==================== ram_port_master
--- src/rtl/ram_port_pkg.sv ---
// Shared types and helpers for the BRAM port initiator.
// Response tags, buffered response entries and the range check.
package ram_port_pkg;

   localparam int PKG_DATA_W = 32;
   localparam int PKG_ADDR_W = 32;

   typedef struct packed {
      logic valid;
      logic write;
      logic err;
   } rsp_tag_t;

   typedef struct packed {
      logic                  write;
      logic                  err;
      logic [PKG_DATA_W-1:0] rdata;
   } rsp_entry_t;

   function automatic logic addr_in_range(
      input logic [PKG_ADDR_W-1:0] addr,
      input logic [PKG_ADDR_W-1:0] size
   );
      return addr < size;
   endfunction

endpackage

--- src/rtl/ram_port_rsp_fifo.sv ---
// First-word-fall-through response buffer.
// Head fields read as zero while the buffer is empty.
module ram_port_rsp_fifo
   import ram_port_pkg::*;
#(
   parameter int DEPTH = 4,
   localparam int PW = (DEPTH > 1) ? $clog2(DEPTH) : 1,
   localparam int CW = $clog2(DEPTH + 1)
) (
   input  logic          clk,
   input  logic          rst_n,
   input  logic          push,
   input  rsp_entry_t    push_data,
   input  logic          pop,
   output rsp_entry_t    head,
   output logic          head_valid,
   output logic [CW-1:0] count
);

   rsp_entry_t    store [DEPTH];
   logic [PW-1:0] wr_ptr;
   logic [PW-1:0] rd_ptr;
   logic          do_pop;

   function automatic logic [PW-1:0] nxt(input logic [PW-1:0] p);
      return (p == PW'(DEPTH - 1)) ? '0 : p + 1'b1;
   endfunction

   assign do_pop     = pop && (count != '0);
   assign head_valid = (count != '0);
   assign head       = head_valid ? store[rd_ptr] : '0;

   // Entry storage; a push while full lands on the slot being popped.
   always_ff @(posedge clk) begin
      if (push) store[wr_ptr] <= push_data;
   end

   // Pointers and occupancy.
   always_ff @(posedge clk) begin
      if (!rst_n) begin
         wr_ptr <= '0;
         rd_ptr <= '0;
         count  <= '0;
      end else begin
         if (push) wr_ptr <= nxt(wr_ptr);
         if (do_pop) rd_ptr <= nxt(rd_ptr);
         case ({push, do_pop})
            2'b10:   count <= count + 1'b1;
            2'b01:   count <= count - 1'b1;
            default: count <= count;
         endcase
      end
   end

endmodule

--- src/rtl/ram_port_master.sv ---
// Valid/ready initiator for one port of the dual-port BRAM.
// Issues requests, tracks read latency, buffers ordered responses.
module ram_port_master
   import ram_port_pkg::*;
#(
   parameter int          DATA_WIDTH   = 32,
   parameter int          ADDR_WIDTH   = 32,
   parameter logic [31:0] RAM_SIZE     = 32'h20,
   parameter int          READ_LATENCY = 2
) (
   input  logic                    clka,
   input  logic                    rsta_n,
   input  logic                    req_valid,
   output logic                    req_ready,
   input  logic                    req_write,
   input  logic [ADDR_WIDTH-1:0]   req_addr,
   input  logic [DATA_WIDTH-1:0]   req_wdata,
   input  logic [DATA_WIDTH/8-1:0] req_wstrb,
   output logic                    rsp_valid,
   input  logic                    rsp_ready,
   output logic                    rsp_write,
   output logic                    rsp_err,
   output logic [DATA_WIDTH-1:0]   rsp_rdata,
   output logic                    mem_en,
   output logic [DATA_WIDTH/8-1:0] mem_we,
   output logic [ADDR_WIDTH-1:0]   mem_addr,
   output logic [DATA_WIDTH-1:0]   mem_din,
   input  logic [DATA_WIDTH-1:0]   mem_dout
);

   localparam int FIFO_DEPTH = READ_LATENCY + 2;
   localparam int CW = $clog2(FIFO_DEPTH + 1);

   logic          accept;
   logic          in_range;
   rsp_tag_t      iss_tag;
   rsp_tag_t      tag_q [READ_LATENCY];
   rsp_tag_t      last;
   rsp_entry_t    push_data;
   rsp_entry_t    head;
   logic [CW-1:0] fifo_count;
   logic [7:0]    occ;

   assign in_range = addr_in_range(req_addr, PKG_ADDR_W'(RAM_SIZE));
   assign accept   = req_valid && req_ready;

   // Issue register: one-cycle BRAM strobe per in-range request.
   always_ff @(posedge clka) begin
      if (!rsta_n) begin
         mem_en   <= 1'b0;
         mem_we   <= '0;
         mem_addr <= '0;
         mem_din  <= '0;
         iss_tag  <= '0;
      end else begin
         mem_en  <= accept && in_range;
         mem_we  <= (accept && in_range && req_write) ? req_wstrb : '0;
         iss_tag <= '{valid: accept, write: req_write, err: !in_range};
         if (accept) begin
            mem_addr <= req_addr;
            mem_din  <= req_wdata;
         end
      end
   end

   // Tag pipe that tracks the BRAM read latency.
   always_ff @(posedge clka) begin
      if (!rsta_n) begin
         for (int i = 0; i < READ_LATENCY; i++) tag_q[i] <= '0;
      end else begin
         tag_q[0] <= iss_tag;
         for (int i = 1; i < READ_LATENCY; i++) tag_q[i] <= tag_q[i-1];
      end
   end

   assign last            = tag_q[READ_LATENCY-1];
   assign push_data.write = last.write;
   assign push_data.err   = last.err;
   assign push_data.rdata = (!last.write && !last.err) ? mem_dout : '0;

   ram_port_rsp_fifo #(
      .DEPTH (FIFO_DEPTH)
   ) u_fifo (
      .clk        (clka),
      .rst_n      (rsta_n),
      .push       (last.valid),
      .push_data  (push_data),
      .pop        (rsp_ready),
      .head       (head),
      .head_valid (rsp_valid),
      .count      (fifo_count)
   );

   assign rsp_write = head.write;
   assign rsp_err   = head.err;
   assign rsp_rdata = head.rdata;

   // Credit: every accepted but unreturned response holds a slot.
   always_comb begin
      occ = {7'd0, iss_tag.valid} + 8'(fifo_count);
      for (int i = 0; i < READ_LATENCY; i++) begin
         occ = occ + {7'd0, tag_q[i].valid};
      end
   end

   assign req_ready = rsta_n && (occ < 8'(FIFO_DEPTH));

endmodule

--- config.mk ---
export PLATFORM = sky130hd
export DESIGN_NAME = ram_port_master
export DESIGN_NICKNAME = d
export VERILOG_FILES = /design/src/rtl/ram_port_pkg.sv /design/src/rtl/ram_port_rsp_fifo.sv /design/src/rtl/ram_port_master.sv
export SDC_FILE = /design/constraint.sdc
export NUM_CORES = 1
export LEC_CHECK = 0
export CAP_MARGIN = 10
export CELL_PAD_IN_SITES_DETAIL_PLACEMENT = 0
export CELL_PAD_IN_SITES_GLOBAL_PLACEMENT = 2
export CORE_MARGIN = 1
export CORE_UTILIZATION = 36
export DETAILED_ROUTE_END_ITERATION = 6
export PLACE_DENSITY = 0.92
export SLEW_MARGIN = 20
export SYNTH_ARGS = -nofsm -noshare
export SYNTH_HDL_FRONTEND = slang
export SYNTH_SLANG_ARGS = --single-unit
--- constraint.sdc ---
create_clock -name clka -period 6.1 [get_ports clka]
set_input_delay 1.22 -clock clka [delete_from_list [all_inputs] [get_ports clka]]
set_output_delay 1.22 -clock clka [all_outputs]
set_load 0.02 [all_outputs]
### Local utilization, ram_port_master

The die is cut into 16 by 16 equal tiles; white is low, dark blue is high, 0 to 100% covered.
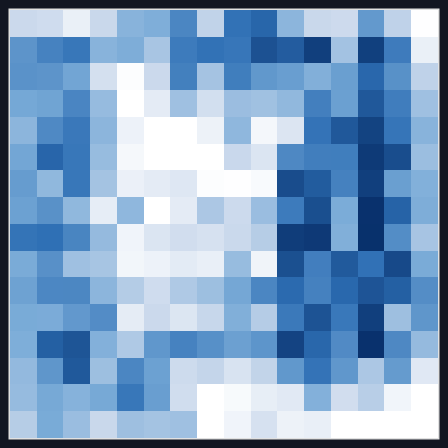
mean over tiles = 46%
nearly empty tiles = 7.0%
fullest tile = 100%
densest ninth of the die = middle right
emptiest ninth of the die = center
tiles over 75% full = 14%

### Track usage over the die, ram_port_master

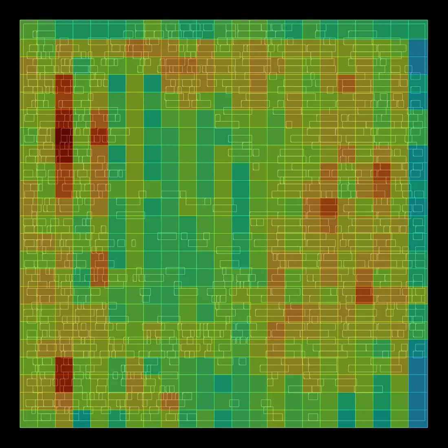
GR Util met2: 25.5%
gr usage total: 16.0%

==> CHANGELOG.md <==
### Changed

- Status: complete, no violations
- Sink Count: 223
- Adder Share, Synth: 1.43%
- Clk slew on worst S/H paths: 0.06 ns
- Root buffer cell: clkbuf_16
- DP Worst Slack: 2.31 ns
- Detailed-route via count: 5,743
- Reg area: 5830 um^2
- Highest metal used: met4
- HPWL Detailed: 12,900 um
- Hold Path Stages: 1
- Crit-path slowest cell: dfxtp_2
- Post-synth EDFFs: 136
- Sequential share of power: 45.0%
- Synth Net Count: 751
- Worst Skew: 0.0114 ns
- Worst slew margin: 38.6%
- VDD IR max: 0.155 mV
- CORE AREA: 24,300 um^2
- Internal: 2.86 mW
- Share of cells above drive strength 1: 15.9%
- H-tree Lvls: 1
- Clk cell area share: 6.51%
- First-pass GRT wire length: 32,300 um
- Synth top area cells: edfxtp_1, dfxtp_1, mux4_2, o21ai_2, nand3_1
- Simple-Gate Area Share: 14.0%
- Row count: 57
- Ys Warns: 0
- Max FFs per register: 136
- Period utilization: 69.4%
- Postcts setup bufs: 0
- Top cell excl fill/tap: clkdlybuf4s50_1
- Finished Core Util: 49.1%
- Crit path max-delay family: buffers and inverters
- CP max stage delay: 0.75 ns
- Routed WL per cell: 17.4 um
- Crit Reg-Reg Startpoint: u_fifo.count[0]$_SDFFE_PN0P_
- Biggest consumer: sequential cells
- Total grt overflow: 0
- Seq area share: 48.8%
- Nonclk buf count: 217
- Clk ins delay skew pair: 0.50 ns
- Core Util at FP: 36.6%
- Final setup violation count: 0
- Clock buffers: 32
- Most used routing layer in global routing: met2
- Largest net degree at the start of global routing: 72
- Area after DPL: 11,200 um^2
- Logic pwr share: 17.0%
- Final worst path period need: 4.24 ns
- Clock buffer depth: 3
- Combinational power: 0.642 mW
- Chip Area, Yosys: 8910 um^2
- R2r endpoint: mem_addr[22]$_SDFFE_PN0N_
- Crit-path max FO: 18
- MaxCap Viol Count: 0
- Hold Startpoint: iss_tag[0]$_SDFF_PN0_
- Crit Path Class: reg2out
- Synth logic family: simple AND/OR/NAND/NOR gates
- ANT nets after route: 0
- Inserted Clock Buffers: 24
- Sequential Power: 1.70 mW
- Tool Warnings: 29
- Tap Count: 324
- Final tally of hold violations: 0
- TritonCTS clock tree: done
- MI comb cells: 357
- R2R Setup Slk: 2.93 ns

==================== alu_muldiv
### Metal 2, alu_muldiv

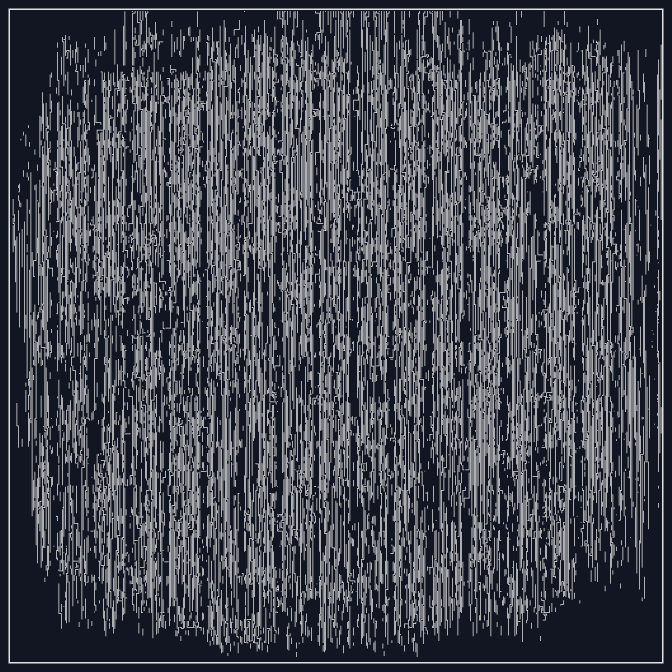
### Metal layers overlaid, alu_muldiv

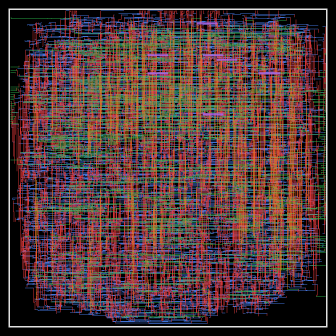
$ cat config.mk
export PLATFORM = sky130hd
export DESIGN_NAME = alu_muldiv
export DESIGN_NICKNAME = d
export VERILOG_FILES = /design/src/rtl/alu_pkg.sv /design/src/rtl/muldiv_iter.sv /design/src/rtl/alu_muldiv.sv
export SDC_FILE = /design/constraint.sdc
export NUM_CORES = 1
export LEC_CHECK = 0
export CORE_MARGIN = 2
export CORE_UTILIZATION = 50
export CTS_CLUSTER_SIZE = 25
export DETAILED_ROUTE_END_ITERATION = 8
export PLACE_DENSITY = 0.69
export REMOVE_ABC_BUFFERS = 1
export SLEW_MARGIN = 20
export SYNTH_ARGS = -nofsm -noshare
export SYNTH_HDL_FRONTEND = slang
export SYNTH_HIERARCHICAL = 1
export SYNTH_SLANG_ARGS = --single-unit
$ cat constraint.sdc
create_clock -name clk -period 6.7 [get_ports clk]
set_clock_uncertainty 0.05 [all_clocks]
set_input_delay 1.34 -clock clk [delete_from_list [all_inputs] [get_ports clk]]
set_output_delay 1.34 -clock clk [all_outputs]
set_load 0.1 [all_outputs]
$ cat src/rtl/alu_pkg.sv
// Shared definitions for the EX-stage ALU with multiply/divide unit:
// op codes, FSM states and the signed-overflow helper.
package alu_pkg;

    localparam logic [4:0] OP_ADD   = 5'b00001;
    localparam logic [4:0] OP_SUB   = 5'b00010;
    localparam logic [4:0] OP_AND   = 5'b00011;
    localparam logic [4:0] OP_OR    = 5'b00100;
    localparam logic [4:0] OP_NOR   = 5'b00101;
    localparam logic [4:0] OP_SLT   = 5'b00110;
    localparam logic [4:0] OP_SLL   = 5'b00111;
    localparam logic [4:0] OP_SRL   = 5'b01000;
    localparam logic [4:0] OP_SRA   = 5'b01001;
    localparam logic [4:0] OP_ADDU  = 5'b01010;
    localparam logic [4:0] OP_SUBU  = 5'b01011;
    localparam logic [4:0] OP_LUI   = 5'b01111;
    localparam logic [4:0] OP_MULT  = 5'b10000;
    localparam logic [4:0] OP_MULTU = 5'b10001;
    localparam logic [4:0] OP_DIV   = 5'b10010;
    localparam logic [4:0] OP_DIVU  = 5'b10011;
    localparam logic [4:0] OP_MFHI  = 5'b10100;
    localparam logic [4:0] OP_MFLO  = 5'b10101;
    localparam logic [4:0] OP_MTHI  = 5'b10110;
    localparam logic [4:0] OP_MTLO  = 5'b10111;

    typedef enum logic [1:0] {IDLE, MUL, DIV, DONE} state_e;

    // Subtraction is an addition of the inverted operand, so flip b's sign.
    function automatic logic signed_ovf(input logic a_msb, input logic b_msb,
                                        input logic r_msb, input logic is_sub);
        logic b_eff;
        b_eff = b_msb ^ is_sub;
        return (a_msb == b_eff) && (r_msb != a_msb);
    endfunction

endpackage

$ cat src/rtl/muldiv_iter.sv
// Iterative radix-2 shift-add multiplier / restoring divider on magnitudes.
// done is high during the final iteration; res_hi/res_lo are then the sign-fixed results.
module muldiv_iter #(
    parameter int WIDTH = 32,
    parameter int SHW   = $clog2(WIDTH)
) (
    input  logic             clk,
    input  logic             rst_n,
    input  logic             start,
    input  logic             abort,
    input  logic             is_div,
    input  logic             is_signed,
    input  logic [WIDTH-1:0] a,
    input  logic [WIDTH-1:0] b,
    output logic             done,
    output logic [WIDTH-1:0] res_hi,
    output logic [WIDTH-1:0] res_lo
);

    logic             busy_q;
    logic [SHW-1:0]   cnt_q;
    logic             is_div_q;
    logic             neg_q;
    logic             rem_neg_q;
    logic             dz_q;
    logic [WIDTH-1:0] acc_hi_q;
    logic [WIDTH-1:0] acc_lo_q;
    logic [WIDTH-1:0] b_q;

    logic [WIDTH-1:0]   a_mag, b_mag;
    logic [WIDTH:0]     mul_sum, div_shift, div_trial;
    logic [WIDTH-1:0]   step_hi, step_lo;
    logic [2*WIDTH-1:0] prod, prod_fix;

    always_comb begin
        a_mag = (is_signed && a[WIDTH-1]) ? -a : a;
        b_mag = (is_signed && b[WIDTH-1]) ? -b : b;
    end

    // acc_hi holds the partial product / running remainder; acc_lo the multiplier / dividend.
    always_comb begin
        mul_sum   = {1'b0, acc_hi_q} + (acc_lo_q[0] ? {1'b0, b_q} : {(WIDTH+1){1'b0}});
        div_shift = {acc_hi_q, acc_lo_q[WIDTH-1]};
        div_trial = div_shift - {1'b0, b_q};
        if (is_div_q) begin
            if (!div_trial[WIDTH]) begin
                step_hi = div_trial[WIDTH-1:0];
                step_lo = {acc_lo_q[WIDTH-2:0], 1'b1};
            end else begin
                step_hi = div_shift[WIDTH-1:0];
                step_lo = {acc_lo_q[WIDTH-2:0], 1'b0};
            end
        end else begin
            step_hi = mul_sum[WIDTH:1];
            step_lo = {mul_sum[0], acc_lo_q[WIDTH-1:1]};
        end
    end

    always_comb begin
        prod     = {step_hi, step_lo};
        prod_fix = neg_q ? -prod : prod;
        if (is_div_q) begin
            res_lo = dz_q ? {WIDTH{1'b1}} : (neg_q ? -step_lo : step_lo);
            res_hi = rem_neg_q ? -step_hi : step_hi;
        end else begin
            res_hi = prod_fix[2*WIDTH-1:WIDTH];
            res_lo = prod_fix[WIDTH-1:0];
        end
    end

    assign done = busy_q && (cnt_q == SHW'(WIDTH-1));

    always_ff @(posedge clk or negedge rst_n) begin
        if (!rst_n) begin
            busy_q    <= 1'b0;
            cnt_q     <= '0;
            is_div_q  <= 1'b0;
            neg_q     <= 1'b0;
            rem_neg_q <= 1'b0;
            dz_q      <= 1'b0;
            acc_hi_q  <= '0;
            acc_lo_q  <= '0;
            b_q       <= '0;
        end else if (start) begin
            busy_q    <= 1'b1;
            cnt_q     <= '0;
            is_div_q  <= is_div;
            neg_q     <= is_signed & (a[WIDTH-1] ^ b[WIDTH-1]);
            rem_neg_q <= is_signed & a[WIDTH-1];
            dz_q      <= (b == '0);
            acc_hi_q  <= '0;
            acc_lo_q  <= a_mag;
            b_q       <= b_mag;
        end else if (busy_q) begin
            acc_hi_q <= step_hi;
            acc_lo_q <= step_lo;
            cnt_q    <= cnt_q + 1'b1;
            if (abort || done) begin
                busy_q <= 1'b0;
            end
        end
    end

endmodule

$ cat src/rtl/alu_muldiv.sv
// EX-stage ALU: single-cycle legacy ALUOp functions plus a multi-cycle
// MIPS multiply/divide unit with architectural HI/LO and valid/ready handshake.
module alu_muldiv
    import alu_pkg::*;
#(
    parameter int WIDTH = 32,
    parameter int SHW   = $clog2(WIDTH)
) (
    input  logic             clk,
    input  logic             rst_n,
    input  logic             in_valid,
    output logic             in_ready,
    input  logic [4:0]       op,
    input  logic [WIDTH-1:0] rs,
    input  logic [WIDTH-1:0] rt,
    input  logic [SHW-1:0]   shamt,
    input  logic             flush,
    output logic             out_valid,
    output logic [WIDTH-1:0] result,
    output logic             ovf,
    output logic [WIDTH-1:0] hi,
    output logic [WIDTH-1:0] lo
);

    state_e           state_q;
    logic             in_ready_q;
    logic             out_valid_q;
    logic [WIDTH-1:0] result_q;
    logic             ovf_q;
    logic [WIDTH-1:0] hi_q;
    logic [WIDTH-1:0] lo_q;

    logic             accept;
    logic             iter_start;
    logic             iter_done;
    logic [WIDTH-1:0] iter_hi, iter_lo;
    logic [WIDTH-1:0] sum, diff;
    logic [WIDTH-1:0] legacy_res;
    logic             legacy_ovf;

    assign accept     = in_valid && in_ready_q;
    assign iter_start = accept && (op == OP_MULT || op == OP_MULTU ||
                                   op == OP_DIV  || op == OP_DIVU);

    always_comb begin
        sum        = rs + rt;
        diff       = rs - rt;
        legacy_res = '0;
        legacy_ovf = 1'b0;
        case (op)
            OP_ADD: begin
                legacy_res = sum;
                legacy_ovf = signed_ovf(rs[WIDTH-1], rt[WIDTH-1], sum[WIDTH-1], 1'b0);
            end
            OP_SUB: begin
                legacy_res = diff;
                legacy_ovf = signed_ovf(rs[WIDTH-1], rt[WIDTH-1], diff[WIDTH-1], 1'b1);
            end
            OP_ADDU: legacy_res = sum;
            OP_SUBU: legacy_res = diff;
            OP_AND:  legacy_res = rs & rt;
            OP_OR:   legacy_res = rs | rt;
            OP_NOR:  legacy_res = ~(rs | rt);
            OP_SLT:  legacy_res = {{(WIDTH-1){1'b0}}, ($signed(rs) < $signed(rt))};
            OP_SLL:  legacy_res = rt << shamt;
            OP_SRL:  legacy_res = rt >> shamt;
            OP_SRA:  legacy_res = $unsigned($signed(rt) >>> shamt);
            OP_LUI:  legacy_res = rt << (WIDTH/2);
            default: legacy_res = '0;
        endcase
    end

    muldiv_iter #(.WIDTH(WIDTH), .SHW(SHW)) u_iter (
        .clk       (clk),
        .rst_n     (rst_n),
        .start     (iter_start),
        .abort     (flush),
        .is_div    (op[1]),
        .is_signed (~op[0]),
        .a         (rs),
        .b         (rt),
        .done      (iter_done),
        .res_hi    (iter_hi),
        .res_lo    (iter_lo)
    );

    always_ff @(posedge clk or negedge rst_n) begin
        if (!rst_n) begin
            state_q     <= IDLE;
            in_ready_q  <= 1'b1;
            out_valid_q <= 1'b0;
            result_q    <= '0;
            ovf_q       <= 1'b0;
            hi_q        <= '0;
            lo_q        <= '0;
        end else begin
            out_valid_q <= 1'b0;
            case (state_q)
                IDLE: begin
                    if (accept) begin
                        if (!op[4]) begin
                            out_valid_q <= 1'b1;
                            result_q    <= legacy_res;
                            ovf_q       <= legacy_ovf;
                        end else begin
                            ovf_q <= 1'b0;
                            case (op)
                                OP_MULT, OP_MULTU: begin
                                    state_q    <= MUL;
                                    in_ready_q <= 1'b0;
                                end
                                OP_DIV, OP_DIVU: begin
                                    state_q    <= DIV;
                                    in_ready_q <= 1'b0;
                                end
                                OP_MFHI: begin
                                    out_valid_q <= 1'b1;
                                    result_q    <= hi_q;
                                end
                                OP_MFLO: begin
                                    out_valid_q <= 1'b1;
                                    result_q    <= lo_q;
                                end
                                OP_MTHI: begin
                                    out_valid_q <= 1'b1;
                                    result_q    <= '0;
                                    hi_q        <= rs;
                                end
                                OP_MTLO: begin
                                    out_valid_q <= 1'b1;
                                    result_q    <= '0;
                                    lo_q        <= rs;
                                end
                                default: begin
                                    out_valid_q <= 1'b1;
                                    result_q    <= '0;
                                end
                            endcase
                        end
                    end
                end
                MUL, DIV: begin
                    // An abort must leave HI/LO untouched, so it wins over completion.
                    if (flush) begin
                        state_q    <= IDLE;
                        in_ready_q <= 1'b1;
                    end else if (iter_done) begin
                        state_q     <= DONE;
                        hi_q        <= iter_hi;
                        lo_q        <= iter_lo;
                        result_q    <= iter_lo;
                        ovf_q       <= 1'b0;
                        out_valid_q <= 1'b1;
                    end
                end
                DONE: begin
                    state_q    <= IDLE;
                    in_ready_q <= 1'b1;
                end
                default: begin
                    state_q    <= IDLE;
                    in_ready_q <= 1'b1;
                end
            endcase
        end
    end

    assign in_ready  = in_ready_q;
    assign out_valid = out_valid_q;
    assign result    = result_q;
    assign ovf       = ovf_q;
    assign hi        = hi_q;
    assign lo        = lo_q;

endmodule
==> CHANGELOG.md <==
### Changed

- Status: complete, no violations
- Critical Path RT: 7.14 ns
- RSZ-0062 raised after global routing: no
- M1 wire length: 49,000 um
- Tap Count: 696
- Clk cell area share: 3.67%
- Crit-path max FO: 8
- Post-synth EDFFs: 0
- Tool Warnings: 95
- Period utilization: 96.0%
- CTS resizes: 0
- Synthesized instance count: 3,649
- Async S/R FF share, synth: 100%
- Synth logic family: AND-OR/OR-AND gates
- I/O Pins: 177
- Worst Tran Pin Value: 1.22 ns
- Worst Setup EP: hi[16]$_DFFE_PN0P_
- Crit Reg-Reg Startpoint: u_iter/acc_lo_q[31]$_DFFE_PN0P_
- CP max stage delay: 0.69 ns
- Reg area: 5190 um^2
- Placed instance count: 4,377
- MI comb cells: 3,026
- Seq share, synth: 19.2%
- Dominant cell type by area after synthesis: dfrtp_1
- DP Worst Slack: 0.487 ns
- Vias per inst: 6.87
- Non-clock buffer share: 8.14%
- Kind of start point of the critical path: flop
- Final slew viol count: 0
- Total chip power: 17.3 mW
- Postcts setup bufs: 0
- FF-to-FF path depth: 24
- Gr usage total: 44.3%
- Share of cells above drive strength 1: 8.22%
Notes on 'Metal 2' of alu_muldiv above:
nets with wire on the layer = 3,181
longest straight run = 80.5 um
wire length on this layer = 52.1 mm
main direction = vertical

Notes on 'Metal layers overlaid' of alu_muldiv above:
green -> M3  # wire length 18,000 um
purple -> M5  # wire length 97.5 um
red -> M2  # wire length 52.1 mm
blue -> M1  # wire length 49.0 mm
orange -> M4  # wire length 8,890 um


==================== led_catcher_param
--- config.mk ---
export PLATFORM = sky130hd
export DESIGN_NAME = led_catcher_param
export DESIGN_NICKNAME = d
export VERILOG_FILES = /design/src/rtl/led_catcher_param.sv
export SDC_FILE = /design/constraint.sdc
export NUM_CORES = 1
export LEC_CHECK = 0
export ABC_AREA = 1
export CAP_MARGIN = 15
export CELL_PAD_IN_SITES_DETAIL_PLACEMENT = 0
export CELL_PAD_IN_SITES_GLOBAL_PLACEMENT = 1
export CORE_UTILIZATION = 48
export CTS_CLUSTER_SIZE = 30
export DETAILED_ROUTE_END_ITERATION = 8
export PLACE_DENSITY = 0.83
export SLEW_MARGIN = 25
export SYNTH_ARGS = -nofsm -noshare
export SYNTH_HDL_FRONTEND = slang
export SYNTH_SLANG_ARGS = --single-unit
--- constraint.sdc ---
create_clock -name clk -period 8.9 [get_ports clk]
set_clock_uncertainty 0.05 [all_clocks]
set_input_delay 1.335 -clock clk [delete_from_list [all_inputs] [get_ports clk]]
set_output_delay 1.335 -clock clk [all_outputs]
set_load 0.005 [all_outputs]
--- src/rtl/led_catcher_param.sv ---
// Parametrised LED catcher game: a single lit LED sweeps back and forth, and a
// rising edge on the switch under it scores a catch and freezes the LED.
//   clk     : system clock
//   rst     : asynchronous active-high reset
//   switch  : raw slide switches, asynchronous to clk
//   state   : one-hot LED drive, bit N_LEDS-1 is the leftmost LED
//   score   : saturating binary score, feeds the BCD display path
//   frozen  : high while the post-catch freeze is active
//   catch_p : one-cycle pulse on a scoring catch
//   miss_p  : one-cycle pulse on a penalised miss (only when MISS_PENALTY=1)
module led_catcher_param #(
    parameter int unsigned N_LEDS       = 16,
    parameter int unsigned STEP_DIV     = 10_000_000,
    parameter int unsigned FREEZE_STEPS = 30,
    parameter int unsigned SCORE_W      = 10,
    parameter bit          MISS_PENALTY = 1'b0
) (
    input  logic               clk,
    input  logic               rst,
    input  logic [N_LEDS-1:0]  switch,
    output logic [N_LEDS-1:0]  state,
    output logic [SCORE_W-1:0] score,
    output logic               frozen,
    output logic               catch_p,
    output logic               miss_p
);

    localparam int unsigned POS_W = $clog2(N_LEDS);
    localparam int unsigned CNT_W = $clog2(STEP_DIV);
    localparam int unsigned FRZ_W = $clog2(FREEZE_STEPS + 1);

    localparam logic [POS_W-1:0]   POS_MAX   = POS_W'(N_LEDS - 1);
    localparam logic [CNT_W-1:0]   CNT_MAX   = CNT_W'(STEP_DIV - 1);
    localparam logic [FRZ_W-1:0]   FRZ_LOAD  = FRZ_W'(FREEZE_STEPS);
    localparam logic [SCORE_W-1:0] SCORE_MAX = '1;
    localparam logic [N_LEDS-1:0]  STATE_RST = N_LEDS'(1) << (N_LEDS - 1);

    typedef enum logic {
        ST_RUN    = 1'b0,
        ST_FROZEN = 1'b1
    } fsm_t;

    logic [N_LEDS-1:0]  sw_meta;
    logic [N_LEDS-1:0]  sw_s;
    logic [N_LEDS-1:0]  sw_d;
    logic [N_LEDS-1:0]  sw_rise;
    logic [CNT_W-1:0]   step_cnt;
    logic               tick_c;

    fsm_t               fsm_q,     fsm_d;
    logic [POS_W-1:0]   pos_q,     pos_d;
    logic               dir_up_q,  dir_up_d;
    logic [FRZ_W-1:0]   frz_cnt_q, frz_cnt_d;
    logic [SCORE_W-1:0] score_d;
    logic               catch_d;
    logic               miss_d;

    // Synchroniser, delay stage and registered rising-edge detect
    always_ff @(posedge clk or posedge rst) begin
        if (rst) begin
            sw_meta <= '0;
            sw_s    <= '0;
            sw_d    <= '0;
            sw_rise <= '0;
        end else begin
            sw_meta <= switch;
            sw_s    <= sw_meta;
            sw_d    <= sw_s;
            sw_rise <= sw_s & ~sw_d;
        end
    end

    // Free-running step divider; a catch never restarts it
    always_ff @(posedge clk or posedge rst) begin
        if (rst) begin
            step_cnt <= '0;
        end else if (tick_c) begin
            step_cnt <= '0;
        end else begin
            step_cnt <= step_cnt + CNT_W'(1);
        end
    end

    assign tick_c = (step_cnt == CNT_MAX);

    // Game state and registered outputs
    always_ff @(posedge clk or posedge rst) begin
        if (rst) begin
            fsm_q     <= ST_RUN;
            pos_q     <= POS_MAX;
            dir_up_q  <= 1'b0;
            frz_cnt_q <= '0;
            state     <= STATE_RST;
            score     <= '0;
            frozen    <= 1'b0;
            catch_p   <= 1'b0;
            miss_p    <= 1'b0;
        end else begin
            fsm_q     <= fsm_d;
            pos_q     <= pos_d;
            dir_up_q  <= dir_up_d;
            frz_cnt_q <= frz_cnt_d;
            state     <= N_LEDS'(1) << pos_d;
            score     <= score_d;
            frozen    <= (fsm_d == ST_FROZEN);
            catch_p   <= catch_d;
            miss_p    <= miss_d;
        end
    end

    // Next-state: catch beats tick; while frozen only the freeze countdown runs
    always_comb begin
        fsm_d     = fsm_q;
        pos_d     = pos_q;
        dir_up_d  = dir_up_q;
        frz_cnt_d = frz_cnt_q;
        score_d   = score;
        catch_d   = 1'b0;
        miss_d    = 1'b0;

        case (fsm_q)
            ST_RUN: begin
                if (sw_rise[pos_q]) begin
                    catch_d   = 1'b1;
                    fsm_d     = ST_FROZEN;
                    frz_cnt_d = FRZ_LOAD;
                    if (score != SCORE_MAX) begin
                        score_d = score + SCORE_W'(1);
                    end
                end else begin
                    // Several unlit edges in one cycle collapse into one miss
                    if (MISS_PENALTY && (|sw_rise)) begin
                        miss_d = 1'b1;
                        if (score != '0) begin
                            score_d = score - SCORE_W'(1);
                        end
                    end
                    // Direction flips on arrival at an endpoint so each end is shown once
                    if (tick_c) begin
                        if (dir_up_q) begin
                            pos_d = pos_q + POS_W'(1);
                            if (pos_q == POS_MAX - POS_W'(1)) begin
                                dir_up_d = 1'b0;
                            end
                        end else begin
                            pos_d = pos_q - POS_W'(1);
                            if (pos_q == POS_W'(1)) begin
                                dir_up_d = 1'b1;
                            end
                        end
                    end
                end
            end
            ST_FROZEN: begin
                // The tick that empties the counter only unfreezes; movement waits a tick
                if (tick_c) begin
                    frz_cnt_d = frz_cnt_q - FRZ_W'(1);
                    if (frz_cnt_q == FRZ_W'(1)) begin
                        fsm_d = ST_RUN;
                    end
                end
            end
            default: begin
                fsm_d = ST_RUN;
            end
        endcase
    end

endmodule
### Metal 2, led_catcher_param

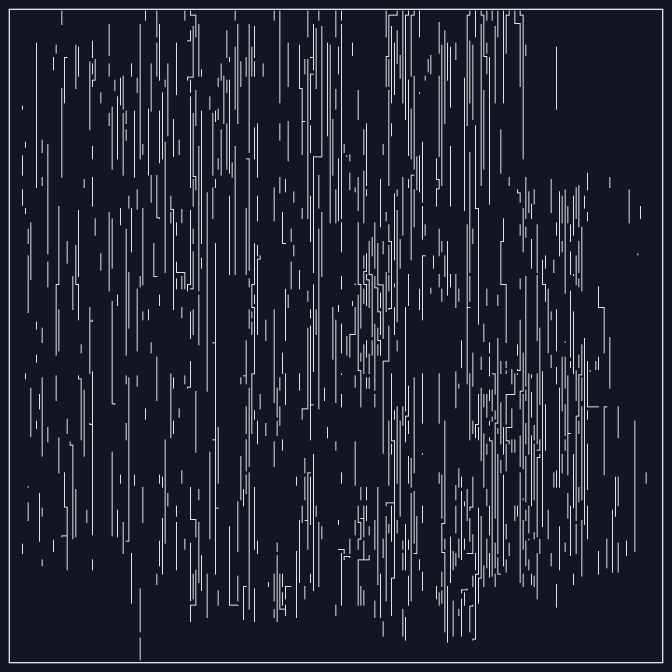
longest straight run = 54.4 um
main direction = vertical
wire length on this layer = 4,930 um
share of all routed wire = 50%
nets with wire on the layer = 506

### Local utilization, led_catcher_param

The die is cut into 11 by 11 equal tiles; white is low, dark blue is high, 0 to 100% covered.
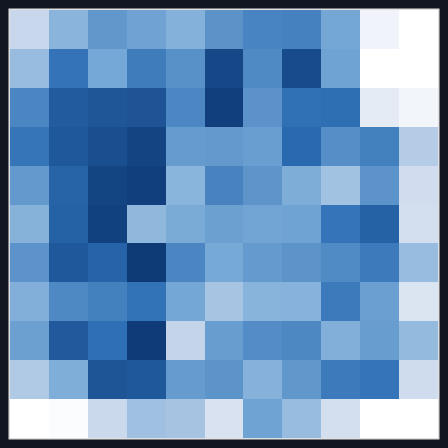
densest ninth of the die = middle left
mean over tiles = 55%
nearly empty tiles = 5.8%
tiles over 75% full = 19%
fullest tile = 96%

==> CHANGELOG.md <==
### Changed

- Status: complete, no violations
- Clock group share of total power: 46.3%
- Total grt overflow: 0
- Number of hold buffers added after cts: 0
- Simple-Gate Area Share: 25.5%
- R2R Setup Slk: 6.61 ns
- Drt total wl: 9860 um
- Biggest consumer: clock
- Leak: 3.14 nW
- Most frequent cells after synthesis: dfrtp_1, nand2_1, inv_1
- GR Util met2: 31.8%
- Cell area after layout: 6470 um^2
- Finished Core Util: 59.7%
- RSZ-0062 raised after global routing: no
- Nonclk buf count: 46
- Final setup violation count: 0
- ANT nets after route: 0
- Worst Path Buf+Inv: 1
- Adder Share, Synth: 1.88%
- Seq share, synth: 59.4%
- Sequential Power: 0.633 mW
- Worst Hold Margin: 0.297 ns
- Inserted Clock Buffers: 17
- Most numerous logic cells after layout: dfrtp_1, nand2_1, inv_1
- TritonCTS clock tree: done
- Cell count in the Yosys report: 558
- Period utilization: 33.9%
- Row count: 38
- Number of port buffers: 45
- Crit Path Class: reg2out
- MI comb cells: 334
- Clk. pwr: 0.656 mW
- Die width: 107 um
- Iteration-0 DRC Markers: 200
- Ys Warns: 0

==================== bp_fe_bp_resolve_queue
--- config.mk ---
export PLATFORM = sky130hd
export DESIGN_NAME = bp_fe_bp_resolve_queue
export DESIGN_NICKNAME = d
export VERILOG_FILES = /design/src/rtl/bp_fe_bp_pkg.sv /design/src/rtl/bp_fe_bp_resolve_fifo.sv /design/src/rtl/bp_fe_bp_resolve_queue.sv
export SDC_FILE = /design/constraint.sdc
export NUM_CORES = 1
export LEC_CHECK = 0
export ABC_AREA = 1
export CORE_AREA = 2 2 162 164
export CTS_CLUSTER_DIAMETER = 30
export DETAILED_ROUTE_END_ITERATION = 6
export DIE_AREA = 0 0 164 166
export MAX_ROUTING_LAYER = met4
export SLEW_MARGIN = 20
export SYNTH_ARGS = -nofsm -noshare
export SYNTH_HDL_FRONTEND = slang
export SYNTH_SLANG_ARGS = --single-unit
--- constraint.sdc ---
create_clock -name clk_i -period 1.8 [get_ports clk_i]
set_input_delay 0.27 -clock clk_i [delete_from_list [all_inputs] [get_ports clk_i]]
set_output_delay 0.27 -clock clk_i [all_outputs]
set_load 0.005 [all_outputs]
--- src/rtl/bp_fe_bp_pkg.sv ---
// Shared branch-predictor front-end types and defaults.
// The resolve queue and the gshare BHT both use these.
`define BP_FE_BP_ENTRY_S(idx_width) struct packed { logic [(idx_width)-1:0] idx; logic taken; }

package bp_fe_bp_pkg;

  localparam int bht_idx_width_gp   = 10;
  localparam int bp_cnt_sat_bits_gp = 2;

  typedef `BP_FE_BP_ENTRY_S(bht_idx_width_gp) bp_fe_bp_entry_s;

endpackage

--- src/rtl/bp_fe_bp_resolve_fifo.sv ---
// Generic circular FIFO with a synchronous clear.
// The head entry is presented combinationally; enqueues and dequeues self-guard on full/empty.
module bp_fe_bp_resolve_fifo #(
  parameter  int width_p      = 11,
  parameter  int depth_p      = 8,
  localparam int ptr_width_lp = $clog2(depth_p)
) (
  input  logic                    i_clk,
  input  logic                    i_reset_n,
  input  logic                    i_clear,
  input  logic                    i_enq,
  input  logic [width_p-1:0]      i_data,
  input  logic                    i_deq,
  output logic [width_p-1:0]      o_data,
  output logic [ptr_width_lp:0]   o_count,
  output logic                    o_full,
  output logic                    o_empty
);

  logic [width_p-1:0]      r_mem [depth_p];
  logic [ptr_width_lp-1:0] r_wr_ptr;
  logic [ptr_width_lp-1:0] r_rd_ptr;
  logic [ptr_width_lp:0]   r_count;
  logic                    w_enq;
  logic                    w_deq;

  assign o_full  = (r_count == (ptr_width_lp+1)'(depth_p));
  assign o_empty = (r_count == '0);
  assign w_enq   = i_enq & ~o_full & ~i_clear;
  assign w_deq   = i_deq & ~o_empty & ~i_clear;
  assign o_data  = r_mem[r_rd_ptr];
  assign o_count = r_count;

  always_ff @(posedge i_clk) begin
    if (w_enq) begin
      r_mem[r_wr_ptr] <= i_data;
    end
  end

  // Pointers wrap for free because depth_p is a power of two.
  always_ff @(posedge i_clk or negedge i_reset_n) begin
    if (!i_reset_n) begin
      r_wr_ptr <= '0;
      r_rd_ptr <= '0;
      r_count  <= '0;
    end else if (i_clear) begin
      r_wr_ptr <= '0;
      r_rd_ptr <= '0;
      r_count  <= '0;
    end else begin
      if (w_enq) begin
        r_wr_ptr <= r_wr_ptr + ptr_width_lp'(1);
      end
      if (w_deq) begin
        r_rd_ptr <= r_rd_ptr + ptr_width_lp'(1);
      end
      case ({w_enq, w_deq})
        2'b10:   r_count <= r_count + (ptr_width_lp+1)'(1);
        2'b01:   r_count <= r_count - (ptr_width_lp+1)'(1);
        default: r_count <= r_count;
      endcase
    end
  end

endmodule

--- src/rtl/bp_fe_bp_resolve_queue.sv ---
// In-order tracker of outstanding branch predictions; on resolution of the oldest
// branch it emits a registered BHT update and bumps saturating statistics.
module bp_fe_bp_resolve_queue
  import bp_fe_bp_pkg::*;
#(
  parameter  int bht_idx_width_p = bht_idx_width_gp,
  parameter  int depth_p         = 8,
  parameter  int cnt_width_p     = 16,
  localparam int ptr_width_lp    = $clog2(depth_p)
) (
  input  logic                       clk_i,
  input  logic                       reset_n_i,
  input  logic                       pred_v_i,
  input  logic [bht_idx_width_p-1:0] pred_idx_i,
  input  logic                       pred_taken_i,
  output logic                       pred_ready_o,
  input  logic                       res_v_i,
  input  logic                       res_taken_i,
  output logic                       res_ready_o,
  input  logic                       flush_i,
  output logic                       w_v_o,
  output logic [bht_idx_width_p-1:0] idx_w_o,
  output logic                       correct_o,
  output logic [ptr_width_lp:0]      count_o,
  output logic [cnt_width_p-1:0]     resolved_cnt_o,
  output logic [cnt_width_p-1:0]     mispred_cnt_o
);

  typedef `BP_FE_BP_ENTRY_S(bht_idx_width_p) entry_s;

  entry_s                     w_enq_entry;
  entry_s                     w_head;
  logic                       w_full;
  logic                       w_empty;
  logic                       w_enq;
  logic                       w_deq;
  logic                       w_correct;
  logic                       r_w_v;
  logic [bht_idx_width_p-1:0] r_idx_w;
  logic                       r_correct;
  logic [cnt_width_p-1:0]     r_resolved_cnt;
  logic [cnt_width_p-1:0]     r_mispred_cnt;

  assign pred_ready_o = ~w_full;
  assign res_ready_o  = ~w_empty;
  assign w_enq        = pred_v_i & pred_ready_o & ~flush_i;
  assign w_deq        = res_v_i & res_ready_o & ~flush_i;
  assign w_enq_entry  = '{idx: pred_idx_i, taken: pred_taken_i};
  assign w_correct    = (w_head.taken == res_taken_i);

  bp_fe_bp_resolve_fifo #(
    .width_p (bht_idx_width_p + 1),
    .depth_p (depth_p)
  ) u_fifo (
    .i_clk     (clk_i),
    .i_reset_n (reset_n_i),
    .i_clear   (flush_i),
    .i_enq     (w_enq),
    .i_data    (w_enq_entry),
    .i_deq     (w_deq),
    .o_data    (w_head),
    .o_count   (count_o),
    .o_full    (w_full),
    .o_empty   (w_empty)
  );

  // Index and direction hold between updates; only the valid strobe drops.
  always_ff @(posedge clk_i or negedge reset_n_i) begin
    if (!reset_n_i) begin
      r_w_v     <= 1'b0;
      r_idx_w   <= '0;
      r_correct <= 1'b0;
    end else begin
      r_w_v <= w_deq;
      if (w_deq) begin
        r_idx_w   <= w_head.idx;
        r_correct <= w_correct;
      end
    end
  end

  always_ff @(posedge clk_i or negedge reset_n_i) begin
    if (!reset_n_i) begin
      r_resolved_cnt <= '0;
      r_mispred_cnt  <= '0;
    end else if (w_deq) begin
      if (r_resolved_cnt != '1) begin
        r_resolved_cnt <= r_resolved_cnt + cnt_width_p'(1);
      end
      if (!w_correct && (r_mispred_cnt != '1)) begin
        r_mispred_cnt <= r_mispred_cnt + cnt_width_p'(1);
      end
    end
  end

  assign w_v_o          = r_w_v;
  assign idx_w_o        = r_idx_w;
  assign correct_o      = r_correct;
  assign resolved_cnt_o = r_resolved_cnt;
  assign mispred_cnt_o  = r_mispred_cnt;

  // Requests while not ready are dropped by the datapath; flag them for the integrator.
  always_ff @(posedge clk_i) begin
    if (reset_n_i) begin
      assert (!(pred_v_i && !pred_ready_o))
        else $warning("protocol: pred_v_i while queue full, prediction dropped");
      assert (!(res_v_i && !res_ready_o))
        else $warning("protocol: res_v_i while queue empty, resolution dropped");
    end
  end

endmodule

### Track usage over the die, bp_fe_bp_resolve_queue

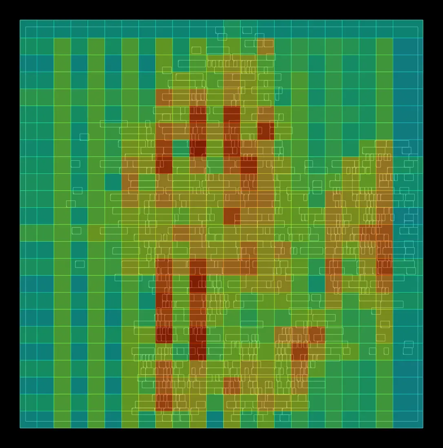
met1 usage: 14.3%
most used routing layer in global routing: met2
GR Layer Usage met3: 2.95%
GR Util met2: 19.5%
gr usage total: 11.8%

==> CHANGELOG.md <==
### Changed

- Status: complete, no violations
- Vias per inst: 4.34
- Filler cell count: 2,588
- Non-clock buffer share: 13.1%
- Area after DPL: 7630 um^2
- CP cell instances: nor2_4 > nand3_2 > nand2_2 > nand2_2 > inv_2 > ha_4 > a21oi_2 > nand2_1 > nand2_1 > nand2_1 > xnor2_1 > nand2_1 > nand2_1
- Sequential share of power: 39.6%
- CTS resizes: 4
- Crit-path max FO: 3
- VDD IR max: 0.625 mV
- MI comb cells: 396
- Critical Path RT: 2.15 ns
- Chip Area, Yosys: 6250 um^2
- DRC: 0
- Logic area: 2070 um^2

==================== fir_tdm_multichannel_filter
### Metal 2, fir_tdm_multichannel_filter

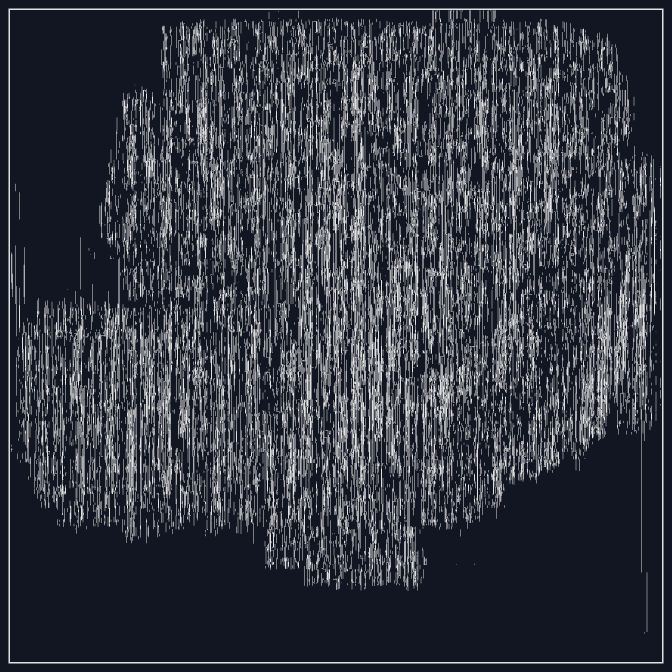
==> src/rtl/fir_tdm_multichannel_filter.sv <==
// Time-multiplexed multi-channel FIR: one shared MAC walks every tap of every channel per frame.
// Optional macro FIR_TDM_SAT_EN saturates the scaled result; otherwise it wraps to DATA_W bits.
//
// state | meaning
// IDLE  | accept a frame, coefficient writes and flush
// MAC   | one tap per cycle; extra drain cycle after the last tap
// OUT   | hold out_data with out_valid until out_ready
module fir_tdm_multichannel_filter #(
    parameter int DATA_W    = 24,
    parameter int COEF_W    = 12,
    parameter int COEF_FRAC = 11,
    parameter int TAPS      = 31,
    parameter int CHANNELS  = 2,
    parameter int ACC_W     = 41
) (
    input  logic                         clk,
    input  logic                         rst_n,
    input  logic                         in_valid,
    output logic                         in_ready,
    input  logic [CHANNELS*DATA_W-1:0]   in_data,
    output logic                         out_valid,
    input  logic                         out_ready,
    output logic [CHANNELS*DATA_W-1:0]   out_data,
    input  logic                         coef_we,
    input  logic [$clog2(TAPS)-1:0]      coef_addr,
    input  logic [COEF_W-1:0]            coef_wdata,
    output logic                         coef_wr_ok,
    input  logic                         flush
);
    localparam int AW = $clog2(TAPS);
    localparam int CW = (CHANNELS > 1) ? $clog2(CHANNELS) : 1;
    localparam int PW = DATA_W + COEF_W;
    localparam logic signed [ACC_W-1:0] ROUND   = ACC_W'(64'(1) << (COEF_FRAC - 1));
    localparam logic signed [ACC_W-1:0] SAT_MAX = ACC_W'((64'(1) << (DATA_W - 1)) - 64'(1));
    localparam logic signed [ACC_W-1:0] SAT_MIN = ~SAT_MAX;

    typedef enum logic [1:0] {IDLE, MAC, OUT} state_t;

    state_t                    state;
    logic signed [DATA_W-1:0]  dl [CHANNELS][TAPS];
    logic signed [COEF_W-1:0]  coef [TAPS];
    logic signed [ACC_W-1:0]   acc;
    logic [AW-1:0]             tap;
    logic [CW-1:0]             ch;
    logic                      drain;

    logic signed [PW-1:0]      prod;
    logic signed [ACC_W-1:0]   sum;
    logic signed [ACC_W-1:0]   shifted;
    logic signed [DATA_W-1:0]  res;

    // The final tap's product is folded in combinationally so the stored result is complete.
    always_comb begin
        prod    = dl[ch][tap] * coef[tap];
        sum     = acc + ACC_W'(prod);
        shifted = (sum + ROUND) >>> COEF_FRAC;
`ifdef FIR_TDM_SAT_EN
        if (shifted > SAT_MAX)
            res = DATA_W'(SAT_MAX);
        else if (shifted < SAT_MIN)
            res = DATA_W'(SAT_MIN);
        else
            res = DATA_W'(shifted);
`else
        res = DATA_W'(shifted);
`endif
    end

    always_ff @(posedge clk or negedge rst_n) begin
        if (!rst_n) begin
            state      <= IDLE;
            in_ready   <= 1'b1;
            coef_wr_ok <= 1'b1;
            out_valid  <= 1'b0;
            out_data   <= '0;
            acc        <= '0;
            tap        <= '0;
            ch         <= '0;
            drain      <= 1'b0;
            for (int c = 0; c < CHANNELS; c++)
                for (int t = 0; t < TAPS; t++)
                    dl[c][t] <= '0;
            for (int t = 0; t < TAPS; t++)
                coef[t] <= '0;
        end else begin
            case (state)
                IDLE: begin
                    if (coef_we && (int'(coef_addr) < TAPS))
                        coef[coef_addr] <= coef_wdata;
                    if (flush) begin
                        for (int c = 0; c < CHANNELS; c++)
                            for (int t = 0; t < TAPS; t++)
                                dl[c][t] <= '0;
                    end else if (in_valid) begin
                        for (int c = 0; c < CHANNELS; c++) begin
                            for (int t = TAPS - 1; t > 0; t--)
                                dl[c][t] <= dl[c][t-1];
                            dl[c][0] <= in_data[c*DATA_W +: DATA_W];
                        end
                        acc        <= '0;
                        ch         <= '0;
                        tap        <= '0;
                        drain      <= 1'b0;
                        state      <= MAC;
                        in_ready   <= 1'b0;
                        coef_wr_ok <= 1'b0;
                    end
                end
                MAC: begin
                    if (drain) begin
                        drain     <= 1'b0;
                        out_valid <= 1'b1;
                        state     <= OUT;
                    end else if (tap == AW'(TAPS - 1)) begin
                        out_data[ch*DATA_W +: DATA_W] <= res;
                        if (ch == CW'(CHANNELS - 1)) begin
                            drain <= 1'b1;
                        end else begin
                            ch  <= ch + 1'b1;
                            tap <= '0;
                            acc <= '0;
                        end
                    end else begin
                        acc <= sum;
                        tap <= tap + 1'b1;
                    end
                end
                OUT: begin
                    if (out_ready) begin
                        out_valid  <= 1'b0;
                        in_ready   <= 1'b1;
                        coef_wr_ok <= 1'b1;
                        state      <= IDLE;
                    end
                end
                default: state <= IDLE;
            endcase
        end
    end
endmodule
==> config.mk <==
export PLATFORM = sky130hd
export DESIGN_NAME = fir_tdm_multichannel_filter
export DESIGN_NICKNAME = d
export VERILOG_FILES = /design/src/rtl/fir_tdm_multichannel_filter.sv
export SDC_FILE = /design/constraint.sdc
export NUM_CORES = 2
export LEC_CHECK = 0
export ABC_CLOCK_PERIOD_IN_PS = 8990
export CAP_MARGIN = 10
export CORE_MARGIN = 4
export CORE_UTILIZATION = 39
export DETAILED_ROUTE_END_ITERATION = 7
export PLACE_DENSITY_LB_ADDON = 0.3
export SKIP_LAST_GASP = 1
export SLEW_MARGIN = 30
export SYNTH_ARGS = -nofsm -noshare
export SYNTH_HDL_FRONTEND = slang
export SYNTH_SLANG_ARGS = --single-unit
==> constraint.sdc <==
create_clock -name clk -period 8.99 [get_ports clk]
set_input_delay 1.798 -clock clk [delete_from_list [all_inputs] [get_ports clk]]
set_output_delay 1.798 -clock clk [all_outputs]
set_load 0.005 [all_outputs]
==> CHANGELOG.md <==
### Changed

- Status: complete, no violations
- Final setup violation count: 0
- Clock group share of total power: 22.9%
- TritonCTS clock tree: done
- Largest registers: dl x1488, coef x372, out_data x48
- Post-synthesis average cell area: 13.7 um^2
- Critical Path AT: 9.47 ns
- Area after DPL: 103,000 um^2
- Final slew viol count: 0
- Gr usage total: 20.0%
- I/O Pins: 122
- M1 wire length: 120,000 um
- ANT nets after route: 0
- Routed wl met2: 117,000 um
- Dominant cell type by area after synthesis: dfrtp_1
- Biggest consumer: combinational logic
- Multiplexer share: 17.0%
- Simple-Gate Area Share: 3.29%
About 'Metal 2' of fir_tdm_multichannel_filter:
wire length on this layer = 117 mm
longest straight run = 165 um
main direction = vertical
nets with wire on the layer = 6,896
share of all routed wire = 45%


==================== uart_rx_flat
### Local utilization, uart_rx_flat

The die is cut into 8 by 8 equal tiles; white is low, dark blue is high, 0 to 100% covered.
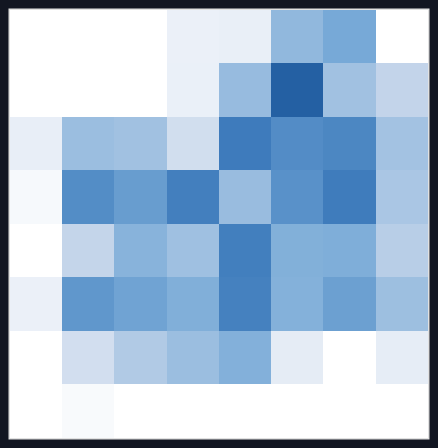
### Gate families picked out, uart_rx_flat

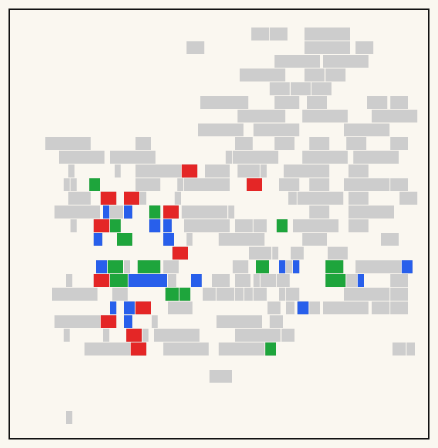
### Metal 2, uart_rx_flat

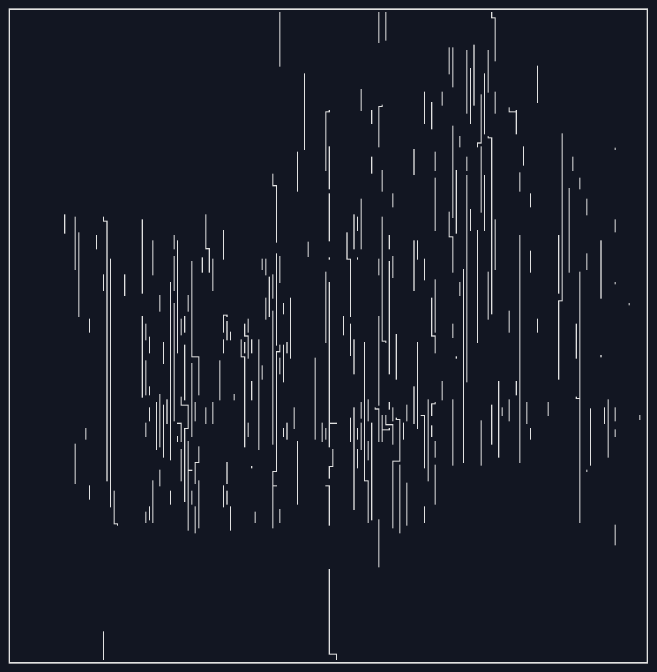
`config.mk`:
```
export PLATFORM = sky130hd
export DESIGN_NAME = uart_rx_flat
export DESIGN_NICKNAME = d
export VERILOG_FILES = /design/src/rtl/uart_pkg.sv /design/src/rtl/uart_rx_if.sv /design/src/rtl/uart_rx_sync.sv /design/src/rtl/uart_rx.sv /design/src/flat_wrapper.sv
export SDC_FILE = /design/constraint.sdc
export NUM_CORES = 1
export LEC_CHECK = 0
export CAP_MARGIN = 15
export CORE_AREA = 2 2 81 83
export CTS_CLUSTER_DIAMETER = 40
export DETAILED_ROUTE_END_ITERATION = 8
export DIE_AREA = 0 0 83 85
export SKIP_CTS_REPAIR_TIMING = 1
export SYNTH_ARGS = -nofsm -noshare
export SYNTH_HDL_FRONTEND = slang
export SYNTH_SLANG_ARGS = --single-unit
```
`constraint.sdc`:
```
create_clock -name clk -period 2.2 [get_ports clk]
set_input_delay 0.55 -clock clk [delete_from_list [all_inputs] [get_ports clk]]
set_output_delay 0.55 -clock clk [all_outputs]
set_load 0.03 [all_outputs]
```
`src/rtl/uart_pkg.sv`:
```
// ----------------------------------------------------------------------------
// uart_pkg
// Shared UART definitions used by the receiver and transmitter.
//   UART_DATA_W : data bits per frame
//   rx_state_t  : receiver FSM state encoding
// ----------------------------------------------------------------------------
package uart_pkg;

    localparam int UART_DATA_W = 8;

    typedef enum logic [2:0] {
        RX_IDLE,
        RX_START,
        RX_DATA,
        RX_PARITY,
        RX_STOP,
        RX_BREAK
    } rx_state_t;

endpackage

```
`src/rtl/uart_rx_if.sv`:
```
// ----------------------------------------------------------------------------
// uart_rx_if
// Valid/ready byte stream leaving the UART receiver.
//   rx_data  : received byte, meaningful while rx_valid=1
//   rx_valid : byte available, held until accepted
//   rx_ready : consumer accepts the byte when rx_valid & rx_ready
// Modports: master (receiver side), slave (consumer side).
// ----------------------------------------------------------------------------
interface uart_rx_if;
    import uart_pkg::*;

    logic [UART_DATA_W-1:0] rx_data;
    logic                   rx_valid;
    logic                   rx_ready;

    modport master (
        output rx_data,
        output rx_valid,
        input  rx_ready
    );

    modport slave (
        input  rx_data,
        input  rx_valid,
        output rx_ready
    );

endinterface

```
`src/rtl/uart_rx_sync.sv`:
```
// ----------------------------------------------------------------------------
// uart_rx_sync
// Two-flop synchroniser for the asynchronous serial line. Resets to 1 so the
// idle-high line does not look like a start bit when reset is released.
//   clk   : system clock
//   rst_n : asynchronous active-low reset
//   d     : asynchronous input
//   q     : synchronised output (2-cycle delay)
// ----------------------------------------------------------------------------
module uart_rx_sync (
    input  logic clk,
    input  logic rst_n,
    input  logic d,
    output logic q
);

    logic meta;

    always_ff @(posedge clk or negedge rst_n) begin
        if (!rst_n) begin
            meta <= 1'b1;
            q    <= 1'b1;
        end else begin
            meta <= d;
            q    <= meta;
        end
    end

endmodule

```
`src/rtl/uart_rx.sv`:
```
// ----------------------------------------------------------------------------
// uart_rx
// UART receiver, 8N1 (8E1 when UART_RX_PARITY_EN is defined), LSB first.
// Samples each bit at mid-period and hands bytes downstream through a
// one-entry valid/ready holding register. Framing, parity and overrun
// errors are reported as 1-cycle pulses.
//
// Parameters:
//   CLK_HZ : system clock frequency in Hz
//   BAUD   : line rate in bit/s (CLK_HZ/BAUD must be >= 8)
// Ports:
//   clk        : system clock, rising edge
//   rst_n      : asynchronous active-low reset
//   rx         : serial line, idle high, asynchronous to clk
//   bus        : uart_rx_if.master (rx_data, rx_valid, rx_ready)
//   busy       : FSM not in IDLE
//   frame_err  : pulse, stop bit sampled 0
//   parity_err : pulse, even-parity mismatch (tied 0 without the macro)
//   overrun    : pulse, byte dropped because the holding register was full
// Configuration macro: UART_RX_PARITY_EN
// ----------------------------------------------------------------------------
module uart_rx
    import uart_pkg::*;
#(
    parameter int CLK_HZ = 50_000_000,
    parameter int BAUD   = 9600
) (
    input  logic      clk,
    input  logic      rst_n,
    input  logic      rx,
    uart_rx_if.master bus,
    output logic      busy,
    output logic      frame_err,
    output logic      parity_err,
    output logic      overrun
);

    localparam int CLKS_PER_BIT = CLK_HZ / BAUD;
    localparam int CW           = $clog2(CLKS_PER_BIT);
    localparam int IW           = $clog2(UART_DATA_W);

    logic                   rx_s;
    rx_state_t              state, state_next;
    logic [CW-1:0]          cnt;
    logic [IW-1:0]          bit_idx;
    logic [UART_DATA_W-1:0] shreg;
    logic                   tick, half;
    logic                   shift_en, deliver, frame_hit, byte_ok;
`ifdef UART_RX_PARITY_EN
    logic                   par_en, par_bad;
`endif

    uart_rx_sync u_sync (
        .clk   (clk),
        .rst_n (rst_n),
        .d     (rx),
        .q     (rx_s)
    );

    assign tick = (cnt == CW'(CLKS_PER_BIT - 1));
    assign half = (cnt == CW'(CLKS_PER_BIT / 2 - 1));
    assign busy = (state != RX_IDLE);

    always_ff @(posedge clk or negedge rst_n) begin
        if (!rst_n) state <= RX_IDLE;
        else        state <= state_next;
    end

    always_comb begin
        state_next = state;
        shift_en   = 1'b0;
        deliver    = 1'b0;
        frame_hit  = 1'b0;
`ifdef UART_RX_PARITY_EN
        par_en     = 1'b0;
`endif
        case (state)
            RX_IDLE: begin
                if (!rx_s) state_next = RX_START;
            end
            RX_START: begin
                // Mid start bit: a line already back high was a glitch.
                if (half) state_next = rx_s ? RX_IDLE : RX_DATA;
            end
            RX_DATA: begin
                if (tick) begin
                    shift_en = 1'b1;
                    if (bit_idx == IW'(UART_DATA_W - 1)) begin
`ifdef UART_RX_PARITY_EN
                        state_next = RX_PARITY;
`else
                        state_next = RX_STOP;
`endif
                    end
                end
            end
`ifdef UART_RX_PARITY_EN
            RX_PARITY: begin
                if (tick) begin
                    par_en     = 1'b1;
                    state_next = RX_STOP;
                end
            end
`endif
            RX_STOP: begin
                if (tick) begin
                    if (rx_s) begin
                        deliver    = 1'b1;
                        state_next = RX_IDLE;
                    end else begin
                        frame_hit  = 1'b1;
                        state_next = RX_BREAK;
                    end
                end
            end
            RX_BREAK: begin
                if (rx_s) state_next = RX_IDLE;
            end
            default: state_next = RX_IDLE;
        endcase
    end

    // Counter restarts on every state change; inside DATA it wraps each bit.
    always_ff @(posedge clk or negedge rst_n) begin
        if (!rst_n)                            cnt <= '0;
        else if (state_next != state || tick) cnt <= '0;
        else                                   cnt <= cnt + CW'(1);
    end

    always_ff @(posedge clk or negedge rst_n) begin
        if (!rst_n) begin
            bit_idx <= '0;
            shreg   <= '0;
        end else begin
            if (state != RX_DATA)  bit_idx <= '0;
            else if (shift_en)     bit_idx <= bit_idx + IW'(1);
            if (shift_en)          shreg   <= {rx_s, shreg[UART_DATA_W-1:1]};
        end
    end

`ifdef UART_RX_PARITY_EN
    // Even parity: data bits XOR parity bit must be 0.
    always_ff @(posedge clk or negedge rst_n) begin
        if (!rst_n)      par_bad <= 1'b0;
        else if (par_en) par_bad <= (^shreg) ^ rx_s;
    end

    always_ff @(posedge clk or negedge rst_n) begin
        if (!rst_n) parity_err <= 1'b0;
        else        parity_err <= deliver & par_bad;
    end

    assign byte_ok = deliver & ~par_bad;
`else
    assign parity_err = 1'b0;
    assign byte_ok    = deliver;
`endif

    // Holding register: a delivery coinciding with an accept replaces the
    // old byte without raising overrun.
    always_ff @(posedge clk or negedge rst_n) begin
        if (!rst_n) begin
            bus.rx_data  <= '0;
            bus.rx_valid <= 1'b0;
            frame_err    <= 1'b0;
            overrun      <= 1'b0;
        end else begin
            frame_err <= frame_hit;
            overrun   <= byte_ok & bus.rx_valid & ~bus.rx_ready;
            if (byte_ok && (!bus.rx_valid || bus.rx_ready)) begin
                bus.rx_data  <= shreg;
                bus.rx_valid <= 1'b1;
            end else if (bus.rx_valid && bus.rx_ready) begin
                bus.rx_valid <= 1'b0;
            end
        end
    end

endmodule

```
`src/flat_wrapper.sv`:
```
// flat-port wrapper written by rule: the top's interface ports become plain ports
module uart_rx_flat import uart_pkg::*;
#(
    parameter int CLK_HZ = 50_000_000,
    parameter int BAUD   = 9600
)
  (clk, rst_n, rx, busy, frame_err, parity_err, overrun, bus_rx_data, bus_rx_valid, bus_rx_ready);
  uart_rx_if bus_i ();
  input  logic clk;
  input  logic rst_n;
  input  logic rx;
  output logic busy;
  output logic frame_err;
  output logic parity_err;
  output logic overrun;
  output wire logic [$bits(bus_i.rx_data)-1:0] bus_rx_data;
  output wire logic [$bits(bus_i.rx_valid)-1:0] bus_rx_valid;
  input wire logic [$bits(bus_i.rx_ready)-1:0] bus_rx_ready;
  assign bus_rx_data = bus_i.rx_data;
  assign bus_rx_valid = bus_i.rx_valid;
  assign bus_i.rx_ready = bus_rx_ready;
  uart_rx #(.CLK_HZ(CLK_HZ), .BAUD(BAUD)) u_core (.clk(clk), .rst_n(rst_n), .rx(rx), .bus(bus_i), .busy(busy), .frame_err(frame_err), .parity_err(parity_err), .overrun(overrun));
endmodule
```
==> CHANGELOG.md <==
### Changed

- AND-OR/OR-AND Cells, Area Fraction: 3.67%
- Max FFs per register: 13
- Largest registers: u_core.cnt x13, u_core.bus.rx_data x8, u_core.shreg x8
- GR Layer Usage met3: 3.40%
- Die width: 83 um
- GR Util met2: 14.1%
- Crit Path Class: in2reg
- Area grow syn2layout: 19.8%
- Detailed-route via count: 1,175
- Biggest register: u_core.cnt
- Adder Share, Synth: 2.07%
- Die Height: 85 um
- Kind of start point of the critical path: primary input
- Most numerous logic cells after layout: dfrtp_1, nor2_1, mux2_2
- Period utilization: 93.4%
- Area after DPL: 2080 um^2
- Chip Area, Yosys: 1810 um^2
- R2r endpoint: u_core.bus.rx_data[1]$_DFFE_PN0P_
- Largest net degree at the start of global routing: 41
- Finished Core Util: 34.9%
- Crit path max-delay family: simple AND/OR/NAND/NOR gates
- Area-dominant cell class after layout: sequential cells
- CP max stage delay: 0.49 ns
- Antenna Cells: 0
- Number of port buffers: 15
- Nonclk buf count: 24
- First-pass GRT wire length: 5280 um
- Highest metal used: met4
- VDD IR max: 0.239 mV
- Post-synth EDFFs: 0
- I/O Pins: 17
- Multiplexer share: 11.1%
- CP cell instances: clkdlybuf4s50_1 > nand2b_1 > or4b_1 > nor2_4 > mux2_2
- Leak: 1.00 nW
- Worst Skew: 0.00717 ns
- Root buffer cell: clkbuf_8
- Top cell excl fill/tap: dfrtp_1
- Sequential share of power: 59.6%
- Core Util at FP: 29.2%
- Synthesized instance count: 149
- Logic area: 753 um^2
- CORE AREA: 6200 um^2
- Cell count in the Yosys report: 149
- Met1 usage: 12.4%
- HPWL Detailed: 2130 um
- Filler cell count: 612
- Placed instance count: 243
- Final tally of hold violations: 0
- Gr usage total: 9.49%
- Async S/R FF share, synth: 100%
- Combinational power: 0.0259 mW
- Sequential Power: 0.739 mW
- Fin Setup TNS: 0 ns
- Simple-Gate Area Share: 18.8%
- Status: complete, no violations
- Final slew viol count: 0
- MaxCap Viol Count: 0
- Switching pwr: 0.275 mW
- Worst Setup SP: bus_rx_ready
- Top FF cell, synth: dfrtp_1
- Crit-path slowest cell: or4b_1
- Worst Path Buf+Inv: 1
- Count of unique library cells instantiated by Yosys: 42
- Vias per inst: 4.68
- Post-synthesis average cell area: 12.1 um^2
- Synth top area cells: dfrtp_1, mux2_2, xor2_1, nor2_1, dfstp_2
## Picture notes: 'Local utilization' of uart_rx_flat
mean over tiles = 29%
tiles over 75% full = 1.6%
densest ninth of the die = center
fullest tile = 81%
nearly empty tiles = 27%

## Picture notes: 'Gate families picked out' of uart_rx_flat
blue -> nand cells  # cells 17
green -> and/or cells  # cells 14, most used and2_1
red -> xor and xnor cells  # cells 12, most used xor2_1

## Picture notes: 'Metal 2' of uart_rx_flat
wire length on this layer = 1,430 um
longest straight run = 33.8 um
nets with wire on the layer = 157


==================== arb_requester_flat
### Metal 2, arb_requester_flat

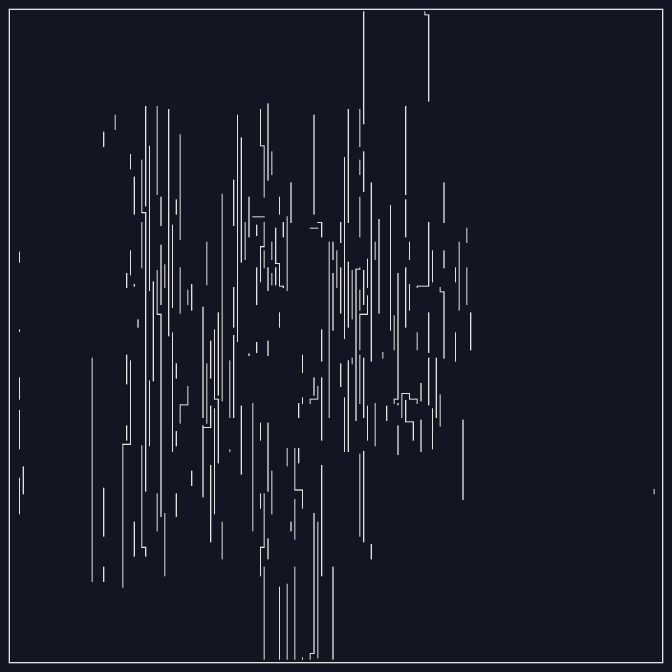
### Metal layers overlaid, arb_requester_flat

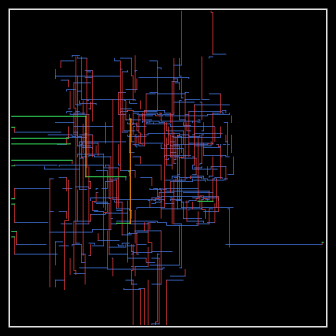
## config.mk

```make
export PLATFORM = sky130hd
export DESIGN_NAME = arb_requester_flat
export DESIGN_NICKNAME = d
export VERILOG_FILES = /design/src/rtl/arb_requester_if.sv /design/src/rtl/arb_requester.sv /design/src/flat_wrapper.sv
export SDC_FILE = /design/constraint.sdc
export NUM_CORES = 1
export LEC_CHECK = 0
export ABC_AREA = 1
export CORE_MARGIN = 8
export CORE_UTILIZATION = 30
export CTS_BUF_LIST = sky130_fd_sc_hd__clkbuf_4
export DETAILED_ROUTE_END_ITERATION = 7
export GPL_TIMING_DRIVEN = 0
export PLACE_DENSITY = 0.54
export SLEW_MARGIN = 30
export SYNTH_ARGS = -nofsm -noshare
export SYNTH_HDL_FRONTEND = slang
export SYNTH_SLANG_ARGS = --single-unit
```

## constraint.sdc

```tcl
create_clock -name clk -period 3.2 [get_ports clk]
set_input_delay 0.8 -clock clk [delete_from_list [all_inputs] [get_ports clk]]
set_output_delay 0.8 -clock clk [all_outputs]
set_load 0.01 [all_outputs]
```

## src/rtl/arb_requester_if.sv

```systemverilog
// arb_requester_if: command, arbiter and beat signals of one requester port.
// master drives cmd/flush/grant, slave (the agent) drives req/beat/status.
interface arb_requester_if #(
  parameter int unsigned LEN_W = 4
);
  logic             cmd_valid;
  logic [LEN_W-1:0] cmd_len;
  logic             cmd_ready;
  logic             flush;
  logic             req;
  logic             grant;
  logic             beat_valid;
  logic [LEN_W-1:0] beat_idx;
  logic             beat_last;
  logic             done;
  logic             preempt;
  logic             starve;

  modport master (
    output cmd_valid, cmd_len, flush, grant,
    input  cmd_ready, req, beat_valid, beat_idx,
    input  beat_last, done, preempt, starve
  );

  modport slave (
    input  cmd_valid, cmd_len, flush, grant,
    output cmd_ready, req, beat_valid, beat_idx,
    output beat_last, done, preempt, starve
  );
endinterface

```

## src/rtl/arb_requester.sv

```systemverilog
// arb_requester: burst requester for one fixed-priority arbiter port.
// Ports: clk, rst_n (async low), bus (slave: cmd/flush/grant in, req/beat/status out).
module arb_requester #(
  parameter int unsigned LEN_W     = 4,
  parameter int unsigned WAIT_W    = 8,
  parameter int unsigned STARVE_TH = 200
) (
  input  logic           clk,
  input  logic           rst_n,
  arb_requester_if.slave bus
);

  typedef enum logic {
    IDLE,
    ACTIVE
  } state_e;

  localparam logic [WAIT_W-1:0] TH = WAIT_W'(STARVE_TH);

  state_e            state_q, state_d;
  logic              req_q, req_d;
  logic [LEN_W-1:0]  len_q, len_d;
  logic [LEN_W-1:0]  idx_q, idx_d;
  logic [WAIT_W-1:0] wait_q, wait_d;
  logic              done_q, done_d;
  logic              pre_q, pre_d;
  logic              starve_q, starve_d;
  logic              gprev_q;

  logic active;
  logic beat_v;
  logic beat_l;
  logic rdy;
  logic do_flush;
  logic do_acc;
  logic do_last;
  logic do_beat;
  logic do_wait;

  assign active = (state_q == ACTIVE);
  assign beat_v = active & bus.grant;
  assign beat_l = beat_v & (idx_q == len_q);
  assign rdy    = ~active & ~bus.flush;

  // One-hot event set: flush dominates every
  // other event, accept only exists in IDLE.
  assign do_flush = bus.flush;
  assign do_acc   = rdy & bus.cmd_valid;
  assign do_last  = beat_l & ~bus.flush;
  assign do_beat  = beat_v & ~beat_l & ~bus.flush;
  assign do_wait  = active & ~bus.grant & ~bus.flush;

  always_comb begin
    state_d = state_q;
    req_d   = req_q;
    len_d   = len_q;
    idx_d   = idx_q;
    wait_d  = wait_q;
    done_d  = 1'b0;
    pre_d   = 1'b0;
    unique case (1'b1)
      do_flush: begin
        state_d = IDLE;
        req_d   = 1'b0;
        idx_d   = '0;
        wait_d  = '0;
      end
      do_acc: begin
        state_d = ACTIVE;
        req_d   = 1'b1;
        len_d   = bus.cmd_len;
        idx_d   = '0;
        wait_d  = '0;
      end
      do_last: begin
        state_d = IDLE;
        req_d   = 1'b0;
        idx_d   = '0;
        wait_d  = '0;
        done_d  = 1'b1;
      end
      do_beat: begin
        idx_d  = idx_q + LEN_W'(1);
        wait_d = '0;
      end
      do_wait: begin
        if (~&wait_q) wait_d = wait_q + WAIT_W'(1);
        // gprev_q only tracks beats of this burst,
        // so a stale grant seen in IDLE never counts.
        pre_d = gprev_q;
      end
      default: ;
    endcase
    starve_d = (wait_d >= TH);
  end

  always_ff @(posedge clk or negedge rst_n) begin
    if (!rst_n) begin
      state_q  <= IDLE;
      req_q    <= 1'b0;
      len_q    <= '0;
      idx_q    <= '0;
      wait_q   <= '0;
      done_q   <= 1'b0;
      pre_q    <= 1'b0;
      starve_q <= 1'b0;
      gprev_q  <= 1'b0;
    end else begin
      state_q  <= state_d;
      req_q    <= req_d;
      len_q    <= len_d;
      idx_q    <= idx_d;
      wait_q   <= wait_d;
      done_q   <= done_d;
      pre_q    <= pre_d;
      starve_q <= starve_d;
      gprev_q  <= beat_v;
    end
  end

  assign bus.cmd_ready  = rdy;
  assign bus.req        = req_q;
  assign bus.beat_valid = beat_v;
  assign bus.beat_idx   = idx_q;
  assign bus.beat_last  = beat_l;
  assign bus.done       = done_q;
  assign bus.preempt    = pre_q;
  assign bus.starve     = starve_q;

endmodule

```

## src/flat_wrapper.sv

```systemverilog
// flat-port wrapper written by rule: the top's interface ports become plain ports
module arb_requester_flat 
#(
  parameter int unsigned LEN_W     = 4,
  parameter int unsigned WAIT_W    = 8,
  parameter int unsigned STARVE_TH = 200
)
  (clk, rst_n, bus_cmd_valid, bus_cmd_len, bus_flush, bus_grant, bus_cmd_ready, bus_req, bus_beat_valid, bus_beat_idx, bus_beat_last, bus_done, bus_preempt, bus_starve);
  arb_requester_if #(.LEN_W(LEN_W)) bus_i ();
  input  logic clk;
  input  logic rst_n;
  input wire logic [$bits(bus_i.cmd_valid)-1:0] bus_cmd_valid;
  input wire logic [$bits(bus_i.cmd_len)-1:0] bus_cmd_len;
  input wire logic [$bits(bus_i.flush)-1:0] bus_flush;
  input wire logic [$bits(bus_i.grant)-1:0] bus_grant;
  output wire logic [$bits(bus_i.cmd_ready)-1:0] bus_cmd_ready;
  output wire logic [$bits(bus_i.req)-1:0] bus_req;
  output wire logic [$bits(bus_i.beat_valid)-1:0] bus_beat_valid;
  output wire logic [$bits(bus_i.beat_idx)-1:0] bus_beat_idx;
  output wire logic [$bits(bus_i.beat_last)-1:0] bus_beat_last;
  output wire logic [$bits(bus_i.done)-1:0] bus_done;
  output wire logic [$bits(bus_i.preempt)-1:0] bus_preempt;
  output wire logic [$bits(bus_i.starve)-1:0] bus_starve;
  assign bus_i.cmd_valid = bus_cmd_valid;
  assign bus_i.cmd_len = bus_cmd_len;
  assign bus_i.flush = bus_flush;
  assign bus_i.grant = bus_grant;
  assign bus_cmd_ready = bus_i.cmd_ready;
  assign bus_req = bus_i.req;
  assign bus_beat_valid = bus_i.beat_valid;
  assign bus_beat_idx = bus_i.beat_idx;
  assign bus_beat_last = bus_i.beat_last;
  assign bus_done = bus_i.done;
  assign bus_preempt = bus_i.preempt;
  assign bus_starve = bus_i.starve;
  arb_requester #(.LEN_W(LEN_W), .WAIT_W(WAIT_W), .STARVE_TH(STARVE_TH)) u_core (.clk(clk), .rst_n(rst_n), .bus(bus_i));
endmodule
```

==> CHANGELOG.md <==
### Changed

- GR Layer Usage met3: 2.39%
- FF+latch count: 21
- Placed instance count: 205
- Biggest consumer: sequential cells
- Internal: 0.395 mW
- Clock buffer depth: 2
- Post-synthesis cell area: 1170 um^2
- Clock group share of total power: 23.3%
- Async S/R FF share, synth: 100%
- Routed WL per cell: 11.8 um
- Sink Count: 21
- Chip Area, Yosys: 1170 um^2
- Status: complete, no violations
- VDD IR max: 0.250 mV
- Routed wl met3: 84 um
- Switch share: 30.4%
- Clk cell area share: 1.90%
- Adder Share, Synth: 2.14%
- Sequential share of power: 56.7%
- Combinational power: 0.113 mW
- Critical Path AT: 2.30 ns
- Cell count in the Yosys report: 138
- Synth Net Count: 149
- Drt pass-1 iters: 4
- Critical path depth in cells: 6
- Filler cell count: 400
- Count of unique library cells instantiated by Yosys: 23
- ANT nets after route: 0
- H-tree Lvls: 1
- Kind of start point of the critical path: primary input
- Number of global-route vias before repair: 993
- Tool Warnings: 26
- Fin Setup TNS: 0 ns
- Finished Core Util: 38.9%
- Area share of the largest cell type after synthesis: 44.9%
- FF-to-FF path depth: 7
- Worst Skew: 0.00718 ns
- Reg area: 526 um^2
- Worst Setup EP: bus_beat_last
- Synth top area cells: dfrtp_1, nand2_1, nor2_1, xor2_1, nand3_1
- Post-synthesis average cell area: 8.48 um^2
- Worst Path Buf+Inv: 4
- MI comb cells: 99
## Picture notes: 'Metal 2' of arb_requester_flat
nets with wire on the layer = 135
longest straight run = 33.5 um

## Picture notes: 'Metal layers overlaid' of arb_requester_flat
blue -> M1  # wire length 1,050 um
green -> M3  # wire length 84.2 um
orange -> M4  # wire length 40.8 um
red -> M2  # wire length 1,290 um


==================== mem_access_ctrl
### Local utilization, mem_access_ctrl

The die is cut into 11 by 12 equal tiles; white is low, dark blue is high, 0 to 100% covered.
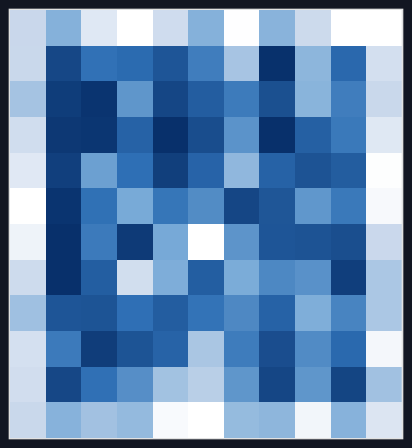
### Gate families picked out, mem_access_ctrl

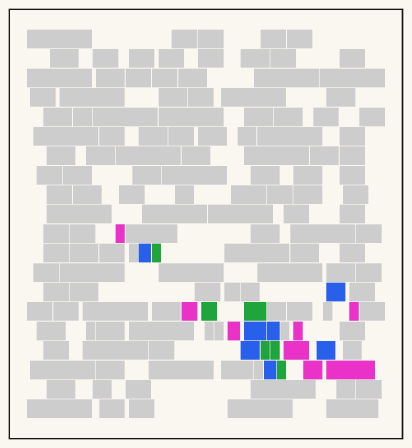
===== src/rtl/mem_access_ctrl.sv =====
// -----------------------------------------------------------------------------
// mem_access_ctrl
//
// Initiator-side front end for the single-port scratch memory. Accepts one
// read/write request at a time over a valid/ready handshake, drives the
// memory pins for WAIT_STATES+1 ACCESS cycles, and returns one response per
// request over a second valid/ready handshake. The memory commits writes on
// the falling clock edge and returns read data combinationally.
//
// Parameters
//   ADDR_W       memory address width
//   DATA_W       memory data width
//   WAIT_STATES  extra ACCESS cycles before sampling/committing (0..15)
//
// Ports
//   clk, rst_n         clock (rising edge) and async active-low reset
//   req_valid/ready    request handshake
//   req_we/addr/wdata  request payload (sampled only on the IDLE accept edge)
//   resp_valid/ready   response handshake
//   resp_we/rdata      response payload (rdata echoes wdata for writes)
//   mem_write_enable   to memory write_enable (high in last ACCESS cycle of a write)
//   mem_address        to memory address (holds last value outside ACCESS)
//   mem_write_data     to memory write_data (holds last value outside ACCESS)
//   mem_read_data      from memory read_data (combinational)
//
// Optional feature (macro MEM_ACCESS_CTRL_STATS_EN)
//   stat_rd_cnt, stat_wr_cnt  saturating 16-bit completed read/write counters
// -----------------------------------------------------------------------------
module mem_access_ctrl #(
    parameter int ADDR_W      = 5,
    parameter int DATA_W      = 8,
    parameter int WAIT_STATES = 0
) (
    input  logic              clk,
    input  logic              rst_n,
    input  logic              req_valid,
    output logic              req_ready,
    input  logic              req_we,
    input  logic [ADDR_W-1:0] req_addr,
    input  logic [DATA_W-1:0] req_wdata,
    output logic              resp_valid,
    input  logic              resp_ready,
    output logic              resp_we,
    output logic [DATA_W-1:0] resp_rdata,
    output logic              mem_write_enable,
    output logic [ADDR_W-1:0] mem_address,
    output logic [DATA_W-1:0] mem_write_data,
    input  logic [DATA_W-1:0] mem_read_data
`ifdef MEM_ACCESS_CTRL_STATS_EN
    ,
    output logic [15:0]       stat_rd_cnt,
    output logic [15:0]       stat_wr_cnt
`endif
);

    localparam logic [3:0] WAIT_INIT = 4'(WAIT_STATES);

    typedef enum logic [1:0] {
        IDLE   = 2'd0,
        ACCESS = 2'd1,
        RESP   = 2'd2
    } state_t;

    state_t              r_state;
    state_t              w_next_state;

    logic [3:0]          r_wait_cnt;
    logic                r_we;
    logic [ADDR_W-1:0]   r_addr;
    logic [DATA_W-1:0]   r_wdata;
    logic                r_resp_we;
    logic [DATA_W-1:0]   r_resp_rdata;

    logic                w_accept;
    logic                w_access_done;

    assign w_accept      = (r_state == IDLE) && req_valid;
    assign w_access_done = (r_state == ACCESS) && (r_wait_cnt == '0);

    // -------------------------------------------------------------------------
    // State register
    // -------------------------------------------------------------------------
    always_ff @(posedge clk or negedge rst_n) begin
        if (!rst_n) begin
            r_state <= IDLE;
        end else begin
            r_state <= w_next_state;
        end
    end

    // -------------------------------------------------------------------------
    // Next-state logic
    // -------------------------------------------------------------------------
    always_comb begin
        w_next_state = r_state;
        case (r_state)
            IDLE:    if (req_valid)     w_next_state = ACCESS;
            ACCESS:  if (w_access_done) w_next_state = RESP;
            RESP:    if (resp_ready)    w_next_state = IDLE;
            default:                    w_next_state = IDLE;
        endcase
    end

    // -------------------------------------------------------------------------
    // Output logic
    // -------------------------------------------------------------------------
    always_comb begin
        // The state register sits in IDLE during reset, so req_ready is gated
        // by rst_n to keep it low while reset is held yet high immediately
        // after release.
        req_ready        = rst_n && (r_state == IDLE);
        resp_valid       = (r_state == RESP);
        // Only the final ACCESS cycle of a write drives the enable, so exactly
        // one falling edge commits it; async reset forces IDLE and drops it.
        mem_write_enable = w_access_done && r_we;
    end

    assign mem_address    = r_addr;
    assign mem_write_data = r_wdata;
    assign resp_we        = r_resp_we;
    assign resp_rdata     = r_resp_rdata;

    // -------------------------------------------------------------------------
    // Request capture, wait counter and response capture
    // -------------------------------------------------------------------------
    always_ff @(posedge clk or negedge rst_n) begin
        if (!rst_n) begin
            r_wait_cnt   <= '0;
            r_we         <= 1'b0;
            r_addr       <= '0;
            r_wdata      <= '0;
            r_resp_we    <= 1'b0;
            r_resp_rdata <= '0;
        end else begin
            if (w_accept) begin
                r_we       <= req_we;
                r_addr     <= req_addr;
                r_wdata    <= req_wdata;
                r_wait_cnt <= WAIT_INIT;
            end
            if (r_state == ACCESS) begin
                if (r_wait_cnt != '0) begin
                    r_wait_cnt <= r_wait_cnt - 4'd1;
                end else begin
                    r_resp_we    <= r_we;
                    r_resp_rdata <= r_we ? r_wdata : mem_read_data;
                end
            end
        end
    end

`ifdef MEM_ACCESS_CTRL_STATS_EN
    // -------------------------------------------------------------------------
    // Completed-access counters, bumped on ACCESS -> RESP, saturating
    // -------------------------------------------------------------------------
    logic [15:0] r_stat_rd_cnt;
    logic [15:0] r_stat_wr_cnt;

    always_ff @(posedge clk or negedge rst_n) begin
        if (!rst_n) begin
            r_stat_rd_cnt <= '0;
            r_stat_wr_cnt <= '0;
        end else if (w_access_done) begin
            if (r_we) begin
                if (r_stat_wr_cnt != '1) r_stat_wr_cnt <= r_stat_wr_cnt + 16'd1;
            end else begin
                if (r_stat_rd_cnt != '1) r_stat_rd_cnt <= r_stat_rd_cnt + 16'd1;
            end
        end
    end

    assign stat_rd_cnt = r_stat_rd_cnt;
    assign stat_wr_cnt = r_stat_wr_cnt;
`endif

endmodule


===== config.mk =====
export PLATFORM = sky130hd
export DESIGN_NAME = mem_access_ctrl
export DESIGN_NICKNAME = d
export VERILOG_FILES = /design/src/rtl/mem_access_ctrl.sv
export SDC_FILE = /design/constraint.sdc
export NUM_CORES = 1
export LEC_CHECK = 0
export CAP_MARGIN = 20
export CORE_ASPECT_RATIO = 1.1
export CORE_MARGIN = 2
export CORE_UTILIZATION = 46
export CTS_CLUSTER_SIZE = 16
export DETAILED_ROUTE_END_ITERATION = 16
export GPL_ROUTABILITY_DRIVEN = 1
export MAX_ROUTING_LAYER = met4
export PLACE_DENSITY_LB_ADDON = 0.15
export SLEW_MARGIN = 20
export SYNTH_ARGS = -nofsm -noshare
export SYNTH_HDL_FRONTEND = slang
export SYNTH_SLANG_ARGS = --single-unit
export TNS_END_PERCENT = 10

===== constraint.sdc =====
create_clock -name clk -period 2.5 [get_ports clk]
set_input_delay 0.25 -clock clk [delete_from_list [all_inputs] [get_ports clk]]
set_output_delay 0.25 -clock clk [all_outputs]
set_load 0.05 [all_outputs]

==> CHANGELOG.md <==
### Changed

- CORE AREA: 2730 um^2
- Area grow syn2layout: 46.7%
- Crit-path slowest cell: clkdlybuf4s50_1
- Critical Path RT: 2.25 ns
- Seq share, synth: 55.7%
- Worst Path Buf+Inv: 2
- Finished Core Util: 70.0%
- Sink Count: 29
- Combinational power: 1.76 mW
- Status: complete, no violations
- Filler cell count: 213
- Crit-path max FO: 6
- AND-OR/OR-AND Cells, Area Fraction: 4.32%
- FF+latch count: 29
- Async S/R FF share, synth: 100%
- Sequential Power: 0.896 mW
- VDD IR max: 0.974 mV
- Final Worst Setup Slack: 0.439 ns
- Met1 usage: 18.8%
- Ys Warns: 0
- MaxCap Viol Count: 0
- ANT nets after route: 0
- Row count: 20
- Clk. pwr: 0.284 mW
- Logic area: 523 um^2
- GR Layer Usage met3: 8.50%
- Initial antenna violation count: 0
- Clock group share of total power: 9.7%
- Cell count in the Yosys report: 95
- Clock buffer depth: 2
- Sequential share of power: 30.5%
- Internal: 1.58 mW
- Synth top area cells: dfrtp_1, mux2_2, buf_6, inv_1, nor3b_4
- Worst Tran Pin Value: 0.513 ns
- Vias per inst: 5.04
- Crit path max-delay family: buffers and inverters
- Chip Area: 3270 um^2
- Top FF cell, synth: dfrtp_1
- Routed wl met3: 242 um
- Drt pass-1 iters: 4
- TritonCTS clock tree: done
- Adder Share, Synth: 0.961%
- CP cell instances: inv_1 > nor2_1 > clkdlybuf4s50_1
- Worst Setup EP: resp_valid
- Area share of the largest cell type after synthesis: 55.7%
- XOR/XNOR share of the synthesized area: 0%
- Non-clock buffer share: 28.4%
- Worst Skew: 0.00354 ns
- Multiplexer share: 27.6%
- Clk cell area share: 2.88%
- Gr usage total: 18.4%
- Clk slew on worst S/H paths: 0.09 ns
- Most frequent cells after synthesis: mux2_2, dfrtp_1, inv_1
- Routed wl met2: 1210 um
- Most numerous logic cells after layout: clkdlybuf4s50_1, mux2_2, dfrtp_1
- Nonclk buf count: 53
- Clock buffers: 7
- Synth logic family: multiplexers
- Cell area after layout: 1910 um^2
- Area after DPL: 1860 um^2
- Die Height: 59.8 um
- Postcts setup bufs: 0
- Core Util at FP: 47.8%
- Switch share: 46.2%
## Picture notes: 'Local utilization' of mem_access_ctrl
mean over tiles = 57%
tiles over 75% full = 36%
nearly empty tiles = 6.1%
fullest tile = 100%

## Picture notes: 'Gate families picked out' of mem_access_ctrl
magenta -> nor cells  # cells 8, most used nor2_1
blue -> aoi and oai cells  # cells 7, most used o21ai_0
green -> nand cells  # cells 6, most used nand2_1



## Gallery

Local utilization.
Plate I
The die is cut into 8 by 8 equal tiles; white is low, dark blue is high, 0 to 100% covered.
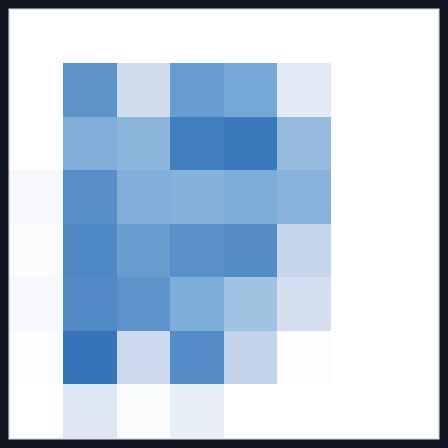
Plate II
The die is cut into 24 by 24 equal tiles; white is low, dark blue is high, 0 to 100% covered.
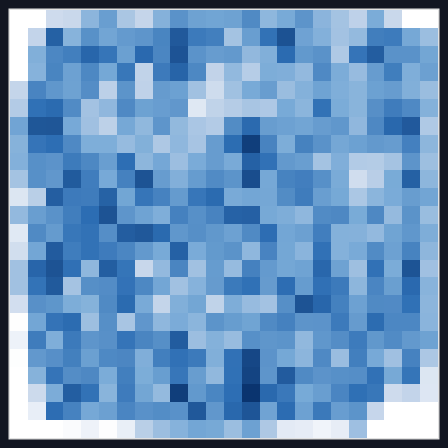
Plate III
The die is cut into 25 by 25 equal tiles; white is low, dark blue is high, 0 to 100% covered.
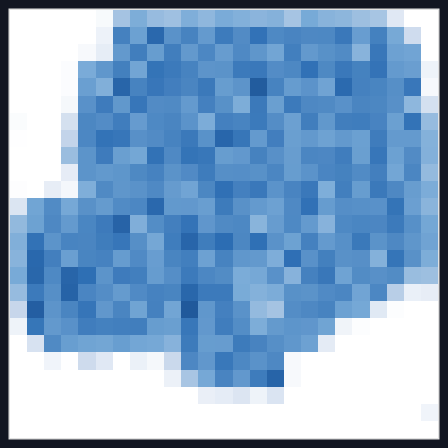
Plate IV
The die is cut into 16 by 17 equal tiles; white is low, dark blue is high, 0 to 100% covered.
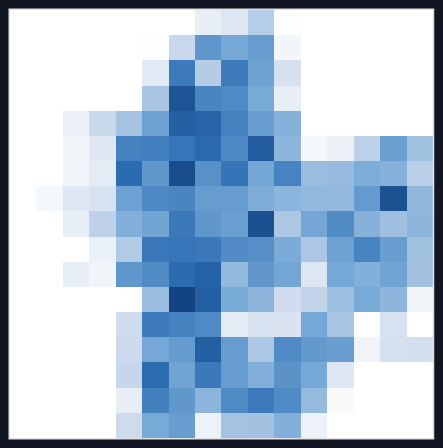
- lowest utilization: Plate IV
- highest utilization: Plate II
alu_muldiv: Plate II
bp_fe_bp_resolve_queue: Plate IV
arb_requester_flat: Plate I
fir_tdm_multichannel_filter: Plate III


==> screenshots <==
Gate families picked out.
image #1
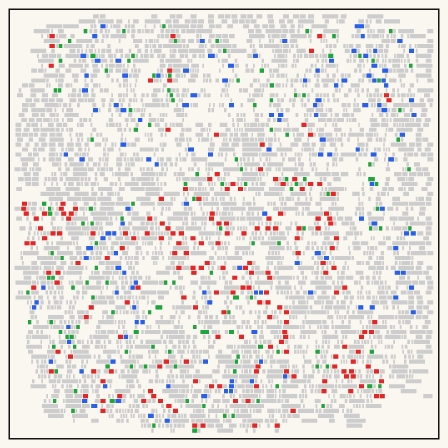
image #2
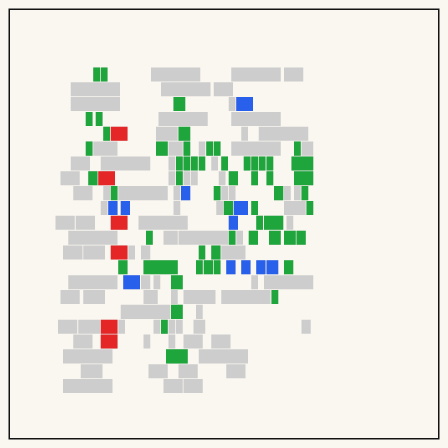
image #3
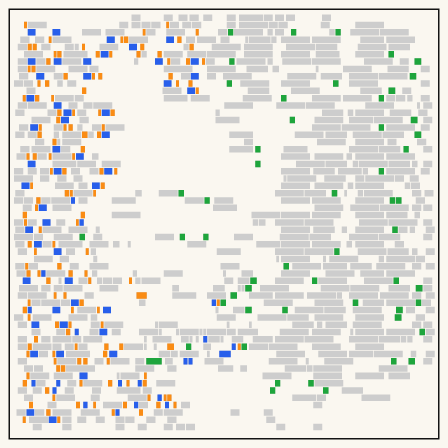
image #4
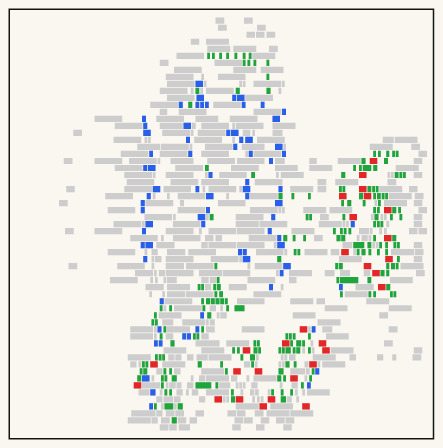
image #5
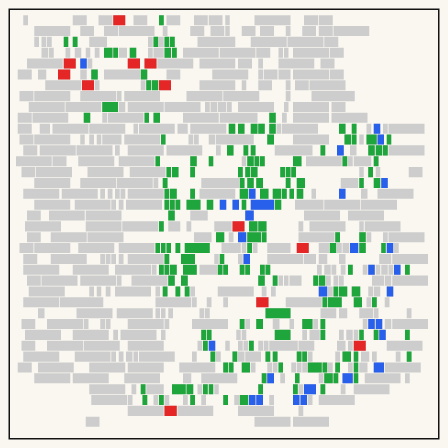
| from | picture |
|---|---|
| led_catcher_param | image #5 |
| ram_port_master | image #3 |
| alu_muldiv | image #1 |
| bp_fe_bp_resolve_queue | image #4 |
| arb_requester_flat | image #2 |
Of these, fewest cells: image #2
Of these, most cells: image #1

Power and IR drop assume default switching activity.
